# ---- design 1 ----
--- config.mk ---
export PLATFORM = sky130hd
export DESIGN_NAME = div_flat
export DESIGN_NICKNAME = d
export VERILOG_FILES = /design/src/rtl/div_pkg.sv /design/src/rtl/div_if.sv /design/src/rtl/div_step.sv /design/src/rtl/div.sv /design/src/flat_wrapper.sv
export SDC_FILE = /design/constraint.sdc
export NUM_CORES = 1
export LEC_CHECK = 0
export ABC_AREA = 1
export CAP_MARGIN = 20
export CORE_MARGIN = 8
export CORE_UTILIZATION = 50
export DETAILED_ROUTE_END_ITERATION = 12
export PLACE_DENSITY = 0.79
export SYNTH_ARGS = -nofsm -noshare
export SYNTH_HDL_FRONTEND = slang
export SYNTH_SLANG_ARGS = --single-unit
--- constraint.sdc ---
create_clock -name Clock -period 5.91 [get_ports Clock]
set_input_delay 1.4775 -clock Clock [delete_from_list [all_inputs] [get_ports Clock]]
set_output_delay 1.4775 -clock Clock [all_outputs]
set_load 0.05 [all_outputs]
--- src/rtl/div_pkg.sv ---
// div_pkg: shared state encoding and iteration constants for the divider
package div_pkg;
  typedef enum logic [1:0] {IDLE, RUN, FIX} div_state_t;
  localparam int DIV_STEPS = 32;
  localparam int CNT_W = 5;
endpackage

--- src/rtl/div_if.sv ---
// div_if: control-unit handshake and operand/result bus of the divider
interface div_if #(parameter int WIDTH = 32);
  logic load;
  logic is_signed;
  logic [WIDTH-1:0] dividend;
  logic [WIDTH-1:0] divisor;
  logic [WIDTH-1:0] hi;
  logic [WIDTH-1:0] lo;
  logic busy;
  logic done;
  logic div_zero;
  modport master (output load, is_signed, dividend, divisor, input hi, lo, busy, done, div_zero);
  modport slave (input load, is_signed, dividend, divisor, output hi, lo, busy, done, div_zero);
endinterface

--- src/rtl/div_step.sv ---
// div_step: one restoring-division iteration on {rem, quo}
module div_step #(parameter int WIDTH = 32) (
  input  logic [WIDTH:0]   rem,
  input  logic [WIDTH-1:0] quo,
  input  logic [WIDTH-1:0] dvs,
  output logic [WIDTH:0]   rem_n,
  output logic [WIDTH-1:0] quo_n
);
  logic [WIDTH+1:0] sh, diff;
  always_comb begin
    sh = {rem, quo[WIDTH-1]};
    diff = sh - {2'b00, dvs};
    rem_n = diff[WIDTH+1] ? sh[WIDTH:0] : diff[WIDTH:0];
    quo_n = {quo[WIDTH-2:0], ~diff[WIDTH+1]};
  end
endmodule

--- src/rtl/div.sv ---
// div: sequential restoring divider for DIV/DIVU, quotient to lo, remainder to hi
module div import div_pkg::*; #(parameter int WIDTH = 32) (
  input logic Clock,
  input logic reset,
  div_if.slave bus
);
  div_state_t state, nxt;
  logic [CNT_W-1:0] cnt;
  logic [WIDTH:0] rem, rem_n;
  logic [WIDTH-1:0] quo, quo_n, dvs, hi, lo;
  logic qneg, rneg, busy, done, div_zero, last;
  div_step #(.WIDTH(WIDTH)) u_step (.rem(rem), .quo(quo), .dvs(dvs), .rem_n(rem_n), .quo_n(quo_n));
  assign last = cnt == CNT_W'(DIV_STEPS - 1);
  always_comb begin
    nxt = (state == IDLE) ? (bus.load ? RUN : IDLE) :
          (state == RUN)  ? (last ? FIX : RUN) : IDLE;
  end
  always_ff @(posedge Clock or posedge reset) begin
    if (reset) state <= IDLE;
    else state <= nxt;
  end
  always_ff @(posedge Clock or posedge reset) begin
    if (reset) begin
      cnt <= '0;
      rem <= '0;
      quo <= '0;
      dvs <= '0;
      qneg <= 1'b0;
      rneg <= 1'b0;
      hi <= '0;
      lo <= '0;
      busy <= 1'b0;
      done <= 1'b0;
      div_zero <= 1'b0;
    end else begin
      done <= 1'b0;
      if (state == IDLE && bus.load) begin
        quo <= (bus.is_signed && bus.dividend[WIDTH-1]) ? -bus.dividend : bus.dividend;
        dvs <= (bus.is_signed && bus.divisor[WIDTH-1]) ? -bus.divisor : bus.divisor;
        qneg <= bus.is_signed & (bus.dividend[WIDTH-1] ^ bus.divisor[WIDTH-1]);
        rneg <= bus.is_signed & bus.dividend[WIDTH-1];
        rem <= '0;
        cnt <= '0;
        busy <= 1'b1;
      end else if (state == RUN) begin
        rem <= rem_n;
        quo <= quo_n;
        cnt <= cnt + CNT_W'(1);
      end else if (state == FIX) begin
        // remainder takes the dividend's sign: truncating division
        lo <= qneg ? -quo : quo;
        hi <= rneg ? -rem[WIDTH-1:0] : rem[WIDTH-1:0];
        div_zero <= dvs == '0;
        done <= 1'b1;
        busy <= 1'b0;
      end
    end
  end
  assign bus.hi = hi;
  assign bus.lo = lo;
  assign bus.busy = busy;
  assign bus.done = done;
  assign bus.div_zero = div_zero;
endmodule

--- src/flat_wrapper.sv ---
// flat-port wrapper written by rule: the top's interface ports become plain ports
module div_flat import div_pkg::*;
#(parameter int WIDTH = 32)
  (Clock, reset, bus_load, bus_is_signed, bus_dividend, bus_divisor, bus_hi, bus_lo, bus_busy, bus_done, bus_div_zero);
  div_if #(.WIDTH(WIDTH)) bus_i ();
  input logic Clock;
  input logic reset;
  input wire logic [$bits(bus_i.load)-1:0] bus_load;
  input wire logic [$bits(bus_i.is_signed)-1:0] bus_is_signed;
  input wire logic [$bits(bus_i.dividend)-1:0] bus_dividend;
  input wire logic [$bits(bus_i.divisor)-1:0] bus_divisor;
  output wire logic [$bits(bus_i.hi)-1:0] bus_hi;
  output wire logic [$bits(bus_i.lo)-1:0] bus_lo;
  output wire logic [$bits(bus_i.busy)-1:0] bus_busy;
  output wire logic [$bits(bus_i.done)-1:0] bus_done;
  output wire logic [$bits(bus_i.div_zero)-1:0] bus_div_zero;
  assign bus_i.load = bus_load;
  assign bus_i.is_signed = bus_is_signed;
  assign bus_i.dividend = bus_dividend;
  assign bus_i.divisor = bus_divisor;
  assign bus_hi = bus_i.hi;
  assign bus_lo = bus_i.lo;
  assign bus_busy = bus_i.busy;
  assign bus_done = bus_i.done;
  assign bus_div_zero = bus_i.div_zero;
  div #(.WIDTH(WIDTH)) u_core (.Clock(Clock), .reset(reset), .bus(bus_i));
endmodule
# ---- design 2 ----
## config.mk

```make
export PLATFORM = sky130hd
export DESIGN_NAME = redmule_job_ctrl
export DESIGN_NICKNAME = d
export VERILOG_FILES = /design/src/rtl/redmule_job_ctrl.sv
export SDC_FILE = /design/constraint.sdc
export NUM_CORES = 1
export LEC_CHECK = 0
export CAP_MARGIN = 20
export CORE_ASPECT_RATIO = 1.2
export CORE_MARGIN = 2
export CORE_UTILIZATION = 50
export CTS_CLUSTER_DIAMETER = 200
export DETAILED_ROUTE_END_ITERATION = 16
export HOLD_SLACK_MARGIN = 0.15
export PLACE_DENSITY = 0.79
export SLEW_MARGIN = 20
export SYNTH_ARGS = -nofsm -noshare
export SYNTH_HDL_FRONTEND = slang
export SYNTH_SLANG_ARGS = --single-unit
```

## constraint.sdc

```tcl
create_clock -name clk_i -period 2.9 [get_ports clk_i]
set_input_delay 0.435 -clock clk_i [delete_from_list [all_inputs] [get_ports clk_i]]
set_output_delay 0.435 -clock clk_i [all_outputs]
set_load 0.005 [all_outputs]
```

## src/rtl/redmule_job_ctrl.sv

```systemverilog
// redmule_job_ctrl
//   Multi-job controller for the RedMulE accelerator. Jobs ({core, tag}) are
//   pushed from the register front-end into a small FIFO, popped one at a time
//   and sequenced through configuration, weight preload, compute and finish.
//   Each job ends with a one-cycle done or error event on its core's lane.
//   A per-state watchdog aborts a job that stalls in an active state.
//
// Ports
//   clk_i, rst_i, clear_i      clock, synchronous active-high reset, soft clear
//   job_valid_i/job_ready_o    job push handshake, with job_core_i / job_tag_i
//   cfg_start_o                one-cycle tiler start, coincident with the pop
//   cfg_valid_i, w_loaded_i,   progress inputs from tiler / loader / Z sink
//   z_done_i
//   abort_i                    software abort of the running job
//   timeout_cycles_i           watchdog threshold, 0 disables
//   idle_o .. finished_o       state decodes
//   evt_o[core][1:0]           per-core events, bit0 done, bit1 error
//   run_core_o, run_tag_o      identity of the running job
//   pending_o                  queued jobs, excluding the running one
//   timeout_o                  sticky: last job was killed by the watchdog
//
// state      | meaning
// -----------+-----------------------------------------------------------
// S_IDLE     | no job running; pops the queue head when one is present
// S_CFG      | tiler configuring, waiting for cfg_valid_i
// S_STARTING | first weight tile loading, waiting for w_loaded_i
// S_COMPUTING| engine running, waiting for z_done_i
// S_FINISHED | one cycle: flush, done event
// S_ABORT    | one cycle: flush, error event
module redmule_job_ctrl #(
  parameter int unsigned NumJobs      = 2,
  parameter int unsigned NumCores     = 8,
  parameter int unsigned TagWidth     = 4,
  parameter int unsigned TimeoutWidth = 16
) (
  input  logic                               clk_i,
  input  logic                               rst_i,
  input  logic                               clear_i,
  input  logic                               job_valid_i,
  output logic                               job_ready_o,
  input  logic [$clog2(NumCores)-1:0]        job_core_i,
  input  logic [TagWidth-1:0]                job_tag_i,
  output logic                               cfg_start_o,
  input  logic                               cfg_valid_i,
  input  logic                               w_loaded_i,
  input  logic                               z_done_i,
  input  logic                               abort_i,
  input  logic [TimeoutWidth-1:0]            timeout_cycles_i,
  output logic                               idle_o,
  output logic                               busy_o,
  output logic                               first_load_o,
  output logic                               flush_o,
  output logic                               finished_o,
  output logic [NumCores-1:0][1:0]           evt_o,
  output logic [$clog2(NumCores)-1:0]        run_core_o,
  output logic [TagWidth-1:0]                run_tag_o,
  output logic [$clog2(NumJobs+1)-1:0]       pending_o,
  output logic                               timeout_o
);

  localparam int unsigned CoreW = $clog2(NumCores);
  localparam int unsigned CntW  = $clog2(NumJobs + 1);
  localparam int unsigned PtrW  = (NumJobs > 1) ? $clog2(NumJobs) : 1;

  typedef enum logic [2:0] {
    S_IDLE, S_CFG, S_STARTING, S_COMPUTING, S_FINISHED, S_ABORT
  } state_e;

  state_e state, state_next;

  logic srst;
  assign srst = rst_i | clear_i;

  // ---------------- job FIFO ----------------
  logic [CoreW-1:0]    q_core [NumJobs];
  logic [TagWidth-1:0] q_tag  [NumJobs];
  logic [PtrW-1:0]     wr_ptr, rd_ptr;
  logic [CntW-1:0]     count;
  logic                push, pop;

  function automatic logic [PtrW-1:0] ptr_inc(input logic [PtrW-1:0] p);
    return (p == PtrW'(NumJobs - 1)) ? '0 : p + PtrW'(1);
  endfunction

  // Ready depends only on the registered count, so a pop in the same cycle
  // never frees a slot for a push.
  assign job_ready_o = (count < CntW'(NumJobs));
  assign push        = job_valid_i & job_ready_o;
  assign pop         = (state == S_IDLE) && (count != '0);

  always_ff @(posedge clk_i) begin
    if (srst) begin
      wr_ptr <= '0;
      rd_ptr <= '0;
      count  <= '0;
    end else begin
      if (push) wr_ptr <= ptr_inc(wr_ptr);
      if (pop)  rd_ptr <= ptr_inc(rd_ptr);
      if (push && !pop)      count <= count + CntW'(1);
      else if (pop && !push) count <= count - CntW'(1);
    end
  end

  always_ff @(posedge clk_i) begin
    if (push) begin
      q_core[wr_ptr] <= job_core_i;
      q_tag[wr_ptr]  <= job_tag_i;
    end
  end

  // ---------------- watchdog ----------------
  logic [TimeoutWidth-1:0] wd_cnt;
  logic                    active, wd_hit, wd_abort;

  assign active = (state == S_CFG) || (state == S_STARTING) || (state == S_COMPUTING);
  assign wd_hit = (timeout_cycles_i != '0) &&
                  (wd_cnt == timeout_cycles_i - TimeoutWidth'(1));

  // ---------------- FSM: state register ----------------
  always_ff @(posedge clk_i) begin
    if (srst) state <= S_IDLE;
    else      state <= state_next;
  end

  // ---------------- FSM: next state ----------------
  // wd_abort marks an abort caused by the watchdog alone, which is what
  // sets the sticky timeout flag.
  always_comb begin
    state_next = state;
    wd_abort   = 1'b0;
    case (state)
      S_IDLE:      if (count != '0) state_next = S_CFG;
      S_CFG: begin
        if (abort_i)          state_next = S_ABORT;
        else if (wd_hit)      begin state_next = S_ABORT; wd_abort = 1'b1; end
        else if (cfg_valid_i) state_next = S_STARTING;
      end
      S_STARTING: begin
        if (abort_i)         state_next = S_ABORT;
        else if (wd_hit)     begin state_next = S_ABORT; wd_abort = 1'b1; end
        else if (w_loaded_i) state_next = S_COMPUTING;
      end
      S_COMPUTING: begin
        // A completing job wins over abort and watchdog.
        if (z_done_i)     state_next = S_FINISHED;
        else if (abort_i) state_next = S_ABORT;
        else if (wd_hit)  begin state_next = S_ABORT; wd_abort = 1'b1; end
      end
      S_FINISHED:  state_next = S_IDLE;
      S_ABORT:     state_next = S_IDLE;
      default:     state_next = S_IDLE;
    endcase
  end

  // ---------------- job registers ----------------
  logic [CoreW-1:0]    run_core;
  logic [TagWidth-1:0] run_tag;
  logic                timeout_q;

  always_ff @(posedge clk_i) begin
    if (srst) begin
      wd_cnt    <= '0;
      run_core  <= '0;
      run_tag   <= '0;
      timeout_q <= 1'b0;
    end else begin
      if (state_next != state)    wd_cnt <= '0;
      else if (active && wd_cnt != '1) wd_cnt <= wd_cnt + TimeoutWidth'(1);
      if (pop) begin
        run_core  <= q_core[rd_ptr];
        run_tag   <= q_tag[rd_ptr];
        timeout_q <= 1'b0;
      end else if (wd_abort) begin
        timeout_q <= 1'b1;
      end
    end
  end

  // ---------------- FSM: outputs ----------------
  always_comb begin
    idle_o       = (state == S_IDLE);
    busy_o       = (state != S_IDLE);
    first_load_o = (state == S_STARTING);
    flush_o      = (state == S_FINISHED) || (state == S_ABORT);
    finished_o   = (state == S_FINISHED);
    evt_o        = '0;
    if (state == S_FINISHED) evt_o[run_core][0] = 1'b1;
    if (state == S_ABORT)    evt_o[run_core][1] = 1'b1;
  end

  assign cfg_start_o = pop;
  assign run_core_o  = run_core;
  assign run_tag_o   = run_tag;
  assign pending_o   = count;
  assign timeout_o   = timeout_q;

endmodule
```

# ---- design 3 ----
==> config.mk <==
export PLATFORM = sky130hd
export DESIGN_NAME = digit_stroke_classifier
export DESIGN_NICKNAME = d
export VERILOG_FILES = /design/src/rtl/digit_stroke_classifier.sv
export SDC_FILE = /design/constraint.sdc
export NUM_CORES = 1
export LEC_CHECK = 0
export ABC_AREA = 1
export CAP_MARGIN = 20
export CORE_UTILIZATION = 60
export CTS_BUF_LIST = sky130_fd_sc_hd__clkbuf_2
export CTS_CLUSTER_SIZE = 28
export DETAILED_ROUTE_END_ITERATION = 8
export PLACE_DENSITY = 0.87
export REMOVE_ABC_BUFFERS = 1
export SYNTH_ARGS = -nofsm -noshare
export SYNTH_HDL_FRONTEND = slang
export SYNTH_SLANG_ARGS = --single-unit
==> constraint.sdc <==
create_clock -name clk -period 4.8 [get_ports clk]
set_input_delay 1.2 -clock clk [delete_from_list [all_inputs] [get_ports clk]]
set_output_delay 1.2 -clock clk [all_outputs]
set_load 0.01 [all_outputs]
==> src/rtl/digit_stroke_classifier.sv <==
// Stroke-crossing digit classifier: counts foreground runs on two horizontal and one
// vertical scan line inside an ROI, classifies once per frame and confirms stable results.
module digit_stroke_classifier #(
  parameter int AW      = 12,
  parameter int XMIN    = 336,
  parameter int XMAX    = 464,
  parameter int YMIN    = 112,
  parameter int YMAX    = 368,
  parameter int XL      = 400,
  parameter int YL1     = 214,
  parameter int YL2     = 282,
  parameter int MIN_RUN = 2,
  parameter int CONFIRM = 3
) (
  input  logic          clk,
  input  logic          rst,
  input  logic          pix_valid,
  input  logic          bin_data,
  input  logic [AW-1:0] H_Addr,
  input  logic [AW-1:0] V_Addr,
  output logic [3:0]    digit_bcd,
  output logic          digit_valid,
  output logic          digit_err,
  output logic [3:0]    stable_bcd,
  output logic          stable_valid,
  output logic [1:0]    x_cnt,
  output logic [1:0]    y1_cnt,
  output logic [1:0]    y2_cnt
);

  localparam logic [AW-1:0] XMIN_A = AW'(XMIN);
  localparam logic [AW-1:0] XMAX_A = AW'(XMAX);
  localparam logic [AW-1:0] YMIN_A = AW'(YMIN);
  localparam logic [AW-1:0] YMAX_A = AW'(YMAX);
  localparam logic [AW-1:0] XL_A   = AW'(XL);
  localparam logic [AW-1:0] YL1_A  = AW'(YL1);
  localparam logic [AW-1:0] YL2_A  = AW'(YL2);
  localparam logic [3:0]    MR     = 4'(MIN_RUN);
  localparam logic [3:0]    MR_M1  = 4'(MIN_RUN - 1);
  localparam logic [3:0]    CF     = 4'(CONFIRM);
  localparam logic          Y1_ON  = (YL1 >= YMIN) && (YL1 < YMAX);
  localparam logic          Y2_ON  = (YL2 >= YMIN) && (YL2 < YMAX);
  localparam logic          X_ON   = (XL >= XMIN) && (XL < XMAX);

  typedef enum logic [1:0] {
    S_IDLE   = 2'd0,
    S_SCAN   = 2'd1,
    S_SETTLE = 2'd2
  } state_t;

  state_t     state_q, state_d;
  logic [3:0] run_y1_q, run_y1_d, run_y2_q, run_y2_d, run_x_q, run_x_d;
  logic [1:0] cnt_y1_q, cnt_y1_d, cnt_y2_q, cnt_y2_d, cnt_x_q, cnt_x_d;
  logic [3:0] agree_q, agree_d, prev_q, prev_d;
  logic [3:0] digit_bcd_q, digit_bcd_d, stable_bcd_q, stable_bcd_d;
  logic       digit_valid_q, digit_valid_d, digit_err_q, digit_err_d;
  logic       stable_valid_q, stable_valid_d;
  logic [1:0] out_x_q, out_x_d, out_y1_q, out_y1_d, out_y2_q, out_y2_d;

  logic       frame_start_s, trigger_s, in_x_s, hit_y1_s, hit_y2_s, hit_x_s;
  logic [3:0] base_y1_s, base_y2_s, code_s;

  function automatic logic [3:0] run_step(input logic [3:0] base, input logic fg);
    logic [3:0] r;
    if (!fg) r = 4'd0;
    else if (base >= MR) r = MR;
    else r = base + 4'd1;
    return r;
  endfunction

  // A stroke is registered only on the sample where the run first reaches MIN_RUN.
  function automatic logic [1:0] cnt_step(input logic [1:0] cnt, input logic [3:0] base,
                                          input logic fg);
    logic [1:0] r;
    r = cnt;
    if (fg && (base == MR_M1) && (cnt != 2'd3)) r = cnt + 2'd1;
    else r = cnt;
    return r;
  endfunction

  function automatic logic [3:0] classify(input logic [5:0] key);
    logic [3:0] c;
    case (key)
      {2'd2, 2'd2, 2'd2}: c = 4'h0;
      {2'd1, 2'd1, 2'd1}: c = 4'h1;
      {2'd1, 2'd1, 2'd3}: c = 4'hC;
      {2'd2, 2'd1, 2'd2}: c = 4'h4;
      {2'd1, 2'd2, 2'd3}: c = 4'h6;
      {2'd1, 2'd1, 2'd2}: c = 4'h7;
      {2'd2, 2'd2, 2'd3}: c = 4'h8;
      {2'd2, 2'd1, 2'd3}: c = 4'h9;
      default:            c = 4'hE;
    endcase
    return c;
  endfunction

  assign frame_start_s = pix_valid && (H_Addr == '0) && (V_Addr == '0);
  assign trigger_s     = pix_valid && (H_Addr == '0) && (V_Addr == YMAX_A);
  assign in_x_s        = (H_Addr >= XMIN_A) && (H_Addr < XMAX_A);
  assign hit_y1_s      = Y1_ON && pix_valid && (V_Addr == YL1_A) && in_x_s;
  assign hit_y2_s      = Y2_ON && pix_valid && (V_Addr == YL2_A) && in_x_s;
  assign hit_x_s       = X_ON && pix_valid && (H_Addr == XL_A) &&
                         (V_Addr >= YMIN_A) && (V_Addr < YMAX_A);
  assign base_y1_s     = (H_Addr == XMIN_A) ? 4'd0 : run_y1_q;
  assign base_y2_s     = (H_Addr == XMIN_A) ? 4'd0 : run_y2_q;
  assign code_s        = classify({cnt_y1_q, cnt_y2_q, cnt_x_q});

  // Frame FSM next state, stroke counting, per-frame latch and confirmation.
  always_comb begin
    state_d        = state_q;
    run_y1_d       = run_y1_q;
    run_y2_d       = run_y2_q;
    run_x_d        = run_x_q;
    cnt_y1_d       = cnt_y1_q;
    cnt_y2_d       = cnt_y2_q;
    cnt_x_d        = cnt_x_q;
    agree_d        = agree_q;
    prev_d         = prev_q;
    digit_bcd_d    = digit_bcd_q;
    digit_err_d    = digit_err_q;
    digit_valid_d  = 1'b0;
    stable_bcd_d   = stable_bcd_q;
    stable_valid_d = stable_valid_q;
    out_x_d        = out_x_q;
    out_y1_d       = out_y1_q;
    out_y2_d       = out_y2_q;
    case (state_q)
      S_IDLE: begin
        if (frame_start_s) begin
          state_d  = S_SCAN;
          run_y1_d = 4'd0; run_y2_d = 4'd0; run_x_d = 4'd0;
          cnt_y1_d = 2'd0; cnt_y2_d = 2'd0; cnt_x_d = 2'd0;
        end else begin
          state_d = S_IDLE;
        end
      end
      S_SCAN: begin
        if (frame_start_s) begin
          run_y1_d = 4'd0; run_y2_d = 4'd0; run_x_d = 4'd0;
          cnt_y1_d = 2'd0; cnt_y2_d = 2'd0; cnt_x_d = 2'd0;
        end else if (trigger_s) begin
          state_d = S_SETTLE;
        end else begin
          if (hit_y1_s) begin
            run_y1_d = run_step(base_y1_s, bin_data);
            cnt_y1_d = cnt_step(cnt_y1_q, base_y1_s, bin_data);
          end
          if (hit_y2_s) begin
            run_y2_d = run_step(base_y2_s, bin_data);
            cnt_y2_d = cnt_step(cnt_y2_q, base_y2_s, bin_data);
          end
          if (hit_x_s) begin
            run_x_d = run_step(run_x_q, bin_data);
            cnt_x_d = cnt_step(cnt_x_q, run_x_q, bin_data);
          end
        end
      end
      S_SETTLE: begin
        state_d       = S_IDLE;
        digit_valid_d = 1'b1;
        digit_bcd_d   = code_s;
        out_x_d       = cnt_x_q;
        out_y1_d      = cnt_y1_q;
        out_y2_d      = cnt_y2_q;
        if (code_s == 4'hE) begin
          digit_err_d = 1'b1;
          agree_d     = 4'd0;
        end else begin
          digit_err_d = 1'b0;
          prev_d      = code_s;
          if ((agree_q != 4'd0) && (code_s == prev_q)) begin
            agree_d = (agree_q >= CF) ? CF : agree_q + 4'd1;
          end else begin
            agree_d = 4'd1;
          end
          if (agree_d == CF) begin
            stable_bcd_d   = code_s;
            stable_valid_d = 1'b1;
          end
        end
      end
      default: state_d = S_IDLE;
    endcase
  end

  // State and output registers with synchronous reset.
  always_ff @(posedge clk) begin
    if (rst) begin
      state_q        <= S_IDLE;
      run_y1_q       <= 4'd0;
      run_y2_q       <= 4'd0;
      run_x_q        <= 4'd0;
      cnt_y1_q       <= 2'd0;
      cnt_y2_q       <= 2'd0;
      cnt_x_q        <= 2'd0;
      agree_q        <= 4'd0;
      prev_q         <= 4'hF;
      digit_bcd_q    <= 4'hF;
      digit_err_q    <= 1'b0;
      digit_valid_q  <= 1'b0;
      stable_bcd_q   <= 4'hF;
      stable_valid_q <= 1'b0;
      out_x_q        <= 2'd0;
      out_y1_q       <= 2'd0;
      out_y2_q       <= 2'd0;
    end else begin
      state_q        <= state_d;
      run_y1_q       <= run_y1_d;
      run_y2_q       <= run_y2_d;
      run_x_q        <= run_x_d;
      cnt_y1_q       <= cnt_y1_d;
      cnt_y2_q       <= cnt_y2_d;
      cnt_x_q        <= cnt_x_d;
      agree_q        <= agree_d;
      prev_q         <= prev_d;
      digit_bcd_q    <= digit_bcd_d;
      digit_err_q    <= digit_err_d;
      digit_valid_q  <= digit_valid_d;
      stable_bcd_q   <= stable_bcd_d;
      stable_valid_q <= stable_valid_d;
      out_x_q        <= out_x_d;
      out_y1_q       <= out_y1_d;
      out_y2_q       <= out_y2_d;
    end
  end

  assign digit_bcd    = digit_bcd_q;
  assign digit_valid  = digit_valid_q;
  assign digit_err    = digit_err_q;
  assign stable_bcd   = stable_bcd_q;
  assign stable_valid = stable_valid_q;
  assign x_cnt        = out_x_q;
  assign y1_cnt       = out_y1_q;
  assign y2_cnt       = out_y2_q;

endmodule

Design 3, routed clock nets over the placement:
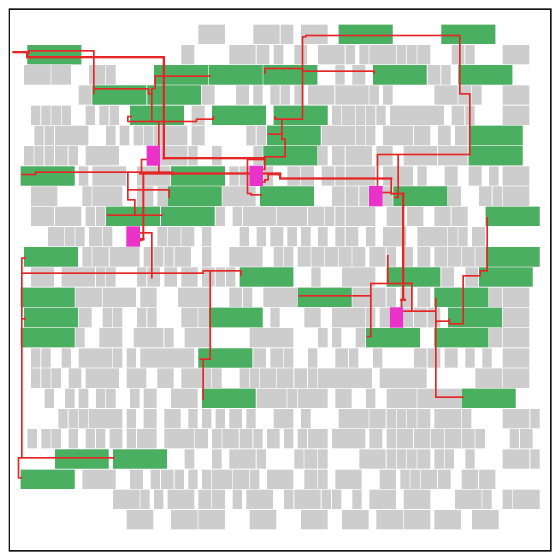
[flip-flops] green | count: 45
[clock-net drivers] magenta | count: 5
[clock wires] red | length: 516 µm
routed clock nets: 6
clk_skew: 0.0216 ns
Clock power frac: 0.258
Clock Latency Late Sink: 0.40 ns

Design 3, PDN straps and rails:
Scale bar: 20 µm. Pins as bars on the die edge. Tap cells in grey.
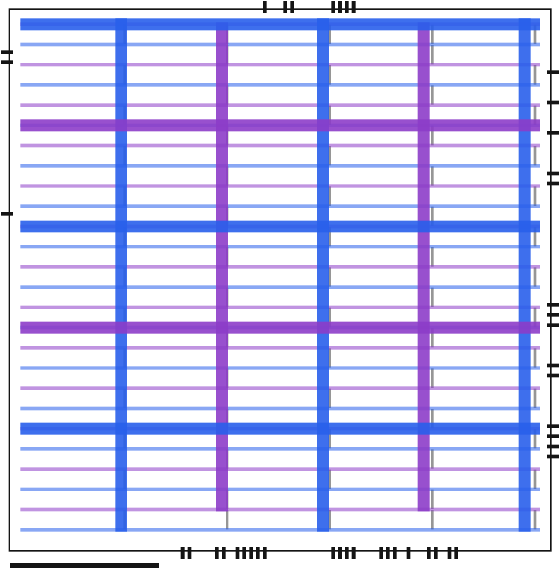
| net | colour |
|---|---|
| VSS | blue |
| VDD | purple |
met5 straps: 5
rows: 25
Core ar.: 4750 µm²
Max rail drop VDD: 123 µV
die extent in x: 72.6 µm
die y size: 72.6 µm

==> results.tsv, design 3 <==
metric	value	unit
initial antenna violation count	0	
total gr overflow	0	
met3 WL	221	µm
Setup violations, final	0	
area leader, netlist	dfxtp_1	
WL met1	3010	µm
Largest cell class	multi-input combinational cells	
Seq/total area	0.255	
WS Path Type	input pin to flip-flop	
Final Max Tran Viols	0	
Placer Congestion	0.846	
status	finished clean	
Non-clock buffer share	0.127	
Clock-cell share	0.00955	
Hold Buf Count CTS	0	
Area Overhead vs Synth	18.1	%
[design 3: worst max-delay path: stages]
cell	delay [ns]
clkdlybuf4s50_1	0.44
nor2_2	0.16
nand2_2	0.10
nor2_4	0.13
nand3_4	0.14
nand2_1	0.15
inv_1	0.08
ha_1	0.18
nand2_1	0.05
nor2_1	0.04
nand2_1	0.05
nand2_1	0.10
nand3_1	0.13
nand2_1	0.07
a21oi_2	0.13
[design 3: where the power goes]
group,switching [mW],leakage (nW),internal [mW],total [mW]
Combinational,0.0262,1.19,0.0267,0.0529
Sequential,0.0000000171,0.363,0.374,0.374
Clock,0.114,0.0265,0.0340,0.148
[design 3: state kept, by name, indices dropped and copies added, names as in the netlist, 4 cells and up]
name / count
run_y1_q: 4
run_y2_q: 4
digit_bcd: 4
stable_bcd: 4
agree_q: 4
prev_q: 4
run_x_q: 4
[design 3: final timing paths]
| check | start | end | slack (ns) |
|---|---|---|---|
| min | agree_q[3] | agree_q[3] | 0.46 |
| max | H_Addr[11] | cnt_y1_q[1] | 2.01 |
| max reg2reg | cnt_y1_q[0] | stable_bcd[1] | 2.70 |
| min reg2reg | agree_q[3] | agree_q[3] | 0.46 |
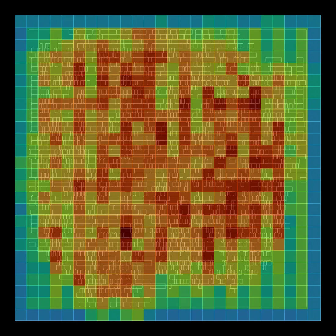
Design 1: routing congestion
busiest layer in global routing: met2
grt met3 use: 0.0379

Design 1, routed clock nets over the placement:
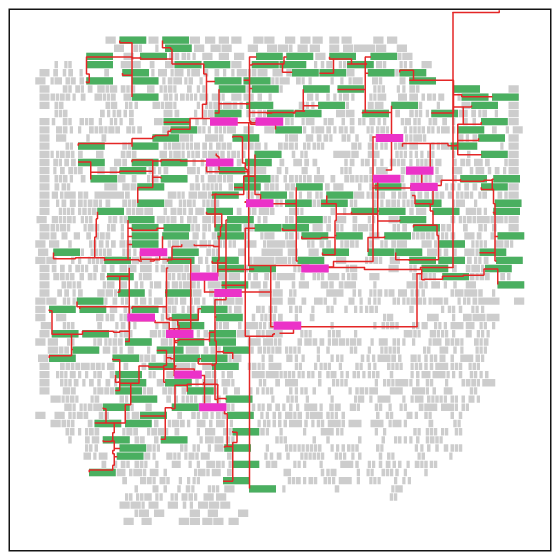
[clock wires] red | length: 2350 µm
[clock-net drivers] magenta | count: 17
[flip-flops] green | count: 173
routed clock nets: 18
Clock Power: 1.13 mW
Clock power frac: 0.121
clk_skew: 0.0225 ns
Clock Latency Late Sink: 0.45 ns

==> results.tsv, design 1 <==
metric	value	unit
status	finished clean	
die extent in x	180	µm
CP top delay family	buffers and inverters	
Max-Cap Viols	0	
Max rail drop VDD	346	µV
WP data required	6.29	ns
Resized cells post-CTS	0	
Hold Buf Count CTS	0	
hold_ws	0.485	ns
Syn Area/Cell	6.62	µm²
Vias/cell	5.54	
distinct lib cells	51	
FP Rows	60	
Synth warnings	0	
r2r setup slk	2.91	ns
capturing point of the worst reg2reg path	u_core.quo[20]	
slowest CP cell	nor2_4	
layout cells sized above 1	0.0593	
dpl ws	1.56	ns
initial core utilization	0.505	
Setup violations, final	0	
CTS tree	done	
met1 Resource Use GR	0.320	
DRT iter0 DRCs	1406	
flops out of synthesis	173	
Final Worst Setup Slack	1.99	ns
Static Leak	7.60	nW
Power Total	9.39	mW
DRC viols	0	
FF+latch count	173	
==> design 1: registers in the layout, summed over array words and instances, names as in the netlist <==
signal / count
u_core.bus.done: 1
u_core.dvs: 32
u_core.bus.hi: 32
u_core.quo: 32
u_core.qneg: 1
u_core.rem: 33
u_core.cnt: 5
u_core.state: 2
u_core.bus.lo: 32
u_core.bus.busy: 1
u_core.bus.div_zero: 1
u_core.rneg: 1
==> design 1: placed cells by master (no fill, tap or decap), types with 6 or more instances in the layout <==
cell and instances:
nor2_1 167, inv_2 14, and2_1 8, nand2_2 6
nor3_1 31, nand3_2 31, nand2_1 600, a22oi_1 24
nand3_1 204, o21ai_1 9, or2_2 8, dfrtp_1 173
nand4_1 28, nand3b_1 18, xor2_1 52, o21ai_0 118
clkbuf_16 17, xnor2_1 20, inv_1 282, clkdlybuf4s50_1 134
nor2_4 6, buf_4 7, a31oi_1 16, nor4_1 16
ha_1 38, a21oi_1 46
==> design 1: where the power goes <==
| part | total, mW | internal (mW) | switching (mW) |
|---|---|---|---|
| clock | 1.13 | 0.575 | 0.558 |
| combinational | 5.97 | 2.06 | 3.91 |
| sequential | 2.29 | 1.63 | 0.659 |
| total | 9.39 | 4.27 | 5.13 |
Design 2, metal layers overlaid:
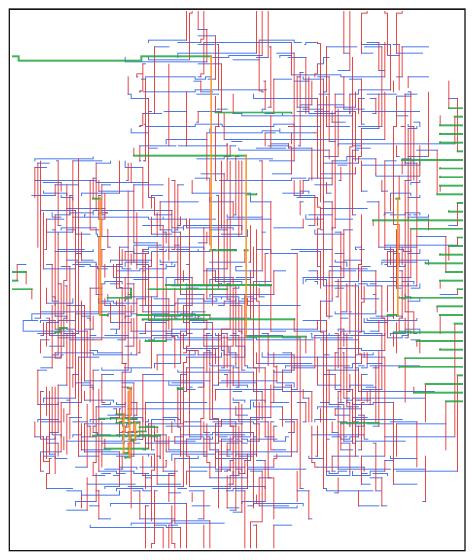
| layer | colour | wire length |
|---|---|---|
| M2 | red | 3520 µm |
| M1 | blue | 2910 µm |
| M4 | orange | 116 µm |
| M3 | green | 360 µm |
DRT Wirelength: 6910 µm
via count of the routed design: 2610
Total GRT Usage: 0.233
WL/cell: 15.2 µm

==> results.tsv, design 2 <==
metric	value	unit
WL met1	2910	µm
logic share of the area	0.430	
Power Total	1.50	mW
heaviest power group	registers	
status	finished clean	
Reg area	1040	µm²
Non-Filler Cell Area, Final	3710	µm²
Finished Core Util	0.701	
dpl ws	-0.0724	ns
clk_skew	0.0132	ns
Clock Latency Late Sink	0.30	ns
Post-DP Area	3600	µm²
R2R Path Start	wd_cnt[12]	
nets	427	
Reg2Reg Depth	7	
DR pass1 iterations	4	
Logic pwr share	0.210	
CTS tree	done	
antenna-violating nets left	0	
design 2: layout by cell type (no fill, tap or decap), drive strengths merged, types with 3 or more instances in the layout:
cell type / Yosys / routed
buf: 3 / 26
xnor2: 17 / 17
nand4b: 3 / 3
nor4: 24 / 24
nand2: 16 / 16
nand2b: 7 / 7
nand4: 7 / 7
ha: 4 / 4
mux2i: 8 / 8
a31oi: 3 / 3
clkbuf: 9 / 6
inv: 13 / 13
or3: 3 / 3
xor2: 18 / 18
nor2: 47 / 47
nor3: 13 / 13
clkdlybuf4s50: 0 / 63
a211oi: 10 / 10
edfxtp: 14 / 14
dfxtp: 31 / 31
a21oi: 4 / 4
o21ai: 5 / 5
nand3: 14 / 14
nor2b: 5 / 5
design 2: sequential cells by signal, summed over array words and instances (netlist names), 2 cells and up:
register    cells
pending_o       2
q_core          6
q_tag           8
run_core_o      3
run_tag_o       4
state           3
wd_cnt         16
design 2: logic make-up after synthesis:
group                    count (synthesis)  share of synthesized area
flip-flops                              45                      0.379
adder cells (fa/ha/maj)                  4                     0.0182
AND/OR/NAND/NOR                        152                      0.313
multiplexers                             8                     0.0292
XOR/XNOR                                35                      0.112
AND-OR/OR-AND                           39                      0.109
buffers and inverters                   25                     0.0396

==> screenshots <==
Placement by cell class.
Plate I
Scale bar: 50 µm.
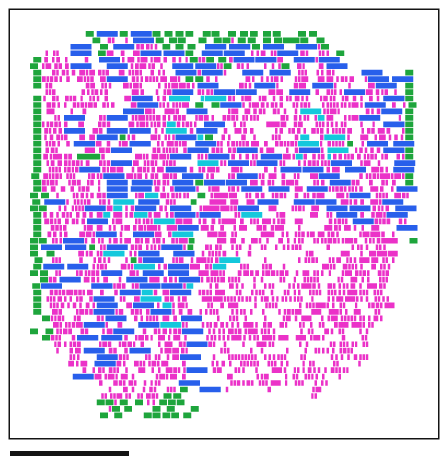
Plate II
Scale bar: 20 µm.
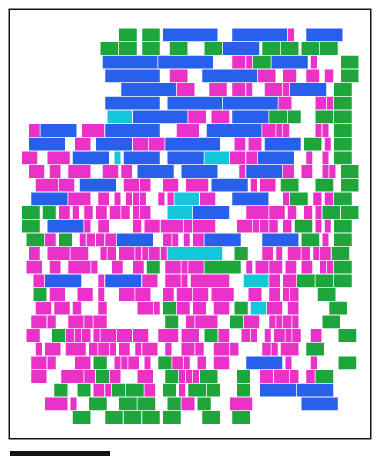
Plate III
Scale bar: 20 µm.
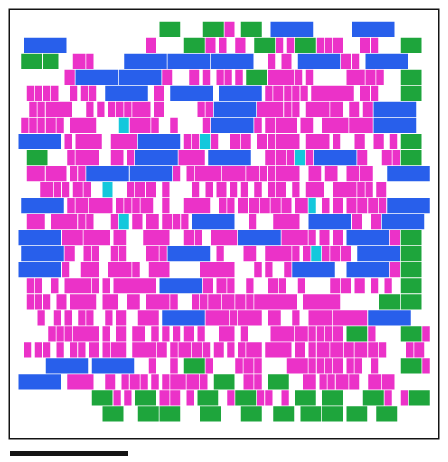
Design 3 is Plate III.
Design 1 is Plate I.
Design 2 is Plate II.
- largest die: Plate I

Key to Plate III:
| class | colour | cells | share of their area |
|---|---|---|---|
| clock drivers and dummy loads | cyan | 7 | 0.98% |
| registers | blue | 45 | 26% |
| remaining buffers and delay cells | green | 45 | 13% |
| remaining logic cells | magenta | 371 | 60% |


# ---- design 4 ----
Design 4, routing congestion:
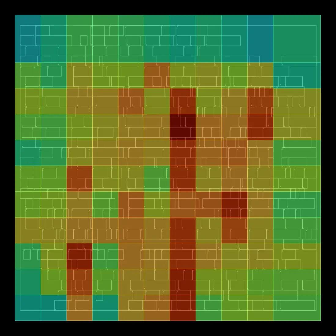

==> src/rtl/mul_pkg.sv <==
// Shared types and helpers for the multiplier arbiter.
// Provides FSM state enum, default width and round-robin pick.
package mul_pkg;

  localparam int MUL_W  = 8;
  localparam int MAXREQ = 32;

  typedef enum logic [1:0] {
    IDLE = 2'd0,
    EXEC = 2'd1,
    RESP = 2'd2
  } mularb_state_t;

  typedef struct packed {
    logic        found;
    logic [31:0] idx;
  } rr_pick_t;

  // Scan far-to-near so the entry closest to ptr wins last.
  function automatic rr_pick_t rr_pick(
    input logic [MAXREQ-1:0] valid,
    input int                nreq,
    input int                ptr
  );
    rr_pick_t r;
    int       k;
    r = '0;
    for (int i = MAXREQ - 1; i >= 0; i--) begin
      if (i < nreq) begin
        k = ptr + i;
        if (k >= nreq) k = k - nreq;
        if (valid[k]) begin
          r.found = 1'b1;
          r.idx   = 32'(k);
        end
      end
    end
    return r;
  endfunction

endpackage

==> src/rtl/mult.sv <==
// Signed combinational multiplier, full-width product.
// Ports: a, b (n-bit signed) -> p (2n-bit signed).
module mult #(
  parameter int n = 8
) (
  input  logic signed [n-1:0]   a,
  input  logic signed [n-1:0]   b,
  output logic signed [2*n-1:0] p
);

  assign p = a * b;

endmodule

==> src/rtl/mult_arbiter_rr.sv <==
// Combinational round-robin picker from a valid vector and pointer.
// Ports: req_valid, rr_ptr -> gnt (one-hot), gnt_id, found.
module rr_arbiter
  import mul_pkg::*;
#(
  parameter int NREQ = 4,
  parameter int IDW  = $clog2(NREQ)
) (
  input  logic [NREQ-1:0] req_valid,
  input  logic [IDW-1:0]  rr_ptr,
  output logic [NREQ-1:0] gnt,
  output logic [IDW-1:0]  gnt_id,
  output logic            found
);

  rr_pick_t w_pick;

  assign w_pick = rr_pick(MAXREQ'(req_valid), NREQ, int'(rr_ptr));
  assign found  = w_pick.found;
  assign gnt_id = IDW'(w_pick.idx);
  assign gnt    = found ? (NREQ'(1) << gnt_id) : '0;

endmodule

==> src/rtl/mult_arbiter.sv <==
// Time-shares one signed multiplier among NREQ requesters, round-robin.
// Ports: clk, reset, req_valid/ready/a/b in, rsp_valid/ready/data/id, busy.
module mult_arbiter
  import mul_pkg::*;
#(
  parameter int NREQ = 4,
  parameter int n    = MUL_W,
  parameter int IDW  = $clog2(NREQ)
) (
  input  logic            clk,
  input  logic            reset,
  input  logic [NREQ-1:0] req_valid,
  output logic [NREQ-1:0] req_ready,
  input  logic [NREQ*n-1:0] req_a,
  input  logic [NREQ*n-1:0] req_b,
  output logic            rsp_valid,
  input  logic            rsp_ready,
  output logic [n-1:0]    rsp_data,
  output logic [IDW-1:0]  rsp_id,
  output logic            busy
);

  mularb_state_t r_state, w_next;

  logic [IDW-1:0]  r_rr_ptr;
  logic [IDW-1:0]  r_gnt_id;
  logic [n-1:0]    r_opa;
  logic [n-1:0]    r_opb;
  logic [n-1:0]    r_rsp_data;
  logic [IDW-1:0]  r_rsp_id;

  logic [NREQ-1:0] w_gnt;
  logic [IDW-1:0]  w_gnt_id;
  logic            w_found;
  logic            w_xfer;
  logic [2*n-1:0]  w_prod;

  rr_arbiter #(
    .NREQ (NREQ),
    .IDW  (IDW)
  ) u_rr (
    .req_valid (req_valid),
    .rr_ptr    (r_rr_ptr),
    .gnt       (w_gnt),
    .gnt_id    (w_gnt_id),
    .found     (w_found)
  );

  mult #(
    .n (n)
  ) u_mult (
    .a (r_opa),
    .b (r_opb),
    .p (w_prod)
  );

  // Reset gates the grant so req_ready drops the same instant.
  assign w_xfer    = (r_state == IDLE) && w_found && !reset;
  assign req_ready = w_xfer ? w_gnt : '0;
  assign rsp_valid = (r_state == RESP);
  assign busy      = (r_state != IDLE);
  assign rsp_data  = r_rsp_data;
  assign rsp_id    = r_rsp_id;

  always_ff @(posedge clk or posedge reset) begin
    if (reset) r_state <= IDLE;
    else       r_state <= w_next;
  end

  always_comb begin
    w_next = r_state;
    unique case (r_state)
      IDLE:    if (w_xfer) w_next = EXEC;
      EXEC:    w_next = RESP;
      RESP:    if (rsp_ready) w_next = IDLE;
      default: w_next = IDLE;
    endcase
  end

  always_ff @(posedge clk or posedge reset) begin
    if (reset) begin
      r_rr_ptr   <= '0;
      r_gnt_id   <= '0;
      r_opa      <= '0;
      r_opb      <= '0;
      r_rsp_data <= '0;
      r_rsp_id   <= '0;
    end else begin
      if (w_xfer) begin
        r_opa    <= req_a[w_gnt_id*n +: n];
        r_opb    <= req_b[w_gnt_id*n +: n];
        r_gnt_id <= w_gnt_id;
        r_rr_ptr <= (w_gnt_id == IDW'(NREQ - 1)) ? '0 : w_gnt_id + 1'b1;
      end
      if (r_state == EXEC) begin
        r_rsp_data <= w_prod[n-1:0];
        r_rsp_id   <= r_gnt_id;
      end
    end
  end

endmodule

==> config.mk <==
export PLATFORM = sky130hd
export DESIGN_NAME = mult_arbiter
export DESIGN_NICKNAME = d
export VERILOG_FILES = /design/src/rtl/mul_pkg.sv /design/src/rtl/mult.sv /design/src/rtl/mult_arbiter_rr.sv /design/src/rtl/mult_arbiter.sv
export SDC_FILE = /design/constraint.sdc
export NUM_CORES = 1
export LEC_CHECK = 0
export CAP_MARGIN = 20
export CORE_UTILIZATION = 49
export DETAILED_ROUTE_END_ITERATION = 8
export GPL_TIMING_DRIVEN = 0
export PLACE_DENSITY = 0.79
export SYNTH_ARGS = -nofsm -noshare
export SYNTH_HDL_FRONTEND = slang
export SYNTH_HIERARCHICAL = 1
export SYNTH_SLANG_ARGS = --single-unit
==> constraint.sdc <==
create_clock -name clk -period 3.75 [get_ports clk]
set_input_delay 0.375 -clock clk [delete_from_list [all_inputs] [get_ports clk]]
set_output_delay 0.375 -clock clk [all_outputs]
set_load 0.05 [all_outputs]
# ---- design 5 ----
### src/rtl/text_line_sequencer_if.sv
// Host-side buffer/control signals and renderer start/done handshake for the
// text line sequencer, grouped so the sequencer and its peers share one bundle.
interface text_line_sequencer_if #(
  parameter int unsigned DEPTH = 16
);
  logic                     wr_en;
  logic [6:0]               wr_char;
  logic                     buf_full;
  logic [$clog2(DEPTH):0]   buf_count;
  logic                     go;
  logic [10:0]              x_base;
  logic [10:0]              y_base;
  logic                     busy;
  logic                     finished;
  logic [6:0]               char_code;
  logic [10:0]              char_x0;
  logic [10:0]              char_y0;
  logic                     char_start;
  logic                     char_done;

  modport master (
    input  wr_en, wr_char, go, x_base, y_base, char_done,
    output buf_full, buf_count, busy, finished,
           char_code, char_x0, char_y0, char_start
  );

  modport slave (
    output wr_en, wr_char, go, x_base, y_base, char_done,
    input  buf_full, buf_count, busy, finished,
           char_code, char_x0, char_y0, char_start
  );
endinterface

### src/rtl/text_line_sequencer.sv
// Buffers host character codes and feeds them one at a time, with computed pen
// positions, to the 14-segment glyph renderer; handles newline and right-edge wrap.
module text_line_sequencer #(
  parameter int unsigned DEPTH      = 16,
  parameter int unsigned CHAR_PITCH = 25,
  parameter int unsigned LINE_PITCH = 50,
  parameter int unsigned X_MAX      = 639,
  parameter logic [6:0]  NEWLINE    = 7'h0A
) (
  input logic                   clk,
  input logic                   reset,
  text_line_sequencer_if.master bus
);
  localparam int unsigned AW      = $clog2(DEPTH);
  localparam logic [AW:0] DEPTH_C = (AW+1)'(DEPTH);

  localparam logic [2:0] IDLE    = 3'd0;
  localparam logic [2:0] FETCH   = 3'd1;
  localparam logic [2:0] START   = 3'd2;
  localparam logic [2:0] RELEASE = 3'd3;
  localparam logic [2:0] NEXT    = 3'd4;
  localparam logic [2:0] DONE    = 3'd5;

  logic [2:0]    state;
  logic [6:0]    mem [DEPTH];
  logic [AW-1:0] wr_ptr;
  logic [AW-1:0] rd_ptr;
  logic [AW:0]   count;
  logic [10:0]   cur_x;
  logic [10:0]   cur_y;
  logic [10:0]   base_x;
  logic [6:0]    head;
  logic [11:0]   x_end;
  logic          full;
  logic          push;
  logic          pop;
  logic          wraps;

  assign full  = (count == DEPTH_C);
  assign push  = bus.wr_en && !full && (state == IDLE);
  assign head  = mem[rd_ptr];
  // 12-bit so a cursor near 2047 cannot alias back under X_MAX
  assign x_end = {1'b0, cur_x} + 12'(CHAR_PITCH - 1);
  assign wraps = (x_end > 12'(X_MAX)) && (cur_x != base_x);
  // A wrapping glyph stays at the head and is retried on the new line
  assign pop   = (state == FETCH) && ((head == NEWLINE) || !wraps);

  assign bus.buf_full   = full;
  assign bus.buf_count  = count;
  assign bus.busy       = (state != IDLE);
  assign bus.finished   = (state == DONE);
  assign bus.char_start = (state == START);

  always_ff @(posedge clk) begin
    if (push) mem[wr_ptr] <= bus.wr_char;
  end

  always_ff @(posedge clk) begin
    if (reset) begin
      state         <= IDLE;
      wr_ptr        <= '0;
      rd_ptr        <= '0;
      count         <= '0;
      cur_x         <= '0;
      cur_y         <= '0;
      base_x        <= '0;
      bus.char_code <= '0;
      bus.char_x0   <= '0;
      bus.char_y0   <= '0;
    end else begin
      if (push) begin
        wr_ptr <= wr_ptr + 1'b1;
        count  <= count + 1'b1;
      end else if (pop) begin
        rd_ptr <= rd_ptr + 1'b1;
        count  <= count - 1'b1;
      end

      case (state)
        IDLE: begin
          if (bus.go) begin
            cur_x  <= bus.x_base;
            cur_y  <= bus.y_base;
            base_x <= bus.x_base;
            state  <= ((count != '0) || push) ? FETCH : DONE;
          end
        end
        FETCH: begin
          bus.char_code <= head;
          if (head == NEWLINE) begin
            cur_x <= base_x;
            cur_y <= cur_y + 11'(LINE_PITCH);
            state <= NEXT;
          end else if (wraps) begin
            cur_x <= base_x;
            cur_y <= cur_y + 11'(LINE_PITCH);
          end else begin
            bus.char_x0 <= cur_x;
            bus.char_y0 <= cur_y;
            state       <= START;
          end
        end
        START: begin
          if (bus.char_done) state <= RELEASE;
        end
        RELEASE: begin
          if (!bus.char_done) begin
            cur_x <= cur_x + 11'(CHAR_PITCH);
            state <= NEXT;
          end
        end
        NEXT:    state <= (count == '0) ? DONE : FETCH;
        DONE:    state <= IDLE;
        default: state <= IDLE;
      endcase
    end
  end
endmodule

### src/flat_wrapper.sv
// flat-port wrapper written by rule: the top's interface ports become plain ports
module text_line_sequencer_flat 
#(
  parameter int unsigned DEPTH      = 16,
  parameter int unsigned CHAR_PITCH = 25,
  parameter int unsigned LINE_PITCH = 50,
  parameter int unsigned X_MAX      = 639,
  parameter logic [6:0]  NEWLINE    = 7'h0A
)
  (clk, reset, bus_wr_en, bus_wr_char, bus_go, bus_x_base, bus_y_base, bus_char_done, bus_buf_full, bus_buf_count, bus_busy, bus_finished, bus_char_code, bus_char_x0, bus_char_y0, bus_char_start);
  text_line_sequencer_if #(.DEPTH(DEPTH)) bus_i ();
  input logic clk;
  input logic reset;
  input wire logic [$bits(bus_i.wr_en)-1:0] bus_wr_en;
  input wire logic [$bits(bus_i.wr_char)-1:0] bus_wr_char;
  input wire logic [$bits(bus_i.go)-1:0] bus_go;
  input wire logic [$bits(bus_i.x_base)-1:0] bus_x_base;
  input wire logic [$bits(bus_i.y_base)-1:0] bus_y_base;
  input wire logic [$bits(bus_i.char_done)-1:0] bus_char_done;
  output wire logic [$bits(bus_i.buf_full)-1:0] bus_buf_full;
  output wire logic [$bits(bus_i.buf_count)-1:0] bus_buf_count;
  output wire logic [$bits(bus_i.busy)-1:0] bus_busy;
  output wire logic [$bits(bus_i.finished)-1:0] bus_finished;
  output wire logic [$bits(bus_i.char_code)-1:0] bus_char_code;
  output wire logic [$bits(bus_i.char_x0)-1:0] bus_char_x0;
  output wire logic [$bits(bus_i.char_y0)-1:0] bus_char_y0;
  output wire logic [$bits(bus_i.char_start)-1:0] bus_char_start;
  assign bus_i.wr_en = bus_wr_en;
  assign bus_i.wr_char = bus_wr_char;
  assign bus_i.go = bus_go;
  assign bus_i.x_base = bus_x_base;
  assign bus_i.y_base = bus_y_base;
  assign bus_i.char_done = bus_char_done;
  assign bus_buf_full = bus_i.buf_full;
  assign bus_buf_count = bus_i.buf_count;
  assign bus_busy = bus_i.busy;
  assign bus_finished = bus_i.finished;
  assign bus_char_code = bus_i.char_code;
  assign bus_char_x0 = bus_i.char_x0;
  assign bus_char_y0 = bus_i.char_y0;
  assign bus_char_start = bus_i.char_start;
  text_line_sequencer #(.DEPTH(DEPTH), .CHAR_PITCH(CHAR_PITCH), .LINE_PITCH(LINE_PITCH), .X_MAX(X_MAX), .NEWLINE(NEWLINE)) u_core (.clk(clk), .reset(reset), .bus(bus_i));
endmodule
### config.mk
export PLATFORM = sky130hd
export DESIGN_NAME = text_line_sequencer_flat
export DESIGN_NICKNAME = d
export VERILOG_FILES = /design/src/rtl/text_line_sequencer_if.sv /design/src/rtl/text_line_sequencer.sv /design/src/flat_wrapper.sv
export SDC_FILE = /design/constraint.sdc
export NUM_CORES = 1
export LEC_CHECK = 0
export ABC_AREA = 1
export CAP_MARGIN = 20
export CORE_UTILIZATION = 30
export CTS_BUF_LIST = sky130_fd_sc_hd__clkbuf_2 sky130_fd_sc_hd__clkbuf_4 sky130_fd_sc_hd__clkbuf_8
export DETAILED_ROUTE_END_ITERATION = 12
export GPL_TIMING_DRIVEN = 0
export PLACE_DENSITY = 0.52
export SLEW_MARGIN = 20
export SYNTH_ARGS = -nofsm -noshare
export SYNTH_HDL_FRONTEND = slang
export SYNTH_SLANG_ARGS = --single-unit
### constraint.sdc
create_clock -name clk -period 2.1 [get_ports clk]
set_clock_uncertainty 0.15 [all_clocks]
set_input_delay 0.315 -clock clk [delete_from_list [all_inputs] [get_ports clk]]
set_output_delay 0.315 -clock clk [all_outputs]
set_load 0.02 [all_outputs]
# ---- design 6 ----
<file path="src/rtl/alu_multicycle_if.sv">
// alu_multicycle_if -- request/result bundle for alu_multicycle.
//   master : drives start, Ain, Bin, MODE; observes busy, done, ALUout, flags
//   slave  : the ALU side of the same signals
interface alu_multicycle_if #(
    parameter int WIDTH = 16
);
    logic             start;
    logic [WIDTH-1:0] Ain;
    logic [WIDTH-1:0] Bin;
    logic [3:0]       MODE;
    logic             busy;
    logic             done;
    logic [WIDTH-1:0] ALUout;
    logic             FLAGzero;
    logic             FLAGneg;
    logic             FLAGcarry;
    logic             FLAGovf;
    logic             FLAGdivz;

    modport master (
        output start, Ain, Bin, MODE,
        input  busy, done, ALUout, FLAGzero, FLAGneg, FLAGcarry, FLAGovf, FLAGdivz
    );

    modport slave (
        input  start, Ain, Bin, MODE,
        output busy, done, ALUout, FLAGzero, FLAGneg, FLAGcarry, FLAGovf, FLAGdivz
    );
endinterface

</file>
<file path="src/rtl/alu_multicycle.sv">
// alu_multicycle -- 16-op ALU; multiply/divide/modulus are iterative
// (one bit per cycle), everything else completes in one cycle.
//   clk, rst : clock, synchronous active-high reset
//   bus      : alu_multicycle_if.slave (start/Ain/Bin/MODE in,
//              busy/done/ALUout/FLAG* out)
module alu_multicycle #(
    parameter int WIDTH = 16
) (
    input  logic              clk,
    input  logic              rst,
    alu_multicycle_if.slave   bus
);
    localparam int CW = $clog2(WIDTH);
    localparam logic [CW-1:0]    LAST = CW'(WIDTH - 1);
    localparam logic [WIDTH-1:0] WLIM = WIDTH'(WIDTH);

    localparam logic [1:0] IDLE = 2'd0;
    localparam logic [1:0] RUN  = 2'd1;
    localparam logic [1:0] FIN  = 2'd2;

    localparam logic [3:0] OP_MUL = 4'b0111;
    localparam logic [3:0] OP_DIV = 4'b1000;
    localparam logic [3:0] OP_MOD = 4'b1001;

    logic [1:0]       state;
    logic [3:0]       op;
    logic [CW-1:0]    cnt;
    logic [WIDTH-1:0] breg;   // multiplicand / divisor
    logic [WIDTH-1:0] acc;    // product high half / partial remainder
    logic [WIDTH-1:0] lo;     // multiplier->product low / dividend->quotient
    logic [WIDTH-1:0] res_q;
    logic             carry_q, ovf_q, divz_q;

    logic accept, multi;
    assign accept = bus.start && (state != RUN);
    // Divide by zero short-circuits to the single-cycle path.
    assign multi  = (bus.MODE == OP_MUL) ||
                    (((bus.MODE == OP_DIV) || (bus.MODE == OP_MOD)) && (bus.Bin != '0));

    // ---------------- single-cycle datapath ----------------
    logic [WIDTH-1:0] res_s;
    logic             c_s, v_s, z_s;
    logic [WIDTH:0]   add_s;
    logic [WIDTH-1:0] sub_s;

    assign add_s = {1'b0, bus.Ain} + {1'b0, bus.Bin};
    assign sub_s = bus.Ain - bus.Bin;

    always_comb begin
        res_s = '0;
        c_s   = 1'b0;
        v_s   = 1'b0;
        z_s   = 1'b0;
        case (bus.MODE)
            4'b0001: begin
                res_s = add_s[WIDTH-1:0];
                c_s   = add_s[WIDTH];
                v_s   = (bus.Ain[WIDTH-1] == bus.Bin[WIDTH-1]) &&
                        (add_s[WIDTH-1] != bus.Ain[WIDTH-1]);
            end
            4'b0010: begin
                res_s = sub_s;
                c_s   = bus.Ain < bus.Bin;
                v_s   = (bus.Ain[WIDTH-1] != bus.Bin[WIDTH-1]) &&
                        (sub_s[WIDTH-1] != bus.Ain[WIDTH-1]);
            end
            4'b0011: res_s = bus.Ain & bus.Bin;
            4'b0100: res_s = bus.Ain | bus.Bin;
            4'b0101: res_s = bus.Ain ^ bus.Bin;
            4'b0110: res_s = ~bus.Ain;
            OP_DIV:  begin res_s = '1;      z_s = 1'b1; end
            OP_MOD:  begin res_s = bus.Ain; z_s = 1'b1; end
            4'b1010: res_s = (bus.Bin >= WLIM) ? '0 : (bus.Ain << bus.Bin);
            4'b1011: res_s = (bus.Bin >= WLIM) ? '0 : (bus.Ain >> bus.Bin);
            4'b1100: res_s = bus.Ain;
            4'b1101: res_s = bus.Bin;
            4'b1110: res_s = {{(WIDTH-1){1'b0}}, bus.Ain != bus.Bin};
            4'b1111: res_s = {{(WIDTH-1){1'b0}}, bus.Ain <  bus.Bin};
            default: res_s = '0;
        endcase
    end

    // ---------------- iterative datapath ----------------
    // Multiply: {acc,lo} shifts right one bit per step, adding breg into
    // the high half when the current multiplier bit is set.
    logic [WIDTH:0]   msum;
    logic [WIDTH-1:0] mul_acc, mul_lo;
    assign msum    = {1'b0, acc} + (lo[0] ? {1'b0, breg} : '0);
    assign mul_acc = msum[WIDTH:1];
    assign mul_lo  = {msum[0], lo[WIDTH-1:1]};

    // Restoring divide: shift next dividend bit into the remainder and
    // subtract the divisor when it fits. Remainder < divisor always, so the
    // subtraction result fits in WIDTH bits.
    logic [WIDTH:0]   dshift;
    logic             dge;
    logic [WIDTH-1:0] div_acc, div_lo;
    assign dshift  = {acc, lo[WIDTH-1]};
    assign dge     = dshift >= {1'b0, breg};
    assign div_acc = dge ? (dshift[WIDTH-1:0] - breg) : dshift[WIDTH-1:0];
    assign div_lo  = {lo[WIDTH-2:0], dge};

    always_ff @(posedge clk) begin
        if (rst) begin
            state   <= IDLE;
            op      <= '0;
            cnt     <= '0;
            breg    <= '0;
            acc     <= '0;
            lo      <= '0;
            res_q   <= '0;
            carry_q <= 1'b0;
            ovf_q   <= 1'b0;
            divz_q  <= 1'b0;
        end else if (accept) begin
            op   <= bus.MODE;
            breg <= bus.Bin;
            lo   <= bus.Ain;
            acc  <= '0;
            cnt  <= '0;
            if (multi) begin
                state <= RUN;
            end else begin
                state   <= FIN;
                res_q   <= res_s;
                carry_q <= c_s;
                ovf_q   <= v_s;
                divz_q  <= z_s;
            end
        end else begin
            case (state)
                RUN: begin
                    acc <= (op == OP_MUL) ? mul_acc : div_acc;
                    lo  <= (op == OP_MUL) ? mul_lo  : div_lo;
                    cnt <= cnt + 1'b1;
                    if (cnt == LAST) begin
                        state   <= FIN;
                        res_q   <= (op == OP_MUL) ? mul_lo :
                                   (op == OP_DIV) ? div_lo : div_acc;
                        carry_q <= (op == OP_MUL) && (mul_acc != '0);
                        ovf_q   <= 1'b0;
                        divz_q  <= 1'b0;
                    end
                end
                FIN:     state <= IDLE;
                default: state <= IDLE;
            endcase
        end
    end

    assign bus.busy      = (state == RUN);
    assign bus.done      = (state == FIN);
    assign bus.ALUout    = res_q;
    assign bus.FLAGzero  = (res_q == '0);
    assign bus.FLAGneg   = res_q[WIDTH-1];
    assign bus.FLAGcarry = carry_q;
    assign bus.FLAGovf   = ovf_q;
    assign bus.FLAGdivz  = divz_q;
endmodule

</file>
<file path="src/flat_wrapper.sv">
// flat-port wrapper written by rule: the top's interface ports become plain ports
module alu_multicycle_flat 
#(
    parameter int WIDTH = 16
)
  (clk, rst, bus_start, bus_Ain, bus_Bin, bus_MODE, bus_busy, bus_done, bus_ALUout, bus_FLAGzero, bus_FLAGneg, bus_FLAGcarry, bus_FLAGovf, bus_FLAGdivz);
  alu_multicycle_if #(.WIDTH(WIDTH)) bus_i ();
  input  logic clk;
  input  logic rst;
  input wire logic [$bits(bus_i.start)-1:0] bus_start;
  input wire logic [$bits(bus_i.Ain)-1:0] bus_Ain;
  input wire logic [$bits(bus_i.Bin)-1:0] bus_Bin;
  input wire logic [$bits(bus_i.MODE)-1:0] bus_MODE;
  output wire logic [$bits(bus_i.busy)-1:0] bus_busy;
  output wire logic [$bits(bus_i.done)-1:0] bus_done;
  output wire logic [$bits(bus_i.ALUout)-1:0] bus_ALUout;
  output wire logic [$bits(bus_i.FLAGzero)-1:0] bus_FLAGzero;
  output wire logic [$bits(bus_i.FLAGneg)-1:0] bus_FLAGneg;
  output wire logic [$bits(bus_i.FLAGcarry)-1:0] bus_FLAGcarry;
  output wire logic [$bits(bus_i.FLAGovf)-1:0] bus_FLAGovf;
  output wire logic [$bits(bus_i.FLAGdivz)-1:0] bus_FLAGdivz;
  assign bus_i.start = bus_start;
  assign bus_i.Ain = bus_Ain;
  assign bus_i.Bin = bus_Bin;
  assign bus_i.MODE = bus_MODE;
  assign bus_busy = bus_i.busy;
  assign bus_done = bus_i.done;
  assign bus_ALUout = bus_i.ALUout;
  assign bus_FLAGzero = bus_i.FLAGzero;
  assign bus_FLAGneg = bus_i.FLAGneg;
  assign bus_FLAGcarry = bus_i.FLAGcarry;
  assign bus_FLAGovf = bus_i.FLAGovf;
  assign bus_FLAGdivz = bus_i.FLAGdivz;
  alu_multicycle #(.WIDTH(WIDTH)) u_core (.clk(clk), .rst(rst), .bus(bus_i));
endmodule
</file>
<file path="config.mk">
export PLATFORM = sky130hd
export DESIGN_NAME = alu_multicycle_flat
export DESIGN_NICKNAME = d
export VERILOG_FILES = /design/src/rtl/alu_multicycle_if.sv /design/src/rtl/alu_multicycle.sv /design/src/flat_wrapper.sv
export SDC_FILE = /design/constraint.sdc
export NUM_CORES = 1
export LEC_CHECK = 0
export ABC_CLOCK_PERIOD_IN_PS = 3200
export CORE_ASPECT_RATIO = 0.8
export CORE_UTILIZATION = 56
export DETAILED_ROUTE_END_ITERATION = 10
export PLACE_DENSITY = 0.79
export SLEW_MARGIN = 30
export SYNTH_ARGS = -nofsm -noshare
export SYNTH_HDL_FRONTEND = slang
export SYNTH_SLANG_ARGS = --single-unit
</file>
<file path="constraint.sdc">
create_clock -name clk -period 3.2 [get_ports clk]
set_input_delay 0.48 -clock clk [delete_from_list [all_inputs] [get_ports clk]]
set_output_delay 0.48 -clock clk [all_outputs]
set_load 0.005 [all_outputs]
</file>
# ---- design 7 ----
## src/rtl/bin2bcd_seq_if.sv

```systemverilog
// Handshake and digit bus between the binary source, bin2bcd_seq and the
// seven-segment multiplexer.
interface bin2bcd_seq_if;
    logic        start;
    logic [13:0] bin;
    logic        busy;
    logic        done;
    logic        ovf;
    logic [3:0]  bcd3;
    logic [3:0]  bcd2;
    logic [3:0]  bcd1;
    logic [3:0]  bcd0;

    modport master (
        output start, bin,
        input  busy, done, ovf, bcd3, bcd2, bcd1, bcd0
    );

    modport slave (
        input  start, bin,
        output busy, done, ovf, bcd3, bcd2, bcd1, bcd0
    );
endinterface

```

## src/rtl/bin2bcd_seq.sv

```systemverilog
// Sequential 14-bit binary to 4-digit BCD converter (double dabble, one bit per clock).
// Optional macro BIN2BCD_SATURATE_EN: out-of-range inputs display 9999 instead of bin mod 10000.
module bin2bcd_seq (
    input  logic          clk,
    input  logic          reset,
    bin2bcd_seq_if.slave  bus
);
    typedef enum logic {IDLE, CONV} state_t;

    state_t      state_q, state_d;
    logic [33:0] sreg_q, sreg_d;
    logic [3:0]  cnt_q, cnt_d;
    logic        busy_q, busy_d;
    logic        done_q, done_d;
    logic        ovf_q, ovf_d;
    logic [15:0] bcd_q, bcd_d;

    // Five BCD nibbles sit above the 14 binary bits: [33:30] is ten-thousands.
    logic [19:0] adj;
    logic [33:0] shifted;

    generate
        for (genvar gi = 0; gi < 5; gi++) begin : g_add3
            assign adj[gi*4 +: 4] = (sreg_q[14 + gi*4 +: 4] >= 4'd5)
                                  ? sreg_q[14 + gi*4 +: 4] + 4'd3
                                  : sreg_q[14 + gi*4 +: 4];
        end
    endgenerate

    assign shifted = {adj[18:0], sreg_q[13:0], 1'b0};

    always_comb begin
        state_d = state_q;
        sreg_d  = sreg_q;
        cnt_d   = cnt_q;
        busy_d  = busy_q;
        done_d  = 1'b0;
        ovf_d   = ovf_q;
        bcd_d   = bcd_q;
        case (state_q)
            IDLE: begin
                if (bus.start) begin
                    sreg_d  = {20'b0, bus.bin};
                    cnt_d   = 4'd0;
                    busy_d  = 1'b1;
                    state_d = CONV;
                end
            end
            CONV: begin
                sreg_d = shifted;
                cnt_d  = cnt_q + 4'd1;
                if (cnt_q == 4'd13) begin
                    state_d = IDLE;
                    busy_d  = 1'b0;
                    done_d  = 1'b1;
                    ovf_d   = (shifted[33:30] != 4'd0);
`ifdef BIN2BCD_SATURATE_EN
                    bcd_d   = (shifted[33:30] != 4'd0) ? 16'h9999 : shifted[29:14];
`else
                    bcd_d   = shifted[29:14];
`endif
                end
            end
            default: state_d = IDLE;
        endcase
    end

    always_ff @(posedge clk or negedge reset) begin
        if (!reset) begin
            state_q <= IDLE;
            sreg_q  <= '0;
            cnt_q   <= '0;
            busy_q  <= 1'b0;
            done_q  <= 1'b0;
            ovf_q   <= 1'b0;
            bcd_q   <= '0;
        end else begin
            state_q <= state_d;
            sreg_q  <= sreg_d;
            cnt_q   <= cnt_d;
            busy_q  <= busy_d;
            done_q  <= done_d;
            ovf_q   <= ovf_d;
            bcd_q   <= bcd_d;
        end
    end

    assign bus.busy = busy_q;
    assign bus.done = done_q;
    assign bus.ovf  = ovf_q;
    assign bus.bcd3 = bcd_q[15:12];
    assign bus.bcd2 = bcd_q[11:8];
    assign bus.bcd1 = bcd_q[7:4];
    assign bus.bcd0 = bcd_q[3:0];
endmodule

```

## src/flat_wrapper.sv

```systemverilog
// flat-port wrapper written by rule: the top's interface ports become plain ports
module bin2bcd_seq_flat 
  (clk, reset, bus_start, bus_bin, bus_busy, bus_done, bus_ovf, bus_bcd3, bus_bcd2, bus_bcd1, bus_bcd0);
  bin2bcd_seq_if bus_i ();
  input  logic clk;
  input  logic reset;
  input wire logic [$bits(bus_i.start)-1:0] bus_start;
  input wire logic [$bits(bus_i.bin)-1:0] bus_bin;
  output wire logic [$bits(bus_i.busy)-1:0] bus_busy;
  output wire logic [$bits(bus_i.done)-1:0] bus_done;
  output wire logic [$bits(bus_i.ovf)-1:0] bus_ovf;
  output wire logic [$bits(bus_i.bcd3)-1:0] bus_bcd3;
  output wire logic [$bits(bus_i.bcd2)-1:0] bus_bcd2;
  output wire logic [$bits(bus_i.bcd1)-1:0] bus_bcd1;
  output wire logic [$bits(bus_i.bcd0)-1:0] bus_bcd0;
  assign bus_i.start = bus_start;
  assign bus_i.bin = bus_bin;
  assign bus_busy = bus_i.busy;
  assign bus_done = bus_i.done;
  assign bus_ovf = bus_i.ovf;
  assign bus_bcd3 = bus_i.bcd3;
  assign bus_bcd2 = bus_i.bcd2;
  assign bus_bcd1 = bus_i.bcd1;
  assign bus_bcd0 = bus_i.bcd0;
  bin2bcd_seq u_core (.clk(clk), .reset(reset), .bus(bus_i));
endmodule
```

## config.mk

```make
export PLATFORM = sky130hd
export DESIGN_NAME = bin2bcd_seq_flat
export DESIGN_NICKNAME = d
export VERILOG_FILES = /design/src/rtl/bin2bcd_seq_if.sv /design/src/rtl/bin2bcd_seq.sv /design/src/flat_wrapper.sv
export SDC_FILE = /design/constraint.sdc
export NUM_CORES = 1
export LEC_CHECK = 0
export CAP_MARGIN = 20
export CORE_MARGIN = 5
export CORE_UTILIZATION = 40
export CTS_BUF_LIST = sky130_fd_sc_hd__clkbuf_4
export CTS_CLUSTER_SIZE = 40
export DETAILED_ROUTE_END_ITERATION = 10
export HOLD_SLACK_MARGIN = 0.08
export REMOVE_ABC_BUFFERS = 1
export SYNTH_ARGS = -nofsm -noshare
export SYNTH_HDL_FRONTEND = slang
export SYNTH_SLANG_ARGS = --single-unit
export TNS_END_PERCENT = 1
```

## constraint.sdc

```tcl
create_clock -name clk -period 2.7 [get_ports clk]
set_input_delay 0.27 -clock clk [delete_from_list [all_inputs] [get_ports clk]]
set_output_delay 0.27 -clock clk [all_outputs]
set_load 0.01 [all_outputs]
```

Design 6, placement by cell class:
Scale bar: 50 µm.
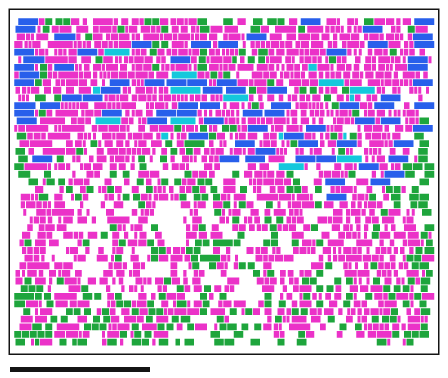
| class | colour | cells | share of their area |
|---|---|---|---|
| clock drivers and dummy loads | cyan | 16 | 2.3% |
| remaining buffers and delay cells | green | 317 | 20% |
| registers | blue | 77 | 12% |
| remaining logic cells | magenta | 1236 | 66% |
Seq/total area: 0.118
Non-Filler Cell Area, Final: 13100 µm²
FP Rows: 43
Core ar.: 17500 µm²

==> results.tsv, design 6 <==
metric	value	unit
failing checks	design-rule violations, negative setup slack	
RSZ-0062 raised after global routing	true	
nets	1766	
Root Driver	clkbuf_16	
Critical Path AT	3.52	ns
status	complete, but fails checks	
die extent in x	153	µm
distinct lib cells	87	
Total GRT Usage	0.467	
DRC viols	5	
hold_ws	0.483	ns
Post-synth top cells	nand2_1 (151), a21oi_1 (147), nor2_1 (112), o21ai_0 (87), clkbuf_1 (85)	
Critical Path Stages	11	
YS chip area	10200	µm²
post-CTS setup buffers	2	
Syn Area/Cell	7.12	µm²
Die ar.	18700	µm²
hold crit path type	flip-flop to flip-flop	
worst-margin pin slew	0.980	ns
dpl ws	-0.490	ns
mapped cell area	10200	µm²
Top Ports	62	
Final Worst Setup Slack	-0.0922	ns
die y size	122	µm
Non-clock buffer share	0.197	
via count of the routed design	13000	
Critical Path End	u_core.bus.FLAGcarry	
Hold Buf Count CTS	0	
Setup violations, final	1	
R2R Path Start	u_core.breg[0]	
FF+latch count	77	
PortBufs	61	
[design 6: through the flow]
stage                     utilization
after floorplan                     -
after global placement          0.712
after detailed placement        0.712
after CTS                       0.733
after global routing            0.745
final                           0.745
[design 6: layer usage]
layer | up-vias | track usage | share of wire | wire (µm)
met5 | - | 0 | 0.0014 | 63
met4 | 2 | 0.128 | 0.035 | 1570
met3 | 177 | 0.153 | 0.17 | 7510
met2 | 1078 | 0.667 | 0.39 | 17700
met1 | 5990 | 0.661 | 0.40 | 18200
li1 | 5728 | - | - | -
[design 6: flip-flops by register name, summed over array words and instances, names as in the netlist]
register and count:
u_core.acc 16, u_core.breg 16, u_core.bus.ALUout 16, u_core.bus.FLAGcarry 1
u_core.bus.FLAGdivz 1, u_core.bus.FLAGovf 1, u_core.cnt 4, u_core.lo 16
u_core.op 4, u_core.state 2
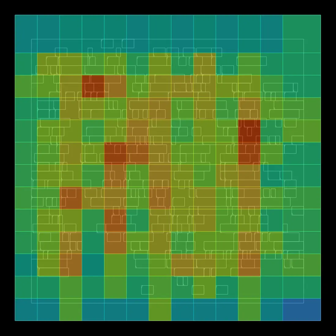
Design 7: routing congestion
Total GRT Usage: 0.129
WL/cell: 12.8 µm
met1 Resource Use GR: 0.157
grt met3 use: 0.0478

==> results.tsv, design 7 <==
metric	value	unit
highest-count logic cell in the final layout	dfrtp_1	
hold crit path type	input pin to asynchronous set/reset pin	
hold_ws	0.481	ns
CP startpoint kind	flip-flop	
status	finished clean	
total tool warning count	31	
H-tree level count	3	
FP Rows	30	
setup TNS	0	ns
area share of and-or/or-and cells after synthesis	0.115	
CTS Buffer Depth	2	
vias in the first global route	1964	
PortBufs	35	
Setup violations, final	0	
Finished Core Util	0.495	
==> design 7: metal layers <==
metal / up-vias / wire (µm)
li1: 989 / -
met4: 0 / 45
met5: - / 0
met2: 42 / 2450
met1: 958 / 2440
met3: 4 / 296
==> design 7: registers in the layout (all words and copies together), names as in the netlist <==
signal           cells
u_core.sreg_q       34
u_core.bcd_q        16
u_core.state_q       1
u_core.bus.done      1
u_core.bus.ovf       1
u_core.cnt_q         4
u_core.bus.busy      1
==> design 7: cell type report <==
| class | count | area, µm² | share of cell area |
|---|---|---|---|
| sequential | 58 | 1450 | 0.427 |
| clock inverter | 4 | 18.8 | 0.00552 |
| clock buffer | 12 | 90.1 | 0.0265 |
| timing repair buffer | 41 | 393 | 0.115 |
| multi-input combinational | 184 | 1280 | 0.376 |
| tap | 96 | 120 | 0.0353 |
| inverter | 13 | 48.8 | 0.0143 |
==> design 7: critical path, stage by stage, from the launching register on <==
cell       delay [ns]
dfrtp_1          0.46
inv_1            0.12
ha_1             0.21
nand2b_1         0.10
nor3b_2          0.18
a2111oi_2        0.36
a31oi_1          0.14
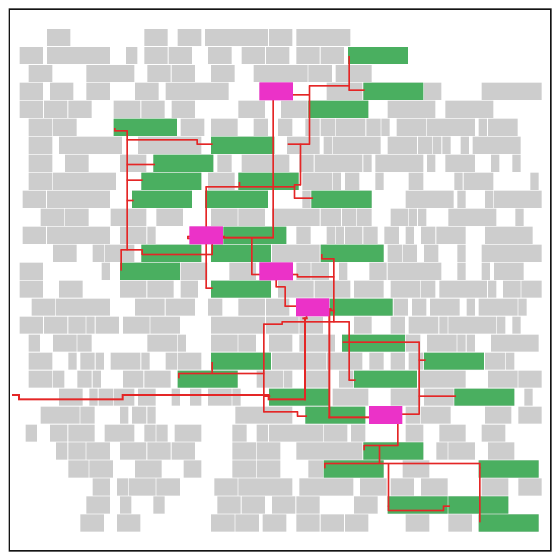
Design 4: routed clock nets over the placement
[clock-net drivers] magenta | count: 5
[flip-flops] green | count: 32
[clock wires] red | length: 452 µm
routed clock nets: 6
Clock Latency Late Sink: 0.28 ns

About 'routing congestion' of design 4:
Finished Core Util: 0.711
busiest layer in global routing: met2
WL/cell: 16.5 µm

==> results.tsv, design 4 <==
metric	value	unit
Vias/cell	5.29	
Core ar.	6030	µm²
Gate Area	2110	µm²
Placer Congestion	0.870	
fill cell count	471	
antenna-violating nets left	0	
layout cells sized above 1	0.255	
Total GRT Usage	0.228	
Critical Path Stages	11	
Fin. Hold Viols	0	
Critical Path AT	3.84	ns
via count of the routed design	2307	
Slew Limit Headroom	0.532	
nature of the critical path endpoint	flip-flop	
Root Driver	clkbuf_8	
nets	477	
status	finished clean	
largest net degree at the start of global routing	18	
total gr overflow	0	
total tool warning count	38	
DR pass1 iterations	4	
Reg2Reg Depth	11	
highest-count logic cell in the final layout	clkdlybuf4s50_1	
CP top delay family	adder cells	
vias in the first global route	2328	
hold_ws	0.509	ns
setup TNS	0	ns
WP data required	3.92	ns
==> design 4: path summary, 6_finish.rpt <==
kind                                     to         from  slack, ns
worst max-delay path            rsp_data[7]     r_opa[0]       0.08
max in group asynchronous          r_opb[1]        reset       2.61
min in group asynchronous        r_state[1]        reset       0.60
worst max register to register  rsp_data[7]     r_opa[0]       0.08
worst min-delay path            rsp_data[4]  rsp_data[4]       0.51
worst min register to register  rsp_data[4]  rsp_data[4]       0.51
==> design 4: routing by layer <==
layer  global-route usage  routed length (µm)
met1                0.288                3070
met4               0.0667                 104
met2                0.397                3800
met3               0.0444                 229
met5                    0                   0
==> design 4: layout make-up <==
| cell class | instances | area share |
|---|---|---|
| multi-input combinational | 179 | 0.492 |
| timing repair buffer | 95 | 0.217 |
| sequential | 32 | 0.189 |
| inverter | 38 | 0.0333 |
| buffer | 10 | 0.0240 |
| clock buffer | 7 | 0.0225 |
| tap | 75 | 0.0219 |
Design 5, routing congestion:
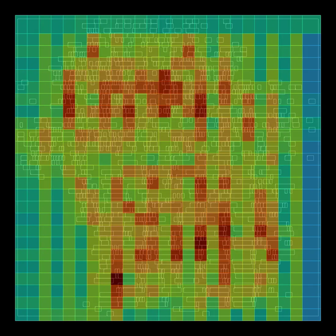
met1 Resource Use GR: 0.232
Total GRT Usage: 0.166

==> results.tsv, design 5 <==
metric	value	unit
status	complete, but fails checks	
failing checks	negative setup slack	
post-CTS setup buffers	6	
most used cell, CP	buf_8	
Slew Limit Headroom	0.548	
distinct lib cells	35	
global-route wire length before repair	39000	µm
Hold Path End	u_core.base_x[6]	
dpl ws	-0.795	ns
vias in the first global route	7100	
setup TNS	-12.36	ns
CTS Buffer Depth	2	
area leader, netlist	edfxtp_1	
post-synthesis sequential area ratio	0.550	
WL/cell	15.6	µm
fill cell count	3046	
YS chip area	9100	µm²
hold crit path type	input pin to flip-flop	
Hold Crit Start	bus_go	
# clk buffers	17	
CTS tree	done	
Setup violations, final	59	
Seq/total area	0.439	
main area contributors	edfxtp_1 (37%), dfxtp_1 (18%), nand2_1 (11%)	
area share of and-or/or-and cells after synthesis	0.0755	
non-filler cells, final	1597	
Adders+Majority by Area	0.0187	
final cycle utilization of the critical path	1.14	
FP Rows	63	
Syn Area/Cell	8.34	µm²
via count of the routed design	7454	
Largest cell class	registers	
CP peak stage delay	0.35	ns
nets	1241	
Num CTS Buffers	17	
Top Ports	72	
Reg area	5020	µm²
Final Worst Setup Slack	-0.295	ns
nature of the critical path endpoint	flip-flop	
Non-clock buffer share	0.110	
PortBufs	70	
H-tree level count	4	
Post-DP Area	10300	µm²
design 5: synthesized netlist by cell type:
cell type  count
a21oi_1       36
a221oi_1       5
a31oi_1        1
buf_1          3
buf_2         14
buf_4          9
buf_6          5
clkbuf_1      17
dfxtp_1       82
edfxtp_1     112
fa_1           1
ha_1          12
inv_1        129
inv_2         12
inv_4          1
nand2_1      274
nand2_2        1
nand3_1       86
nand3_2        2
nand4_1       20
nor2_1       151
nor2_2         3
nor3_1        11
nor3_2         1
o211ai_1       7
o21ai_0       58
o21ai_1        8
o21bai_1       3
o221ai_1       1
o22a_1         1
o22ai_1        3
o31ai_1        2
or2_2          2
xnor2_1        4
xor2_1        14
design 5: layer usage:
layer  vias up  wire length, µm  GRT usage
li1       3746                -          -
met1      3484            11900      0.232
met2       197            11300      0.259
met3        27             1230     0.0258
met4         0              528     0.0565
met5         -                0          0
design 5: sequential cells by signal, indices dropped and copies added (netlist names), named ones only:
signal	cells
u_core.cur_y	11
u_core.bus.char_code	7
u_core.bus.char_y0	11
u_core.wr_ptr	4
u_core.base_x	11
u_core.rd_ptr	4
u_core.state	3
u_core.cur_x	11
u_core.mem	112
u_core.bus.buf_count	5
u_core.bus.char_x0	11

# ---- design 8 ----
$ cat src/rtl/alu_16_bit_nibble_seq.sv
// Purpose: sequences a 16-bit ALU operation through an external 4-bit CLA slice, one nibble per cycle, LSB first.
// Latency: done pulses in the 5th cycle after the start edge (4 RUN cycles, then 1 DONE cycle).
// Backpressure: none; start is only honoured in IDLE, and result/flags hold until the next operation overwrites them.
module alu_16_bit_nibble_seq #(
  parameter logic [2:0] SUB_OP = 3'b110
) (
  input  logic        clk,
  input  logic        reset,
  input  logic        start,
  input  logic [15:0] a,
  input  logic [15:0] b,
  input  logic [2:0]  ALUop,
  output logic [3:0]  slice_a,
  output logic [3:0]  slice_b,
  output logic        slice_c_in,
  output logic [2:0]  slice_ALUop,
  input  logic [3:0]  slice_result,
  input  logic        slice_p,
  input  logic        slice_g,
  output logic [15:0] result,
  output logic        c_out,
  output logic        zero,
  output logic        busy,
  output logic        done
);

  typedef enum logic [1:0] {
    IDLE = 2'd0,
    RUN  = 2'd1,
    DONE = 2'd2
  } state_t;

  state_t      state;
  state_t      state_nxt;
  logic [1:0]  idx;
  logic        carry;
  logic        carry_nxt;
  logic [15:0] lat_a;
  logic [15:0] lat_b;
  logic [2:0]  lat_op;
  logic [3:0]  nib_lo;

  // Carry leaving the current nibble, from the slice's group propagate/generate.
  assign carry_nxt = slice_g | (slice_p & carry);
  assign nib_lo    = {idx, 2'b00};

  // State register.
  always_ff @(posedge clk) begin
    if (reset) begin
      state <= IDLE;
    end else begin
      state <= state_nxt;
    end
  end

  // Next-state: IDLE -> RUN on start, RUN -> DONE after nibble 3, DONE lasts one cycle.
  always_comb begin
    state_nxt = state;
    case (state)
      IDLE:    if (start) state_nxt = RUN;
      RUN:     if (idx == 2'd3) state_nxt = DONE;
      DONE:    state_nxt = IDLE;
      default: state_nxt = IDLE;
    endcase
  end

  // Operand capture, nibble walk, carry chain and result assembly.
  always_ff @(posedge clk) begin
    if (reset) begin
      idx    <= 2'd0;
      carry  <= 1'b0;
      lat_a  <= 16'd0;
      lat_b  <= 16'd0;
      lat_op <= 3'd0;
      result <= 16'd0;
      c_out  <= 1'b0;
      zero   <= 1'b0;
    end else begin
      case (state)
        IDLE: begin
          if (start) begin
            lat_a  <= a;
            lat_b  <= b;
            lat_op <= ALUop;
            idx    <= 2'd0;
            // Subtract is a + ~b + 1: the slice inverts b, the +1 enters here.
            carry  <= (ALUop == SUB_OP);
          end
        end
        RUN: begin
          result[nib_lo +: 4] <= slice_result;
          carry               <= carry_nxt;
          if (idx != 2'd3) begin
            idx <= idx + 2'd1;
          end else begin
            c_out <= carry_nxt;
            // Upper nibble is being written this edge, so test it from the slice directly.
            zero  <= ({slice_result, result[11:0]} == 16'd0);
          end
        end
        default: ;
      endcase
    end
  end

  // Slice drive: current nibble and carry in RUN, quiet zeros otherwise.
  always_comb begin
    slice_a    = 4'd0;
    slice_b    = 4'd0;
    slice_c_in = 1'b0;
    if (state == RUN) begin
      slice_a    = lat_a[nib_lo +: 4];
      slice_b    = lat_b[nib_lo +: 4];
      slice_c_in = carry;
    end
  end

  assign slice_ALUop = lat_op;
  assign busy        = (state == RUN);
  assign done        = (state == DONE);

endmodule

$ cat config.mk
export PLATFORM = sky130hd
export DESIGN_NAME = alu_16_bit_nibble_seq
export DESIGN_NICKNAME = d
export VERILOG_FILES = /design/src/rtl/alu_16_bit_nibble_seq.sv
export SDC_FILE = /design/constraint.sdc
export NUM_CORES = 1
export LEC_CHECK = 0
export CAP_MARGIN = 20
export CORE_MARGIN = 5
export CORE_UTILIZATION = 49
export CTS_BUF_LIST = sky130_fd_sc_hd__clkbuf_4 sky130_fd_sc_hd__clkbuf_8
export DETAILED_ROUTE_END_ITERATION = 8
export GPL_ROUTABILITY_DRIVEN = 1
export MAX_ROUTING_LAYER = met4
export PLACE_DENSITY = 0.78
export SLEW_MARGIN = 20
export SYNTH_ARGS = -nofsm -noshare
export SYNTH_HDL_FRONTEND = slang
export SYNTH_SLANG_ARGS = --single-unit
$ cat constraint.sdc
create_clock -name clk -period 2.3 [get_ports clk]
set_clock_uncertainty 0.05 [all_clocks]
set_input_delay 0.46 -clock clk [delete_from_list [all_inputs] [get_ports clk]]
set_output_delay 0.46 -clock clk [all_outputs]
set_load 0.05 [all_outputs]
# ---- design 9 ----
**config.mk**
```make
export PLATFORM = sky130hd
export DESIGN_NAME = branch_hazard_ctrl
export DESIGN_NICKNAME = d
export VERILOG_FILES = /design/src/rtl/branch_hazard_ctrl.sv
export SDC_FILE = /design/constraint.sdc
export NUM_CORES = 1
export LEC_CHECK = 0
export ABC_AREA = 1
export CELL_PAD_IN_SITES_DETAIL_PLACEMENT = 1
export CELL_PAD_IN_SITES_GLOBAL_PLACEMENT = 2
export CORE_MARGIN = 5
export CORE_UTILIZATION = 27
export CTS_BUF_LIST = sky130_fd_sc_hd__clkbuf_4 sky130_fd_sc_hd__clkbuf_8
export DETAILED_ROUTE_END_ITERATION = 16
export PLACE_DENSITY = 0.93
export SLEW_MARGIN = 10
export SYNTH_ARGS = -nofsm -noshare
export SYNTH_HDL_FRONTEND = slang
export SYNTH_SLANG_ARGS = --single-unit
```
**constraint.sdc**
```tcl
create_clock -name Clk -period 1.8 [get_ports Clk]
set_input_delay 0.18 -clock Clk [delete_from_list [all_inputs] [get_ports Clk]]
set_output_delay 0.18 -clock Clk [all_outputs]
set_load 0.01 [all_outputs]
```
**src/rtl/branch_hazard_ctrl.sv**
```systemverilog
// ---------------------------------------------------------------------------
// branch_hazard_ctrl
// ID-stage controller for branch/jump resolution in a 5-stage MIPS pipeline.
// Stalls PC and IF/ID while a branch or jr operand is still being produced
// in EX or MEM. Selects the PC source once the branch or jump resolves and
// flushes the wrong-path fetch. Keeps saturating statistics counters.
//
// Ports
//   Clk, Reset_n          clock (rising edge) and async active-low reset
//   IdValid, Branch       ID holds a valid instruction / conditional branch
//   PCSelect[1:0]         00 PC+4, 01 branch, 10 j/jal, 11 jr
//   UsesRs, UsesRt, Rs, Rt  operand usage and register numbers in ID
//   BranchTaken           compare result on forwarded operands
//   ExRegWrite, ExMemRead, ExRd   EX-stage writer info
//   MemMemRead, MemRd     MEM-stage load info
//   ClearStats            synchronous clear of the statistics counters
//   PCWrite, IfIdWrite, IfIdFlush, IdExBubble, PCSrc, Stalling
//                         combinational pipeline controls
//   BranchCount, TakenCount, StallCycles   registered statistics counters
// ---------------------------------------------------------------------------
module branch_hazard_ctrl #(
  parameter int unsigned CNT_W      = 16,
  parameter int unsigned LOAD_STALL = 2
) (
  input  logic             Clk,
  input  logic             Reset_n,
  input  logic             IdValid,
  input  logic             Branch,
  input  logic [1:0]       PCSelect,
  input  logic             UsesRs,
  input  logic             UsesRt,
  input  logic [4:0]       Rs,
  input  logic [4:0]       Rt,
  input  logic             BranchTaken,
  input  logic             ExRegWrite,
  input  logic             ExMemRead,
  input  logic [4:0]       ExRd,
  input  logic             MemMemRead,
  input  logic [4:0]       MemRd,
  input  logic             ClearStats,
  output logic             PCWrite,
  output logic             IfIdWrite,
  output logic             IfIdFlush,
  output logic             IdExBubble,
  output logic [1:0]       PCSrc,
  output logic             Stalling,
  output logic [CNT_W-1:0] BranchCount,
  output logic [CNT_W-1:0] TakenCount,
  output logic [CNT_W-1:0] StallCycles
);

  localparam logic [1:0] SEL_PC4    = 2'b00;
  localparam logic [1:0] SEL_BRANCH = 2'b01;
  localparam logic [1:0] SEL_JUMP   = 2'b10;
  localparam logic [1:0] LOAD_W     = 2'(LOAD_STALL);

  typedef enum logic {S_RUN, S_WAIT} state_t;

  state_t     state;
  logic [1:0] cnt;

  logic       ctl;
  logic       ex_need;
  logic       mem_need;
  logic       ex_haz;
  logic       mem_haz;
  logic [1:0] ex_w;
  logic [1:0] mem_w;
  logic [1:0] wait_len;
  logic       resolve;
  logic       redirect;

  // Hazard detection and wait-length selection
  always_comb begin
    ctl      = IdValid & (Branch | (PCSelect != SEL_PC4));
    ex_need  = (ExRd != 5'd0) &
               ((UsesRs & (Rs == ExRd)) | (UsesRt & (Rt == ExRd)));
    mem_need = (MemRd != 5'd0) &
               ((UsesRs & (Rs == MemRd)) | (UsesRt & (Rt == MemRd)));
    // j/jal target comes from the instruction word, never from a register
    ex_haz   = ExRegWrite & ex_need  & (PCSelect != SEL_JUMP);
    mem_haz  = MemMemRead & mem_need & (PCSelect != SEL_JUMP);
    ex_w     = ex_haz  ? (ExMemRead ? LOAD_W : 2'd1) : 2'd0;
    mem_w    = mem_haz ? 2'd1 : 2'd0;
    wait_len = (ex_w > mem_w) ? ex_w : mem_w;
    resolve  = (state == S_RUN) & ctl & (wait_len == 2'd0);
    redirect = resolve & (PCSelect[1] |
               ((PCSelect == SEL_BRANCH) & Branch & BranchTaken));
  end

  // Mealy pipeline controls
  always_comb begin
    PCWrite    = 1'b1;
    IfIdWrite  = 1'b1;
    IfIdFlush  = 1'b0;
    IdExBubble = 1'b0;
    PCSrc      = SEL_PC4;
    Stalling   = 1'b0;
    if ((state == S_WAIT) || (ctl && (wait_len != 2'd0))) begin
      PCWrite    = 1'b0;
      IfIdWrite  = 1'b0;
      IdExBubble = 1'b1;
      Stalling   = 1'b1;
    end else if (redirect) begin
      PCSrc     = PCSelect;
      IfIdFlush = 1'b1;
    end
  end

  function automatic logic [CNT_W-1:0] sat_inc(input logic [CNT_W-1:0] c);
    return (c == {CNT_W{1'b1}}) ? c : c + CNT_W'(1);
  endfunction

  // State, wait counter and statistics
  always_ff @(posedge Clk or negedge Reset_n) begin
    if (!Reset_n) begin
      state       <= S_RUN;
      cnt         <= 2'd0;
      BranchCount <= '0;
      TakenCount  <= '0;
      StallCycles <= '0;
    end else begin
      case (state)
        S_RUN: begin
          if (ctl && (wait_len != 2'd0)) begin
            cnt   <= wait_len - 2'd1;
            state <= (wait_len > 2'd1) ? S_WAIT : S_RUN;
          end
        end
        S_WAIT: begin
          // IdValid is not consulted: an accepted stall always completes
          cnt <= cnt - 2'd1;
          if (cnt <= 2'd1) state <= S_RUN;
        end
        default: state <= S_RUN;
      endcase

      if (ClearStats) begin
        BranchCount <= '0;
        TakenCount  <= '0;
        StallCycles <= '0;
      end else begin
        if (resolve && Branch) BranchCount <= sat_inc(BranchCount);
        if (redirect)          TakenCount  <= sat_inc(TakenCount);
        if (Stalling)          StallCycles <= sat_inc(StallCycles);
      end
    end
  end

endmodule

```
# ---- design 10 ----
`config.mk`:
```
export PLATFORM = sky130hd
export DESIGN_NAME = ecc_dec_ctrl_flat
export DESIGN_NICKNAME = d
export VERILOG_FILES = /design/src/rtl/ecc_dec_ctrl_pkg.sv /design/src/rtl/ecc_dec_ctrl_if.sv /design/src/rtl/ecc_dec_ctrl_bit_fix.sv /design/src/rtl/ecc_dec_ctrl.sv /design/src/flat_wrapper.sv
export SDC_FILE = /design/constraint.sdc
export NUM_CORES = 1
export LEC_CHECK = 0
export CORE_UTILIZATION = 48
export CTS_CLUSTER_SIZE = 24
export DETAILED_ROUTE_END_ITERATION = 10
export PLACE_DENSITY = 0.78
export SLEW_MARGIN = 20
export SYNTH_ARGS = -nofsm -noshare
export SYNTH_HDL_FRONTEND = slang
export SYNTH_SLANG_ARGS = --single-unit
export TNS_END_PERCENT = 30
```
`constraint.sdc`:
```
create_clock -name clk -period 3.6 [get_ports clk]
set_input_delay 0.72 -clock clk [delete_from_list [all_inputs] [get_ports clk]]
set_output_delay 0.72 -clock clk [all_outputs]
set_load 0.02 [all_outputs]
```
`src/rtl/ecc_dec_ctrl_pkg.sv`:
```
// ecc_pkg: shared types and constants for the ECC decode sequencer.
//   state_t      : sequencer states IDLE/WAIT/FIX/DONE
//   W_*          : codeword width codes (2'b11 decodes as Large)
//   NOF_*        : number-of-errors codes from the syndrome unit
//   width_mask() : active-bit mask for a width code
//   act_bits()   : number of active bits for a width code
package ecc_pkg;

    typedef enum logic [1:0] {
        IDLE = 2'd0,
        WAIT = 2'd1,
        FIX  = 2'd2,
        DONE = 2'd3
    } state_t;

    localparam logic [1:0] W_SMALL  = 2'b00;
    localparam logic [1:0] W_MEDIUM = 2'b01;
    localparam logic [1:0] W_LARGE  = 2'b10;

    localparam logic [1:0] NOF_NONE   = 2'b00;
    localparam logic [1:0] NOF_SINGLE = 2'b01;
    localparam logic [1:0] NOF_DOUBLE = 2'b10;

    function automatic logic [31:0] width_mask(input logic [1:0] width);
        case (width)
            W_SMALL:  width_mask = 32'h0000_00FF;
            W_MEDIUM: width_mask = 32'h0000_FFFF;
            default:  width_mask = 32'hFFFF_FFFF;
        endcase
    endfunction

    function automatic logic [5:0] act_bits(input logic [1:0] width);
        case (width)
            W_SMALL:  act_bits = 6'd8;
            W_MEDIUM: act_bits = 6'd16;
            default:  act_bits = 6'd32;
        endcase
    endfunction

endpackage

```
`src/rtl/ecc_dec_ctrl_if.sv`:
```
// ecc_dec_ctrl_if: request/response and syndrome-unit signals of the decode sequencer.
//   Request side : start, cw_width, codeword_in -> busy, done, data_out, num_of_errors
//   Syndrome side: syn_cw, syn_small, syn_medium -> syn_nof, syn_pos
//   dbg_state    : current sequencer state, for observation only
// Handshake: start is a request that is taken only while the sequencer is idle (busy low);
// a start seen while busy is dropped, not queued. busy rises the cycle after acceptance and
// stays high up to and including the single-cycle done pulse; data_out/num_of_errors are valid
// from done onward and hold until the next done.
interface ecc_dec_ctrl_if
    import ecc_pkg::*;
#(
    parameter int AMBA_WORD = 32
);
    logic                 start;
    logic [1:0]           cw_width;
    logic [AMBA_WORD-1:0] codeword_in;
    logic                 busy;
    logic                 done;
    logic [AMBA_WORD-1:0] data_out;
    logic [1:0]           num_of_errors;
    logic [AMBA_WORD-1:0] syn_cw;
    logic                 syn_small;
    logic                 syn_medium;
    logic [1:0]           syn_nof;
    logic [4:0]           syn_pos;
    state_t               dbg_state;

    // Requester plus syndrome-unit side (testbench / surrounding logic).
    modport master (
        output start, cw_width, codeword_in, syn_nof, syn_pos,
        input  busy, done, data_out, num_of_errors, syn_cw, syn_small, syn_medium, dbg_state
    );

    // Sequencer side.
    modport slave (
        input  start, cw_width, codeword_in, syn_nof, syn_pos,
        output busy, done, data_out, num_of_errors, syn_cw, syn_small, syn_medium, dbg_state
    );
endinterface

```
`src/rtl/ecc_dec_ctrl_bit_fix.sv`:
```
// ecc_bit_fix: combinational single-bit corrector.
//   cw       in  : captured codeword (already masked to active width)
//   width    in  : width code
//   nof      in  : raw number-of-errors code from the syndrome unit
//   pos      in  : 1-based error position, 0 = overall parity bit (MSB of active width)
//   cw_fixed out : corrected codeword
//   oor      out : single error reported at a position outside the active width
//   nof_out  out : final error code (11 folded to 10, out-of-range single promoted to 10)
module ecc_bit_fix
    import ecc_pkg::*;
#(
    parameter int W = 32
) (
    input  logic [W-1:0] cw,
    input  logic [1:0]   width,
    input  logic [1:0]   nof,
    input  logic [4:0]   pos,
    output logic [W-1:0] cw_fixed,
    output logic         oor,
    output logic [1:0]   nof_out
);
    logic [1:0] nof_n;
    logic [5:0] nbits;
    logic [5:0] idx;

    always_comb begin
        nof_n    = (nof == 2'b11) ? NOF_DOUBLE : nof;
        nbits    = act_bits(width);
        // Position 0 names the overall parity bit, stored in the top active bit.
        idx      = (pos == 5'd0) ? (nbits - 6'd1) : ({1'b0, pos} - 6'd1);
        oor      = (nof_n == NOF_SINGLE) && (pos != 5'd0) && (idx >= nbits);
        cw_fixed = cw;
        if ((nof_n == NOF_SINGLE) && !oor)
            cw_fixed = cw ^ (W'(1) << idx);
        nof_out  = oor ? NOF_DOUBLE : nof_n;
    end
endmodule

```
`src/rtl/ecc_dec_ctrl.sv`:
```
// ecc_dec_ctrl: ECC decode sequencer. Captures a codeword on start, presents it to the
// syndrome unit, waits SYN_LAT cycles, flips one erroneous bit and reports the result.
//   clk, rst   : clock, asynchronous active-high reset
//   bus        : ecc_dec_ctrl_if.slave (request/response, syndrome unit, dbg_state)
//   Optional (macro ECC_ERR_CNT_EN defined):
//     cnt_clr    in  : synchronous clear of both counters, wins over an increment
//     corr_cnt   out : saturating count of corrected single errors
//     uncorr_cnt out : saturating count of uncorrectable results
// Latency start -> done is SYN_LAT + 2 cycles.
module ecc_dec_ctrl
    import ecc_pkg::*;
#(
    parameter int AMBA_WORD = 32,
    parameter int SYN_LAT   = 1
) (
    input  logic           clk,
    input  logic           rst,
    ecc_dec_ctrl_if.slave  bus
`ifdef ECC_ERR_CNT_EN
    ,
    input  logic           cnt_clr,
    output logic [15:0]    corr_cnt,
    output logic [15:0]    uncorr_cnt
`endif
);
    state_t               state;
    logic [2:0]           lat_cnt;
    logic [1:0]           width_q;
    logic [AMBA_WORD-1:0] cw_q;
    logic [1:0]           nof_q;
    logic [4:0]           pos_q;
    logic                 syn_small_q;
    logic                 syn_medium_q;
    logic                 busy_q;
    logic                 done_q;
    logic [AMBA_WORD-1:0] data_q;
    logic [1:0]           noe_q;

    logic [AMBA_WORD-1:0] cw_fixed;
    logic                 fix_oor;
    logic [1:0]           nof_final;

    ecc_bit_fix #(.W(AMBA_WORD)) u_bit_fix (
        .cw       (cw_q),
        .width    (width_q),
        .nof      (nof_q),
        .pos      (pos_q),
        .cw_fixed (cw_fixed),
        .oor      (fix_oor),
        .nof_out  (nof_final)
    );

    always_ff @(posedge clk or posedge rst) begin
        if (rst) begin
            state        <= IDLE;
            lat_cnt      <= 3'd0;
            width_q      <= W_SMALL;
            cw_q         <= '0;
            nof_q        <= NOF_NONE;
            pos_q        <= 5'd0;
            syn_small_q  <= 1'b0;
            syn_medium_q <= 1'b0;
            busy_q       <= 1'b0;
            done_q       <= 1'b0;
            data_q       <= '0;
            noe_q        <= NOF_NONE;
        end else begin
            case (state)
                IDLE: begin
                    if (bus.start) begin
                        cw_q         <= bus.codeword_in & AMBA_WORD'(width_mask(bus.cw_width));
                        width_q      <= bus.cw_width;
                        syn_small_q  <= (bus.cw_width == W_SMALL);
                        syn_medium_q <= (bus.cw_width == W_MEDIUM);
                        lat_cnt      <= 3'(SYN_LAT);
                        busy_q       <= 1'b1;
                        state        <= WAIT;
                    end
                end
                WAIT: begin
                    // The syndrome result is valid on the edge where the count reaches 1.
                    if (lat_cnt == 3'd1) begin
                        nof_q <= bus.syn_nof;
                        pos_q <= bus.syn_pos;
                        state <= FIX;
                    end else begin
                        lat_cnt <= lat_cnt - 3'd1;
                    end
                end
                FIX: begin
                    data_q <= cw_fixed;
                    noe_q  <= nof_final;
                    done_q <= 1'b1;
                    state  <= DONE;
                end
                DONE: begin
                    done_q <= 1'b0;
                    busy_q <= 1'b0;
                    state  <= IDLE;
                end
                default: state <= IDLE;
            endcase
        end
    end

`ifdef ECC_ERR_CNT_EN
    // Counters advance on the edge that ends DONE, using the registered final result.
    always_ff @(posedge clk or posedge rst) begin
        if (rst) begin
            corr_cnt   <= 16'd0;
            uncorr_cnt <= 16'd0;
        end else if (cnt_clr) begin
            corr_cnt   <= 16'd0;
            uncorr_cnt <= 16'd0;
        end else if (state == DONE) begin
            if (noe_q == NOF_SINGLE && corr_cnt != 16'hFFFF)
                corr_cnt <= corr_cnt + 16'd1;
            if (noe_q == NOF_DOUBLE && uncorr_cnt != 16'hFFFF)
                uncorr_cnt <= uncorr_cnt + 16'd1;
        end
    end
`endif

    assign bus.syn_cw        = cw_q;
    assign bus.syn_small     = syn_small_q;
    assign bus.syn_medium    = syn_medium_q;
    assign bus.busy          = busy_q;
    assign bus.done          = done_q;
    assign bus.data_out      = data_q;
    assign bus.num_of_errors = noe_q;
    assign bus.dbg_state     = state;

endmodule

```
`src/flat_wrapper.sv`:
```
// flat-port wrapper written by rule: the top's interface ports become plain ports
module ecc_dec_ctrl_flat import ecc_pkg::*;
#(
    parameter int AMBA_WORD = 32,
    parameter int SYN_LAT   = 1
)
  (clk, rst, bus_start, bus_cw_width, bus_codeword_in, bus_syn_nof, bus_syn_pos, bus_busy, bus_done, bus_data_out, bus_num_of_errors, bus_syn_cw, bus_syn_small, bus_syn_medium, bus_dbg_state);
  ecc_dec_ctrl_if #(.AMBA_WORD(AMBA_WORD)) bus_i ();
  input  logic clk;
  input  logic rst;
  input wire logic [$bits(bus_i.start)-1:0] bus_start;
  input wire logic [$bits(bus_i.cw_width)-1:0] bus_cw_width;
  input wire logic [$bits(bus_i.codeword_in)-1:0] bus_codeword_in;
  input wire logic [$bits(bus_i.syn_nof)-1:0] bus_syn_nof;
  input wire logic [$bits(bus_i.syn_pos)-1:0] bus_syn_pos;
  output wire logic [$bits(bus_i.busy)-1:0] bus_busy;
  output wire logic [$bits(bus_i.done)-1:0] bus_done;
  output wire logic [$bits(bus_i.data_out)-1:0] bus_data_out;
  output wire logic [$bits(bus_i.num_of_errors)-1:0] bus_num_of_errors;
  output wire logic [$bits(bus_i.syn_cw)-1:0] bus_syn_cw;
  output wire logic [$bits(bus_i.syn_small)-1:0] bus_syn_small;
  output wire logic [$bits(bus_i.syn_medium)-1:0] bus_syn_medium;
  output wire logic [$bits(bus_i.dbg_state)-1:0] bus_dbg_state;
  assign bus_i.start = bus_start;
  assign bus_i.cw_width = bus_cw_width;
  assign bus_i.codeword_in = bus_codeword_in;
  assign bus_i.syn_nof = bus_syn_nof;
  assign bus_i.syn_pos = bus_syn_pos;
  assign bus_busy = bus_i.busy;
  assign bus_done = bus_i.done;
  assign bus_data_out = bus_i.data_out;
  assign bus_num_of_errors = bus_i.num_of_errors;
  assign bus_syn_cw = bus_i.syn_cw;
  assign bus_syn_small = bus_i.syn_small;
  assign bus_syn_medium = bus_i.syn_medium;
  assign bus_dbg_state = bus_i.dbg_state;
  ecc_dec_ctrl #(.AMBA_WORD(AMBA_WORD), .SYN_LAT(SYN_LAT)) u_core (.clk(clk), .rst(rst), .bus(bus_i));
endmodule
```
# ---- design 11 ----
**src/rtl/class_tree_pkg.sv**
```systemverilog
// Shared types and constants for the class-tree scheduler.
//   state_t    : scheduler FSM encoding
//   DEF_N_REQ  : default requester count
//   DEF_FEAT_W : default classifier feature width
//   ID_W       : requester index width at the default requester count
//   LAT_W      : settle-latency counter width (covers CLS_LAT up to 15)
package class_tree_pkg;
  typedef enum logic [1:0] {IDLE, EVAL, RESP} state_t;

  localparam int DEF_N_REQ  = 4;
  localparam int DEF_FEAT_W = 51;
  localparam int ID_W       = $clog2(DEF_N_REQ);
  localparam int LAT_W      = 4;
endpackage

```
**src/rtl/rr_arbiter.sv**
```systemverilog
// Combinational round-robin arbiter.
//   req : request vector
//   ptr : highest-priority index; the search runs upward from here with wrap
//   gnt : one-hot grant (all-zero when nothing requests)
//   idx : encoded index of the grant (0 when nothing requests)
module rr_arbiter
  import class_tree_pkg::*;
#(
  parameter int N_REQ = DEF_N_REQ,
  parameter int IDX_W = $clog2(N_REQ)
) (
  input  logic [N_REQ-1:0] req,
  input  logic [IDX_W-1:0] ptr,
  output logic [N_REQ-1:0] gnt,
  output logic [IDX_W-1:0] idx
);

  always_comb begin
    int  j;
    logic found;
    gnt   = '0;
    idx   = '0;
    found = 1'b0;
    j     = 0;
    for (int i = 0; i < N_REQ; i++) begin
      j = int'(ptr) + i;
      if (j >= N_REQ) j = j - N_REQ;
      if (!found && req[j]) begin
        found  = 1'b1;
        gnt[j] = 1'b1;
        idx    = IDX_W'(j);
      end
    end
  end

endmodule

```
**src/rtl/class_tree_sched.sv**
```systemverilog
// Shares one combinational class-tree classifier between N_REQ requesters.
// A round-robin winner's feature vector is registered onto cls_feat, the tree
// is given CLS_LAT cycles to settle, and the sampled class bit is returned to
// the winner over a valid/ready response channel.
//   clk, rst_n            : clock, async active-low reset
//   req_valid/req_feat    : per-requester request and packed feature vectors
//   req_ready             : one-hot accept (only in IDLE)
//   cls_feat / cls_class  : classifier input (registered) / output (sampled)
//   rsp_valid/ready/id/class : response channel
//   busy                  : FSM not in IDLE
//   pos_count             : saturating count of accepted class-1 responses
module class_tree_sched
  import class_tree_pkg::*;
#(
  parameter int N_REQ   = DEF_N_REQ,
  parameter int FEAT_W  = DEF_FEAT_W,
  parameter int CLS_LAT = 1,
  parameter int CNT_W   = 16
) (
  input  logic                      clk,
  input  logic                      rst_n,
  input  logic [N_REQ-1:0]          req_valid,
  input  logic [N_REQ*FEAT_W-1:0]   req_feat,
  output logic [N_REQ-1:0]          req_ready,
  output logic [FEAT_W-1:0]         cls_feat,
  input  logic                      cls_class,
  output logic                      rsp_valid,
  input  logic                      rsp_ready,
  output logic [$clog2(N_REQ)-1:0]  rsp_id,
  output logic                      rsp_class,
  output logic                      busy,
  output logic [CNT_W-1:0]          pos_count
);

  localparam int RID_W = $clog2(N_REQ);

  state_t                         state, state_nxt;
  logic [RID_W-1:0]               ptr, gidx;
  logic [N_REQ-1:0]               gnt;
  logic [LAT_W-1:0]               cnt;
  logic [N_REQ-1:0][FEAT_W-1:0]   feat_arr;
  logic                           accept, lat_done;

  assign feat_arr = req_feat;

  rr_arbiter #(.N_REQ(N_REQ), .IDX_W(RID_W)) u_arb (
    .req (req_valid),
    .ptr (ptr),
    .gnt (gnt),
    .idx (gidx)
  );

  // Grant is only offered in IDLE; gated by rst_n so it also reads zero while
  // reset is held, regardless of what the requesters drive.
  assign req_ready = (state == IDLE && rst_n) ? gnt : '0;
  assign accept    = |(req_valid & req_ready);
  assign lat_done  = (state == EVAL) && (cnt == '0);
  assign busy      = (state != IDLE);

  always_ff @(posedge clk or negedge rst_n) begin
    if (!rst_n) state <= IDLE;
    else        state <= state_nxt;
  end

  always_comb begin
    state_nxt = state;
    case (state)
      IDLE:    if (accept)    state_nxt = EVAL;
      EVAL:    if (lat_done)  state_nxt = RESP;
      RESP:    if (rsp_ready) state_nxt = IDLE;
      default:                state_nxt = IDLE;
    endcase
  end

  always_ff @(posedge clk or negedge rst_n) begin
    if (!rst_n) begin
      cls_feat  <= '0;
      rsp_valid <= 1'b0;
      rsp_id    <= '0;
      rsp_class <= 1'b0;
      pos_count <= '0;
      ptr       <= '0;
      cnt       <= '0;
    end else begin
      case (state)
        IDLE: if (accept) begin
          cls_feat <= feat_arr[gidx];
          rsp_id   <= gidx;
          cnt      <= LAT_W'(CLS_LAT - 1);
        end
        EVAL: begin
          if (lat_done) begin
            rsp_class <= cls_class;
            rsp_valid <= 1'b1;
          end else begin
            cnt <= cnt - 1'b1;
          end
        end
        RESP: if (rsp_ready) begin
          rsp_valid <= 1'b0;
          // Pointer moves only on completion, so the served requester drops
          // to lowest priority for the next grant.
          if (rsp_id == RID_W'(N_REQ - 1)) ptr <= '0;
          else                              ptr <= rsp_id + 1'b1;
          if (rsp_class && (pos_count != {CNT_W{1'b1}}))
            pos_count <= pos_count + 1'b1;
        end
        default: ;
      endcase
    end
  end

endmodule
```
**config.mk**
```make
export PLATFORM = sky130hd
export DESIGN_NAME = class_tree_sched
export DESIGN_NICKNAME = d
export VERILOG_FILES = /design/src/rtl/class_tree_pkg.sv /design/src/rtl/rr_arbiter.sv /design/src/rtl/class_tree_sched.sv
export SDC_FILE = /design/constraint.sdc
export NUM_CORES = 1
export LEC_CHECK = 0
export CAP_MARGIN = 20
export CELL_PAD_IN_SITES_DETAIL_PLACEMENT = 0
export CELL_PAD_IN_SITES_GLOBAL_PLACEMENT = 1
export CORE_AREA = 2 2 111 113
export CTS_BUF_LIST = sky130_fd_sc_hd__clkbuf_16
export DETAILED_ROUTE_END_ITERATION = 6
export DIE_AREA = 0 0 113 115
export DONT_BUFFER_PORTS = 1
export PLACE_DENSITY = 0.81
export RECOVER_POWER = 50
export SLEW_MARGIN = 20
export SYNTH_ARGS = -nofsm -noshare
export SYNTH_HDL_FRONTEND = slang
export SYNTH_SLANG_ARGS = --single-unit
export TNS_END_PERCENT = 10
```
**constraint.sdc**
```tcl
create_clock -name clk -period 3.5 [get_ports clk]
set_clock_uncertainty 0.2 [all_clocks]
set_input_delay 0.7 -clock clk [delete_from_list [all_inputs] [get_ports clk]]
set_output_delay 0.7 -clock clk [all_outputs]
set_load 0.005 [all_outputs]
```
Design 9, metal layers overlaid:
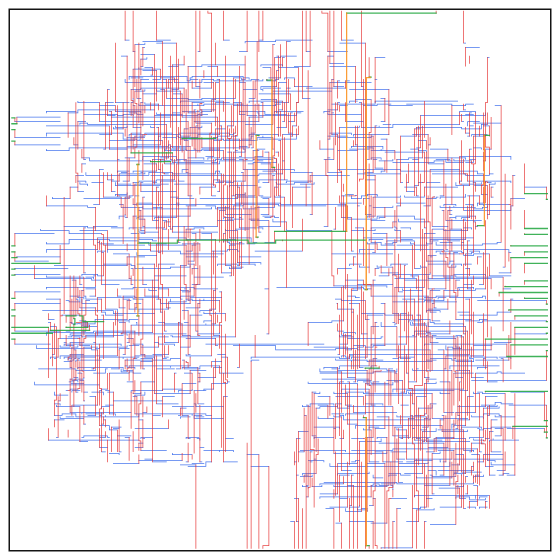
| layer | colour | wire length |
|---|---|---|
| M3 | green | 348 µm |
| M2 | red | 7180 µm |
| M1 | blue | 6110 µm |
| M4 | orange | 232 µm |
via count of the routed design: 4256
Total GRT Usage: 0.167
DRT Wirelength: 13900 µm
WL/cell: 15.8 µm

==> results.tsv, design 9 <==
metric	value	unit
total tool warning count	28	
Final Worst Setup Slack	-0.103	ns
failing checks	negative setup slack	
Mux area share	0	
worst-path maximum fanout	4	
area leader, netlist	dfrtp_1	
Synth logic family	simple AND/OR/NAND/NOR gates	
antenna-violating nets left	0	
switching power	0.805	mW
WP buf/inv	6	
met1 Resource Use GR	0.203	
RSZ-0062 raised after global routing	true	
Post-synth top cells	nand2_1 (197), nor2_1 (70), inv_1 (54), dfrtp_1 (51), nand3_1 (50)	
Seq pwr share	0.427	
Setup violations, final	39	
slowest CP cell	a31oi_4	
xor/xnor share	0.0528	
Adders+Majority by Area	0.0172	
Synth warnings	0	
CTS Buffer Depth	2	
power per cell area	494	nW/µm²
heaviest power group	registers	
WL met1	6110	µm
Max rail drop VDD	210	µV
Clock power frac	0.350	
largest net degree at the start of global routing	52	
CP cell instances	buf_12 -> inv_8 -> nor2_1 -> nor2_2 -> nand3_1 -> nand2_2 -> nand3_4 -> buf_6 -> ha_4 -> nand4_1 -> inv_2 -> a31oi_4 -> inv_1 -> buf_2	
status	complete, but fails checks	
post-CTS setup buffers	12	
clk_skew	0.00729	ns
net count after synthesis	592	
die extent in x	126	µm
r2r setup slk	0.09	ns
uppermost routed layer	met4	
YS chip area	3650	µm²
FP Rows	42	
hold crit path type	input pin to asynchronous set/reset pin	
top-count cell post-synth	nand2_1	
Clock transition at path regs	0.10	ns
met3 WL	347	µm
Logic pwr share	0.224	
Finished Core Util	0.434	
highest-count logic cell in the final layout	nand2_1	
cell count in the Yosys report	554	
## design 9: how the worst max path moves through the flow
stage / start / endpoint / slack [ns] / depth (start not counted)
3_5_place_dp: Rs[2] / PCSrc[0] / -1.03 / 15
6_report: ExRd[0] / IfIdFlush / -0.10 / 14
5_1_grt: Rt[3] / TakenCount[4] / -0.22 / 19
3_3_place_gp: ExRd[1] / PCSrc[0] / -0.90 / 15
4_1_cts: ExRd[1] / IfIdFlush / -0.04 / 15
2_1_floorplan: ExRd[0] / TakenCount[0] / 0.005 / 18
## design 9: area by class of cell
type | count | area [µm²] | area share
Clock buffer | 5 | 68.8 | 0.0120
Clock inverter | 3 | 67.6 | 0.0118
Inverter | 56 | 246 | 0.0429
Multi-Input combinational cell | 434 | 2380 | 0.414
Sequential cell | 51 | 1280 | 0.222
Tap cell | 176 | 220 | 0.0383
Timing Repair Buffer | 153 | 1490 | 0.258
## design 9: state kept, by name (all words and copies together), names as in the netlist
| register | cells |
|---|---|
| StallCycles | 16 |
| BranchCount | 16 |
| state | 1 |
| cnt | 2 |
| TakenCount | 16 |
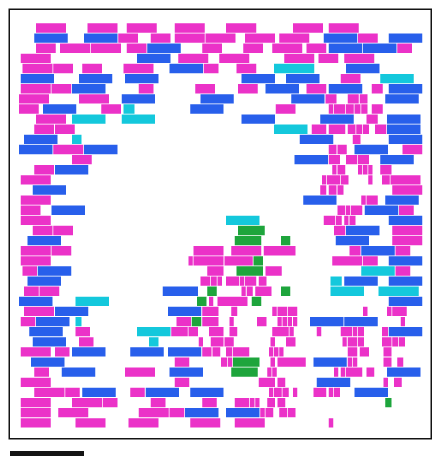
Design 11: placement by cell class
Scale bar: 20 µm.
| class | colour | cells | share of their area |
|---|---|---|---|
| clock drivers and dummy loads | cyan | 16 | 6.0% |
| remaining buffers and delay cells | green | 13 | 2.9% |
| registers | blue | 79 | 37% |
| remaining logic cells | magenta | 255 | 54% |
Core ar.: 11800 µm²
Non-Filler Cell Area, Final: 5570 µm²
Seq/total area: 0.355

Design 11, routed clock nets over the placement:
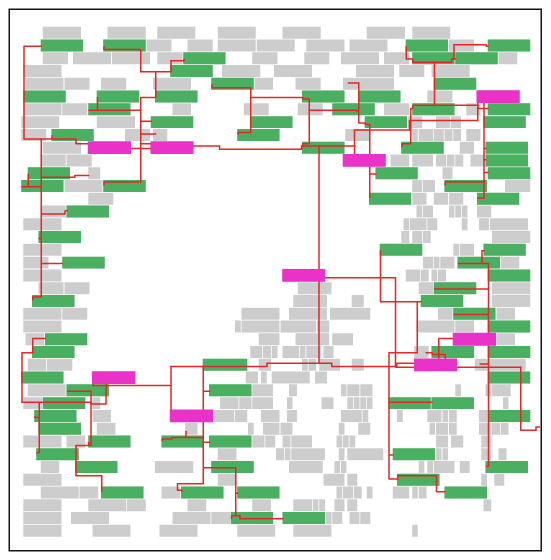
[flip-flops] green | count: 79
[clock wires] red | length: 1060 µm
[clock-net drivers] magenta | count: 9
routed clock nets: 10
Clock Latency Late Sink: 0.34 ns
Clock Power: 1.00 mW
Clock power frac: 0.163

==> results.tsv, design 11 <==
metric	value	unit
Vias/cell	6.17	
Total GRT Usage	0.199	
R2R Path Start	ptr[1]	
number of enable flip-flop cells	0	
total placed cells including tap cells	491	
heaviest power group	combinational cells	
Top Ports	288	
YS chip area	5080	µm²
antenna-violating nets left	0	
post-synthesis sequential area ratio	0.389	
DRT iter0 DRCs	145	
die extent in x	113	µm
CTS tree	done	
Fin. Hold Viols	0	
Clock-cell share	0.0579	
total gr overflow	0	
hold crit path type	input pin to flip-flop	
Max-Cap Viols	1	
Final Worst Setup Slack	0.161	ns
CP top delay family	multiplexers	
Reg2Reg Depth	10	
worst-path maximum fanout	18	
CP cell instances	inv_1 -> ha_1 -> buf_4 -> or4b_2 -> o22ai_1 -> o31ai_1 -> a22oi_2 -> buf_4 -> mux4_2 -> mux2_1	
Final Max Tran Viols	80	
Critical Path End	cls_feat[41]	
main area contributors	dfrtp_1 (39%), mux4_2 (24%), mux2_4 (8.9%)	
crit path time final	3.34	ns
Area Overhead vs Synth	9.78	%
biggest regs	cls_feat (51), pos_count (16), cnt (4)	
status	complete, but fails checks	
failing checks	design-rule violations, max-capacitance violations, max-slew violations	
DRC viols	13	
via count of the routed design	3147	
-- design 11: cell usage in the layout, fill, tap and decap left out, drive strengths merged, types with 2 or more instances in the layout --
master	instances
nor2b	3
nand3b	4
a21oi	5
clkbuf	10
o21a	4
nand3	10
buf	12
a22oi	2
nand4	2
o21ai	6
o31ai	4
nand2b	3
a31oi	7
ha	7
xor2	5
and2	4
nand2	27
mux4	55
dfrtp	79
bufinv	2
xnor2	10
and3	3
clkinvlp	2
nor3b	2
mux2	57
inv	9
nor2	13
clkinv	3
-- design 11: synthesized netlist by cell type (2+ instances only) --
library cell / n
nand3_1: 10
nor2b_1: 3
nand3b_1: 4
nor3b_1: 2
nand4_1: 2
nand2b_1: 3
a22oi_2: 2
nor2_1: 13
ha_1: 7
a21oi_1: 5
buf_12: 3
xnor2_1: 10
mux2_1: 7
nand2_1: 27
mux4_2: 55
a31oi_1: 6
mux2_2: 20
o21a_1: 4
xor2_1: 5
inv_1: 9
buf_6: 3
o21ai_0: 5
and3_1: 3
dfrtp_1: 79
and2_1: 4
o31ai_1: 3
mux2_4: 30
buf_2: 14
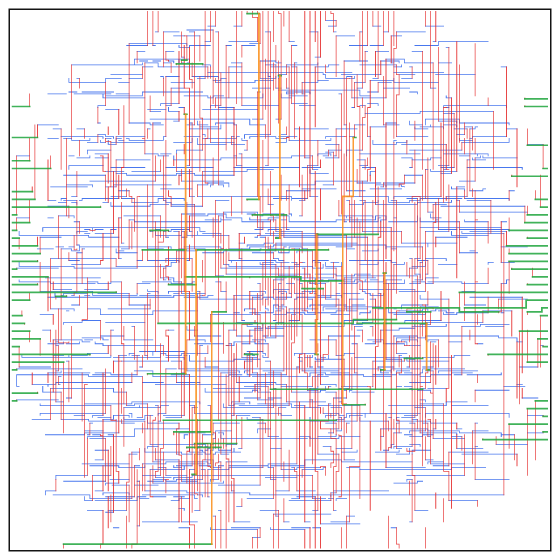
Design 10: metal layers overlaid
| layer | colour | wire length |
|---|---|---|
| M4 | orange | 282 µm |
| M2 | red | 5110 µm |
| M3 | green | 592 µm |
| M1 | blue | 4600 µm |
Total GRT Usage: 0.254
DRT Wirelength: 10600 µm
WL/cell: 16.5 µm
via count of the routed design: 3530

==> results.tsv, design 10 <==
metric	value	unit
status	finished clean	
antenna cell count	0	
RSZ-0062 raised after global routing	false	
Critical Path End	u_core.bus.data_out[4]	
Power Total	5.53	mW
DRC viols	0	
r2r setup slk	0.33	ns
Resized cells post-CTS	0	
initial antenna violation count	0	
nature of the critical path endpoint	flip-flop	
Critical Path Stages	9	
cell count in the Yosys report	423	
crit path time final	3.27	ns
Hold Buf Count CTS	0	
WP data required	3.83	ns
Num CTS Buffers	9	
CP cell instances	or3_1 -> nor2_1 -> mux2_2 -> ha_1 -> a21oi_1 -> nand2_1 -> or4_1 -> nand4_1 -> nand3_1	
Post-synth ARST share	1.00	
YS chip area	4130	µm²
Clock transition at path regs	0.08	ns
FP Rows	33	
Peak Freq	306	MHz
fill cell count	646	
Area Overhead vs Synth	35.9	%
Clock Latency Late Sink	0.35	ns
post-synthesis sequential area ratio	0.508	
FF+latch count	84	
CP top delay family	simple AND/OR/NAND/NOR gates	
Seq/total area	0.374	
Max rail drop VDD	562	µV
Combinational Gates	305	
design 10: kinds of logic after synthesis:
family	synth area share
AND/OR/NAND/NOR	0.204
AND-OR/OR-AND	0.127
adder cells (fa/ha/maj)	0.0272
buffers and inverters	0.0351
multiplexers	0.0490
other	0.000907
flip-flops	0.508
XOR/XNOR	0.0487
design 10: worst min-delay path, delay by kind of cell, from the launching register on:
family | cells | cell delay (ns)
AND-OR/OR-AND | 1 | 0.07
AND/OR/NAND/NOR | 1 | 0.06
flip-flops | 1 | 0.36
design 10: routing by layer:
metal,part of all wire,global-route usage,vias to the layer above
met5,0,0,-
met4,0.027,0.114,0
met3,0.056,0.0419,22
met2,0.48,0.397,121
met1,0.43,0.347,1687
li1,-,-,1700
design 10: where the power goes:
part	switching, mW	internal, mW
sequential	0.437	1.40
clock	0.327	0.424
combinational	1.60	1.35
design 10: stage by stage:
step	std cells	util	cell area (µm²)
2_1_floorplan	423	-	4130
6_report	643	0.680	5620
4_1_cts	643	0.680	5620
3_5_place_dp	628	0.653	5390
5_1_grt	643	0.680	5620
3_3_place_gp	628	0.653	5390
Design 8, routed clock nets over the placement:
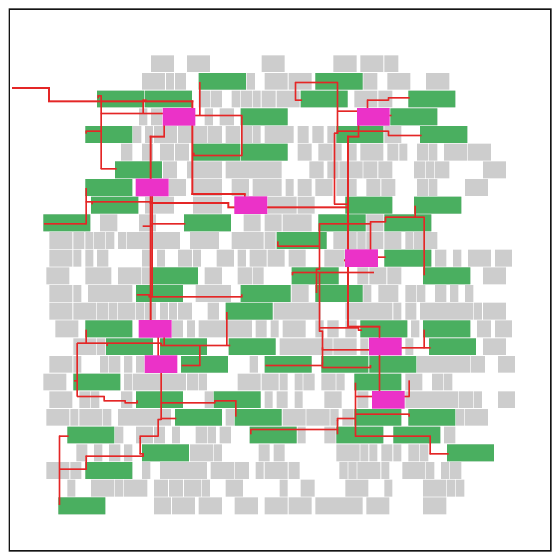
[clock wires] red | length: 681 µm
[clock-net drivers] magenta | count: 9
[flip-flops] green | count: 58
routed clock nets: 10
Clock Latency Late Sink: 0.32 ns
Clock power frac: 0.354
Clock Power: 0.810 mW

Design 8, placement by cell class:
Scale bar: 20 µm.
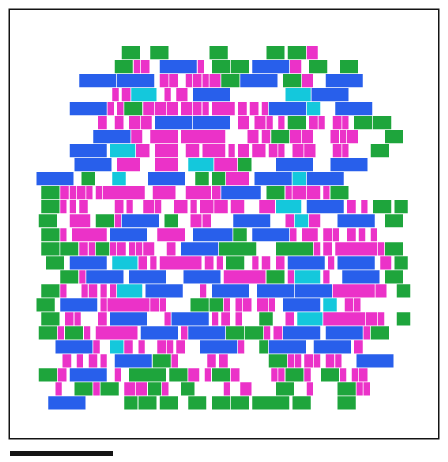
| class | colour | cells | share of their area |
|---|---|---|---|
| clock drivers and dummy loads | cyan | 15 | 4.9% |
| remaining logic cells | magenta | 216 | 38% |
| remaining buffers and delay cells | green | 84 | 24% |
| registers | blue | 58 | 34% |
FP Rows: 26
Core ar.: 5140 µm²
Seq/total area: 0.327

==> results.tsv, design 8 <==
metric	value	unit
status	finished clean	
YS chip area	2620	µm²
Hold Path End	lat_b[15]	
Power Total	2.29	mW
Num CTS Buffers	9	
R2R Path Start	idx[0]	
DR pass1 iterations	4	
Static Leak	1.29	nW
met3 WL	346	µm
Critical Path End	slice_a[2]	
PortBufs	75	
Reg area	1160	µm²
highest-count logic cell in the final layout	nand2_1	
FF+latch count	58	
r2r setup slk	0.49	ns
Largest cell class	multi-input combinational cells	
area leader, netlist	dfxtp_1	
most frequent cells in the layout	nand2_1 (87), clkdlybuf4s50_1 (63), dfxtp_1 (56), a21oi_1 (55), nand4_1 (17)	
total gr overflow	0	
setup TNS	0	ns
H-tree level count	3	
main area contributors	dfxtp_1 (44%), nand2_1 (12%), a21oi_1 (11%)	
Clock transition at path regs	0.06	ns
CTS tree	done	
DP HPWL	4600	µm
Syn Area/Cell	8.80	µm²
==> design 8: logic make-up (layout without fill, tap and decap cells) <==
family	after synthesis	after routing	share of synthesized area
mux	8	8	0.0689
compound gates	63	63	0.132
fa+ha+maj	6	6	0.0287
buf+inv	28	104	0.0651
flops	58	58	0.444
simple gates	134	134	0.262
==> design 8: synth_stat cells, drive strengths merged <==
| master | count |
|---|---|
| a2111oi | 1 |
| a211o | 1 |
| a21oi | 55 |
| a311oi | 1 |
| a31oi | 1 |
| and2 | 9 |
| and4bb | 1 |
| buf | 15 |
| clkbuf | 8 |
| dfxtp | 58 |
| ha | 6 |
| inv | 5 |
| mux4 | 8 |
| nand2 | 87 |
| nand2b | 1 |
| nand3b | 5 |
| nand4 | 17 |
| nor2 | 2 |
| nor2b | 1 |
| nor3 | 1 |
| nor3b | 2 |
| nor4 | 4 |
| nor4b | 2 |
| o211ai | 2 |
| o21a | 1 |
| o31ai | 1 |
| or3 | 1 |
| or3b | 1 |
==> design 8: power by group <==
part           switching, mW  internal (mW)
Clock                  0.351          0.459
Combinational          0.213          0.184
Sequential            0.0278           1.05


==> screenshots <==
Placement by cell class.
shot_01.png
Scale bar: 20 µm.
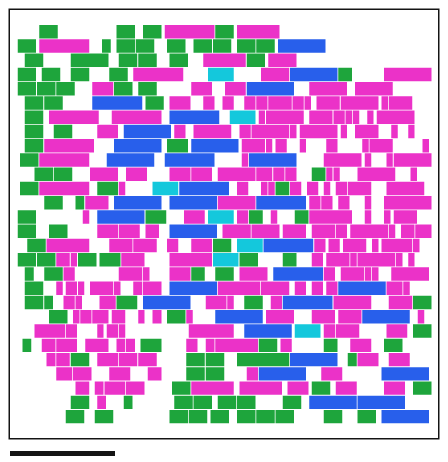
shot_02.png
Scale bar: 50 µm.
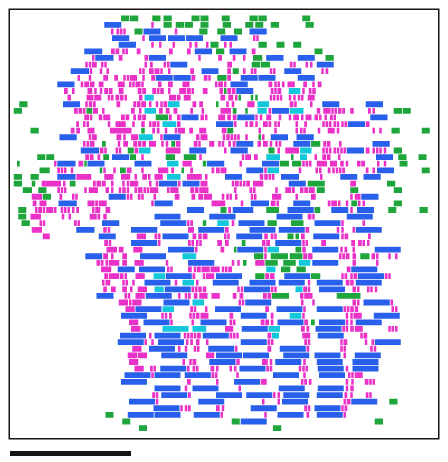
shot_03.png
Scale bar: 20 µm.
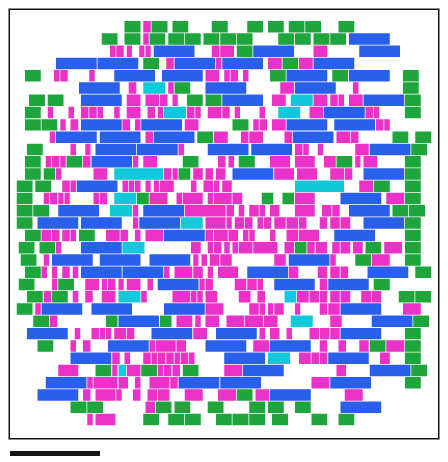
shot_04.png
Scale bar: 50 µm.
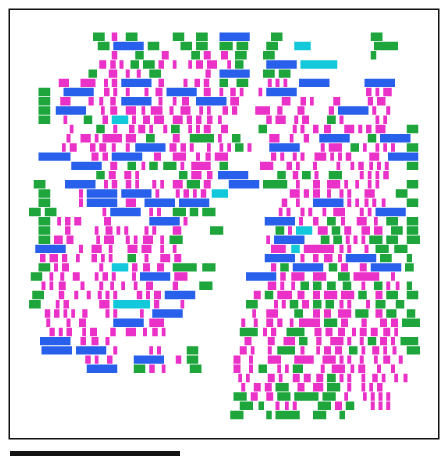
shot_05.png
Scale bar: 20 µm.
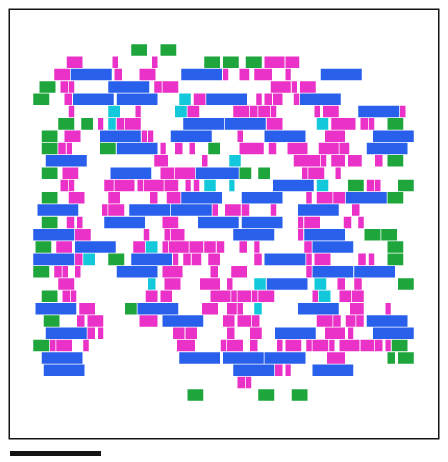
- design 7 = shot_05.png
- design 5 = shot_02.png
- design 9 = shot_04.png
- design 10 = shot_03.png
- design 4 = shot_01.png
The one with the largest die is shot_02.png.
The one with the smallest die is shot_01.png.


==> notes/layouts.md <==
Pictures saved along the way, in no particular order.

Routing congestion.
image #1
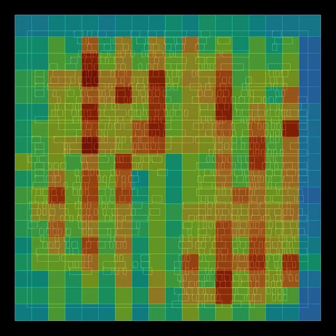
image #2
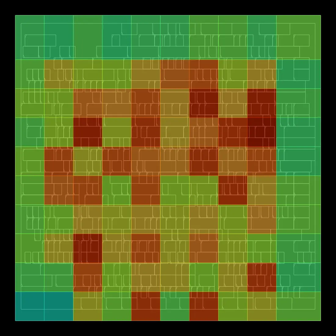
image #3
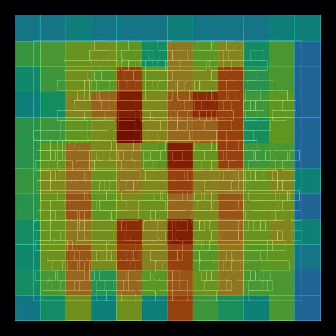
image #4
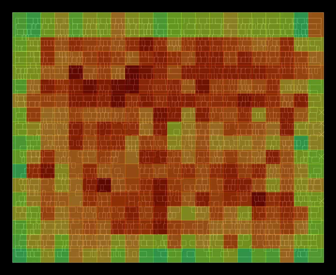
image #5
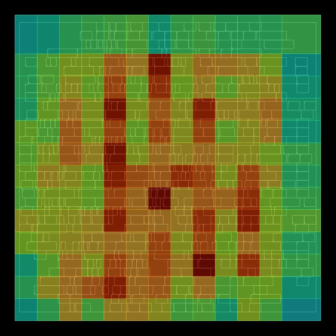
image #6
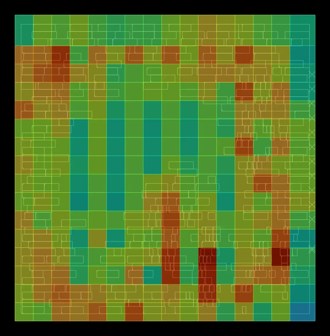
- design 8 = image #3
- design 6 = image #4
- design 10 = image #5
- design 11 = image #6
- design 3 = image #2
- design 9 = image #1

Power figures rest on the tool's default switching activity, not on a simulated workload.
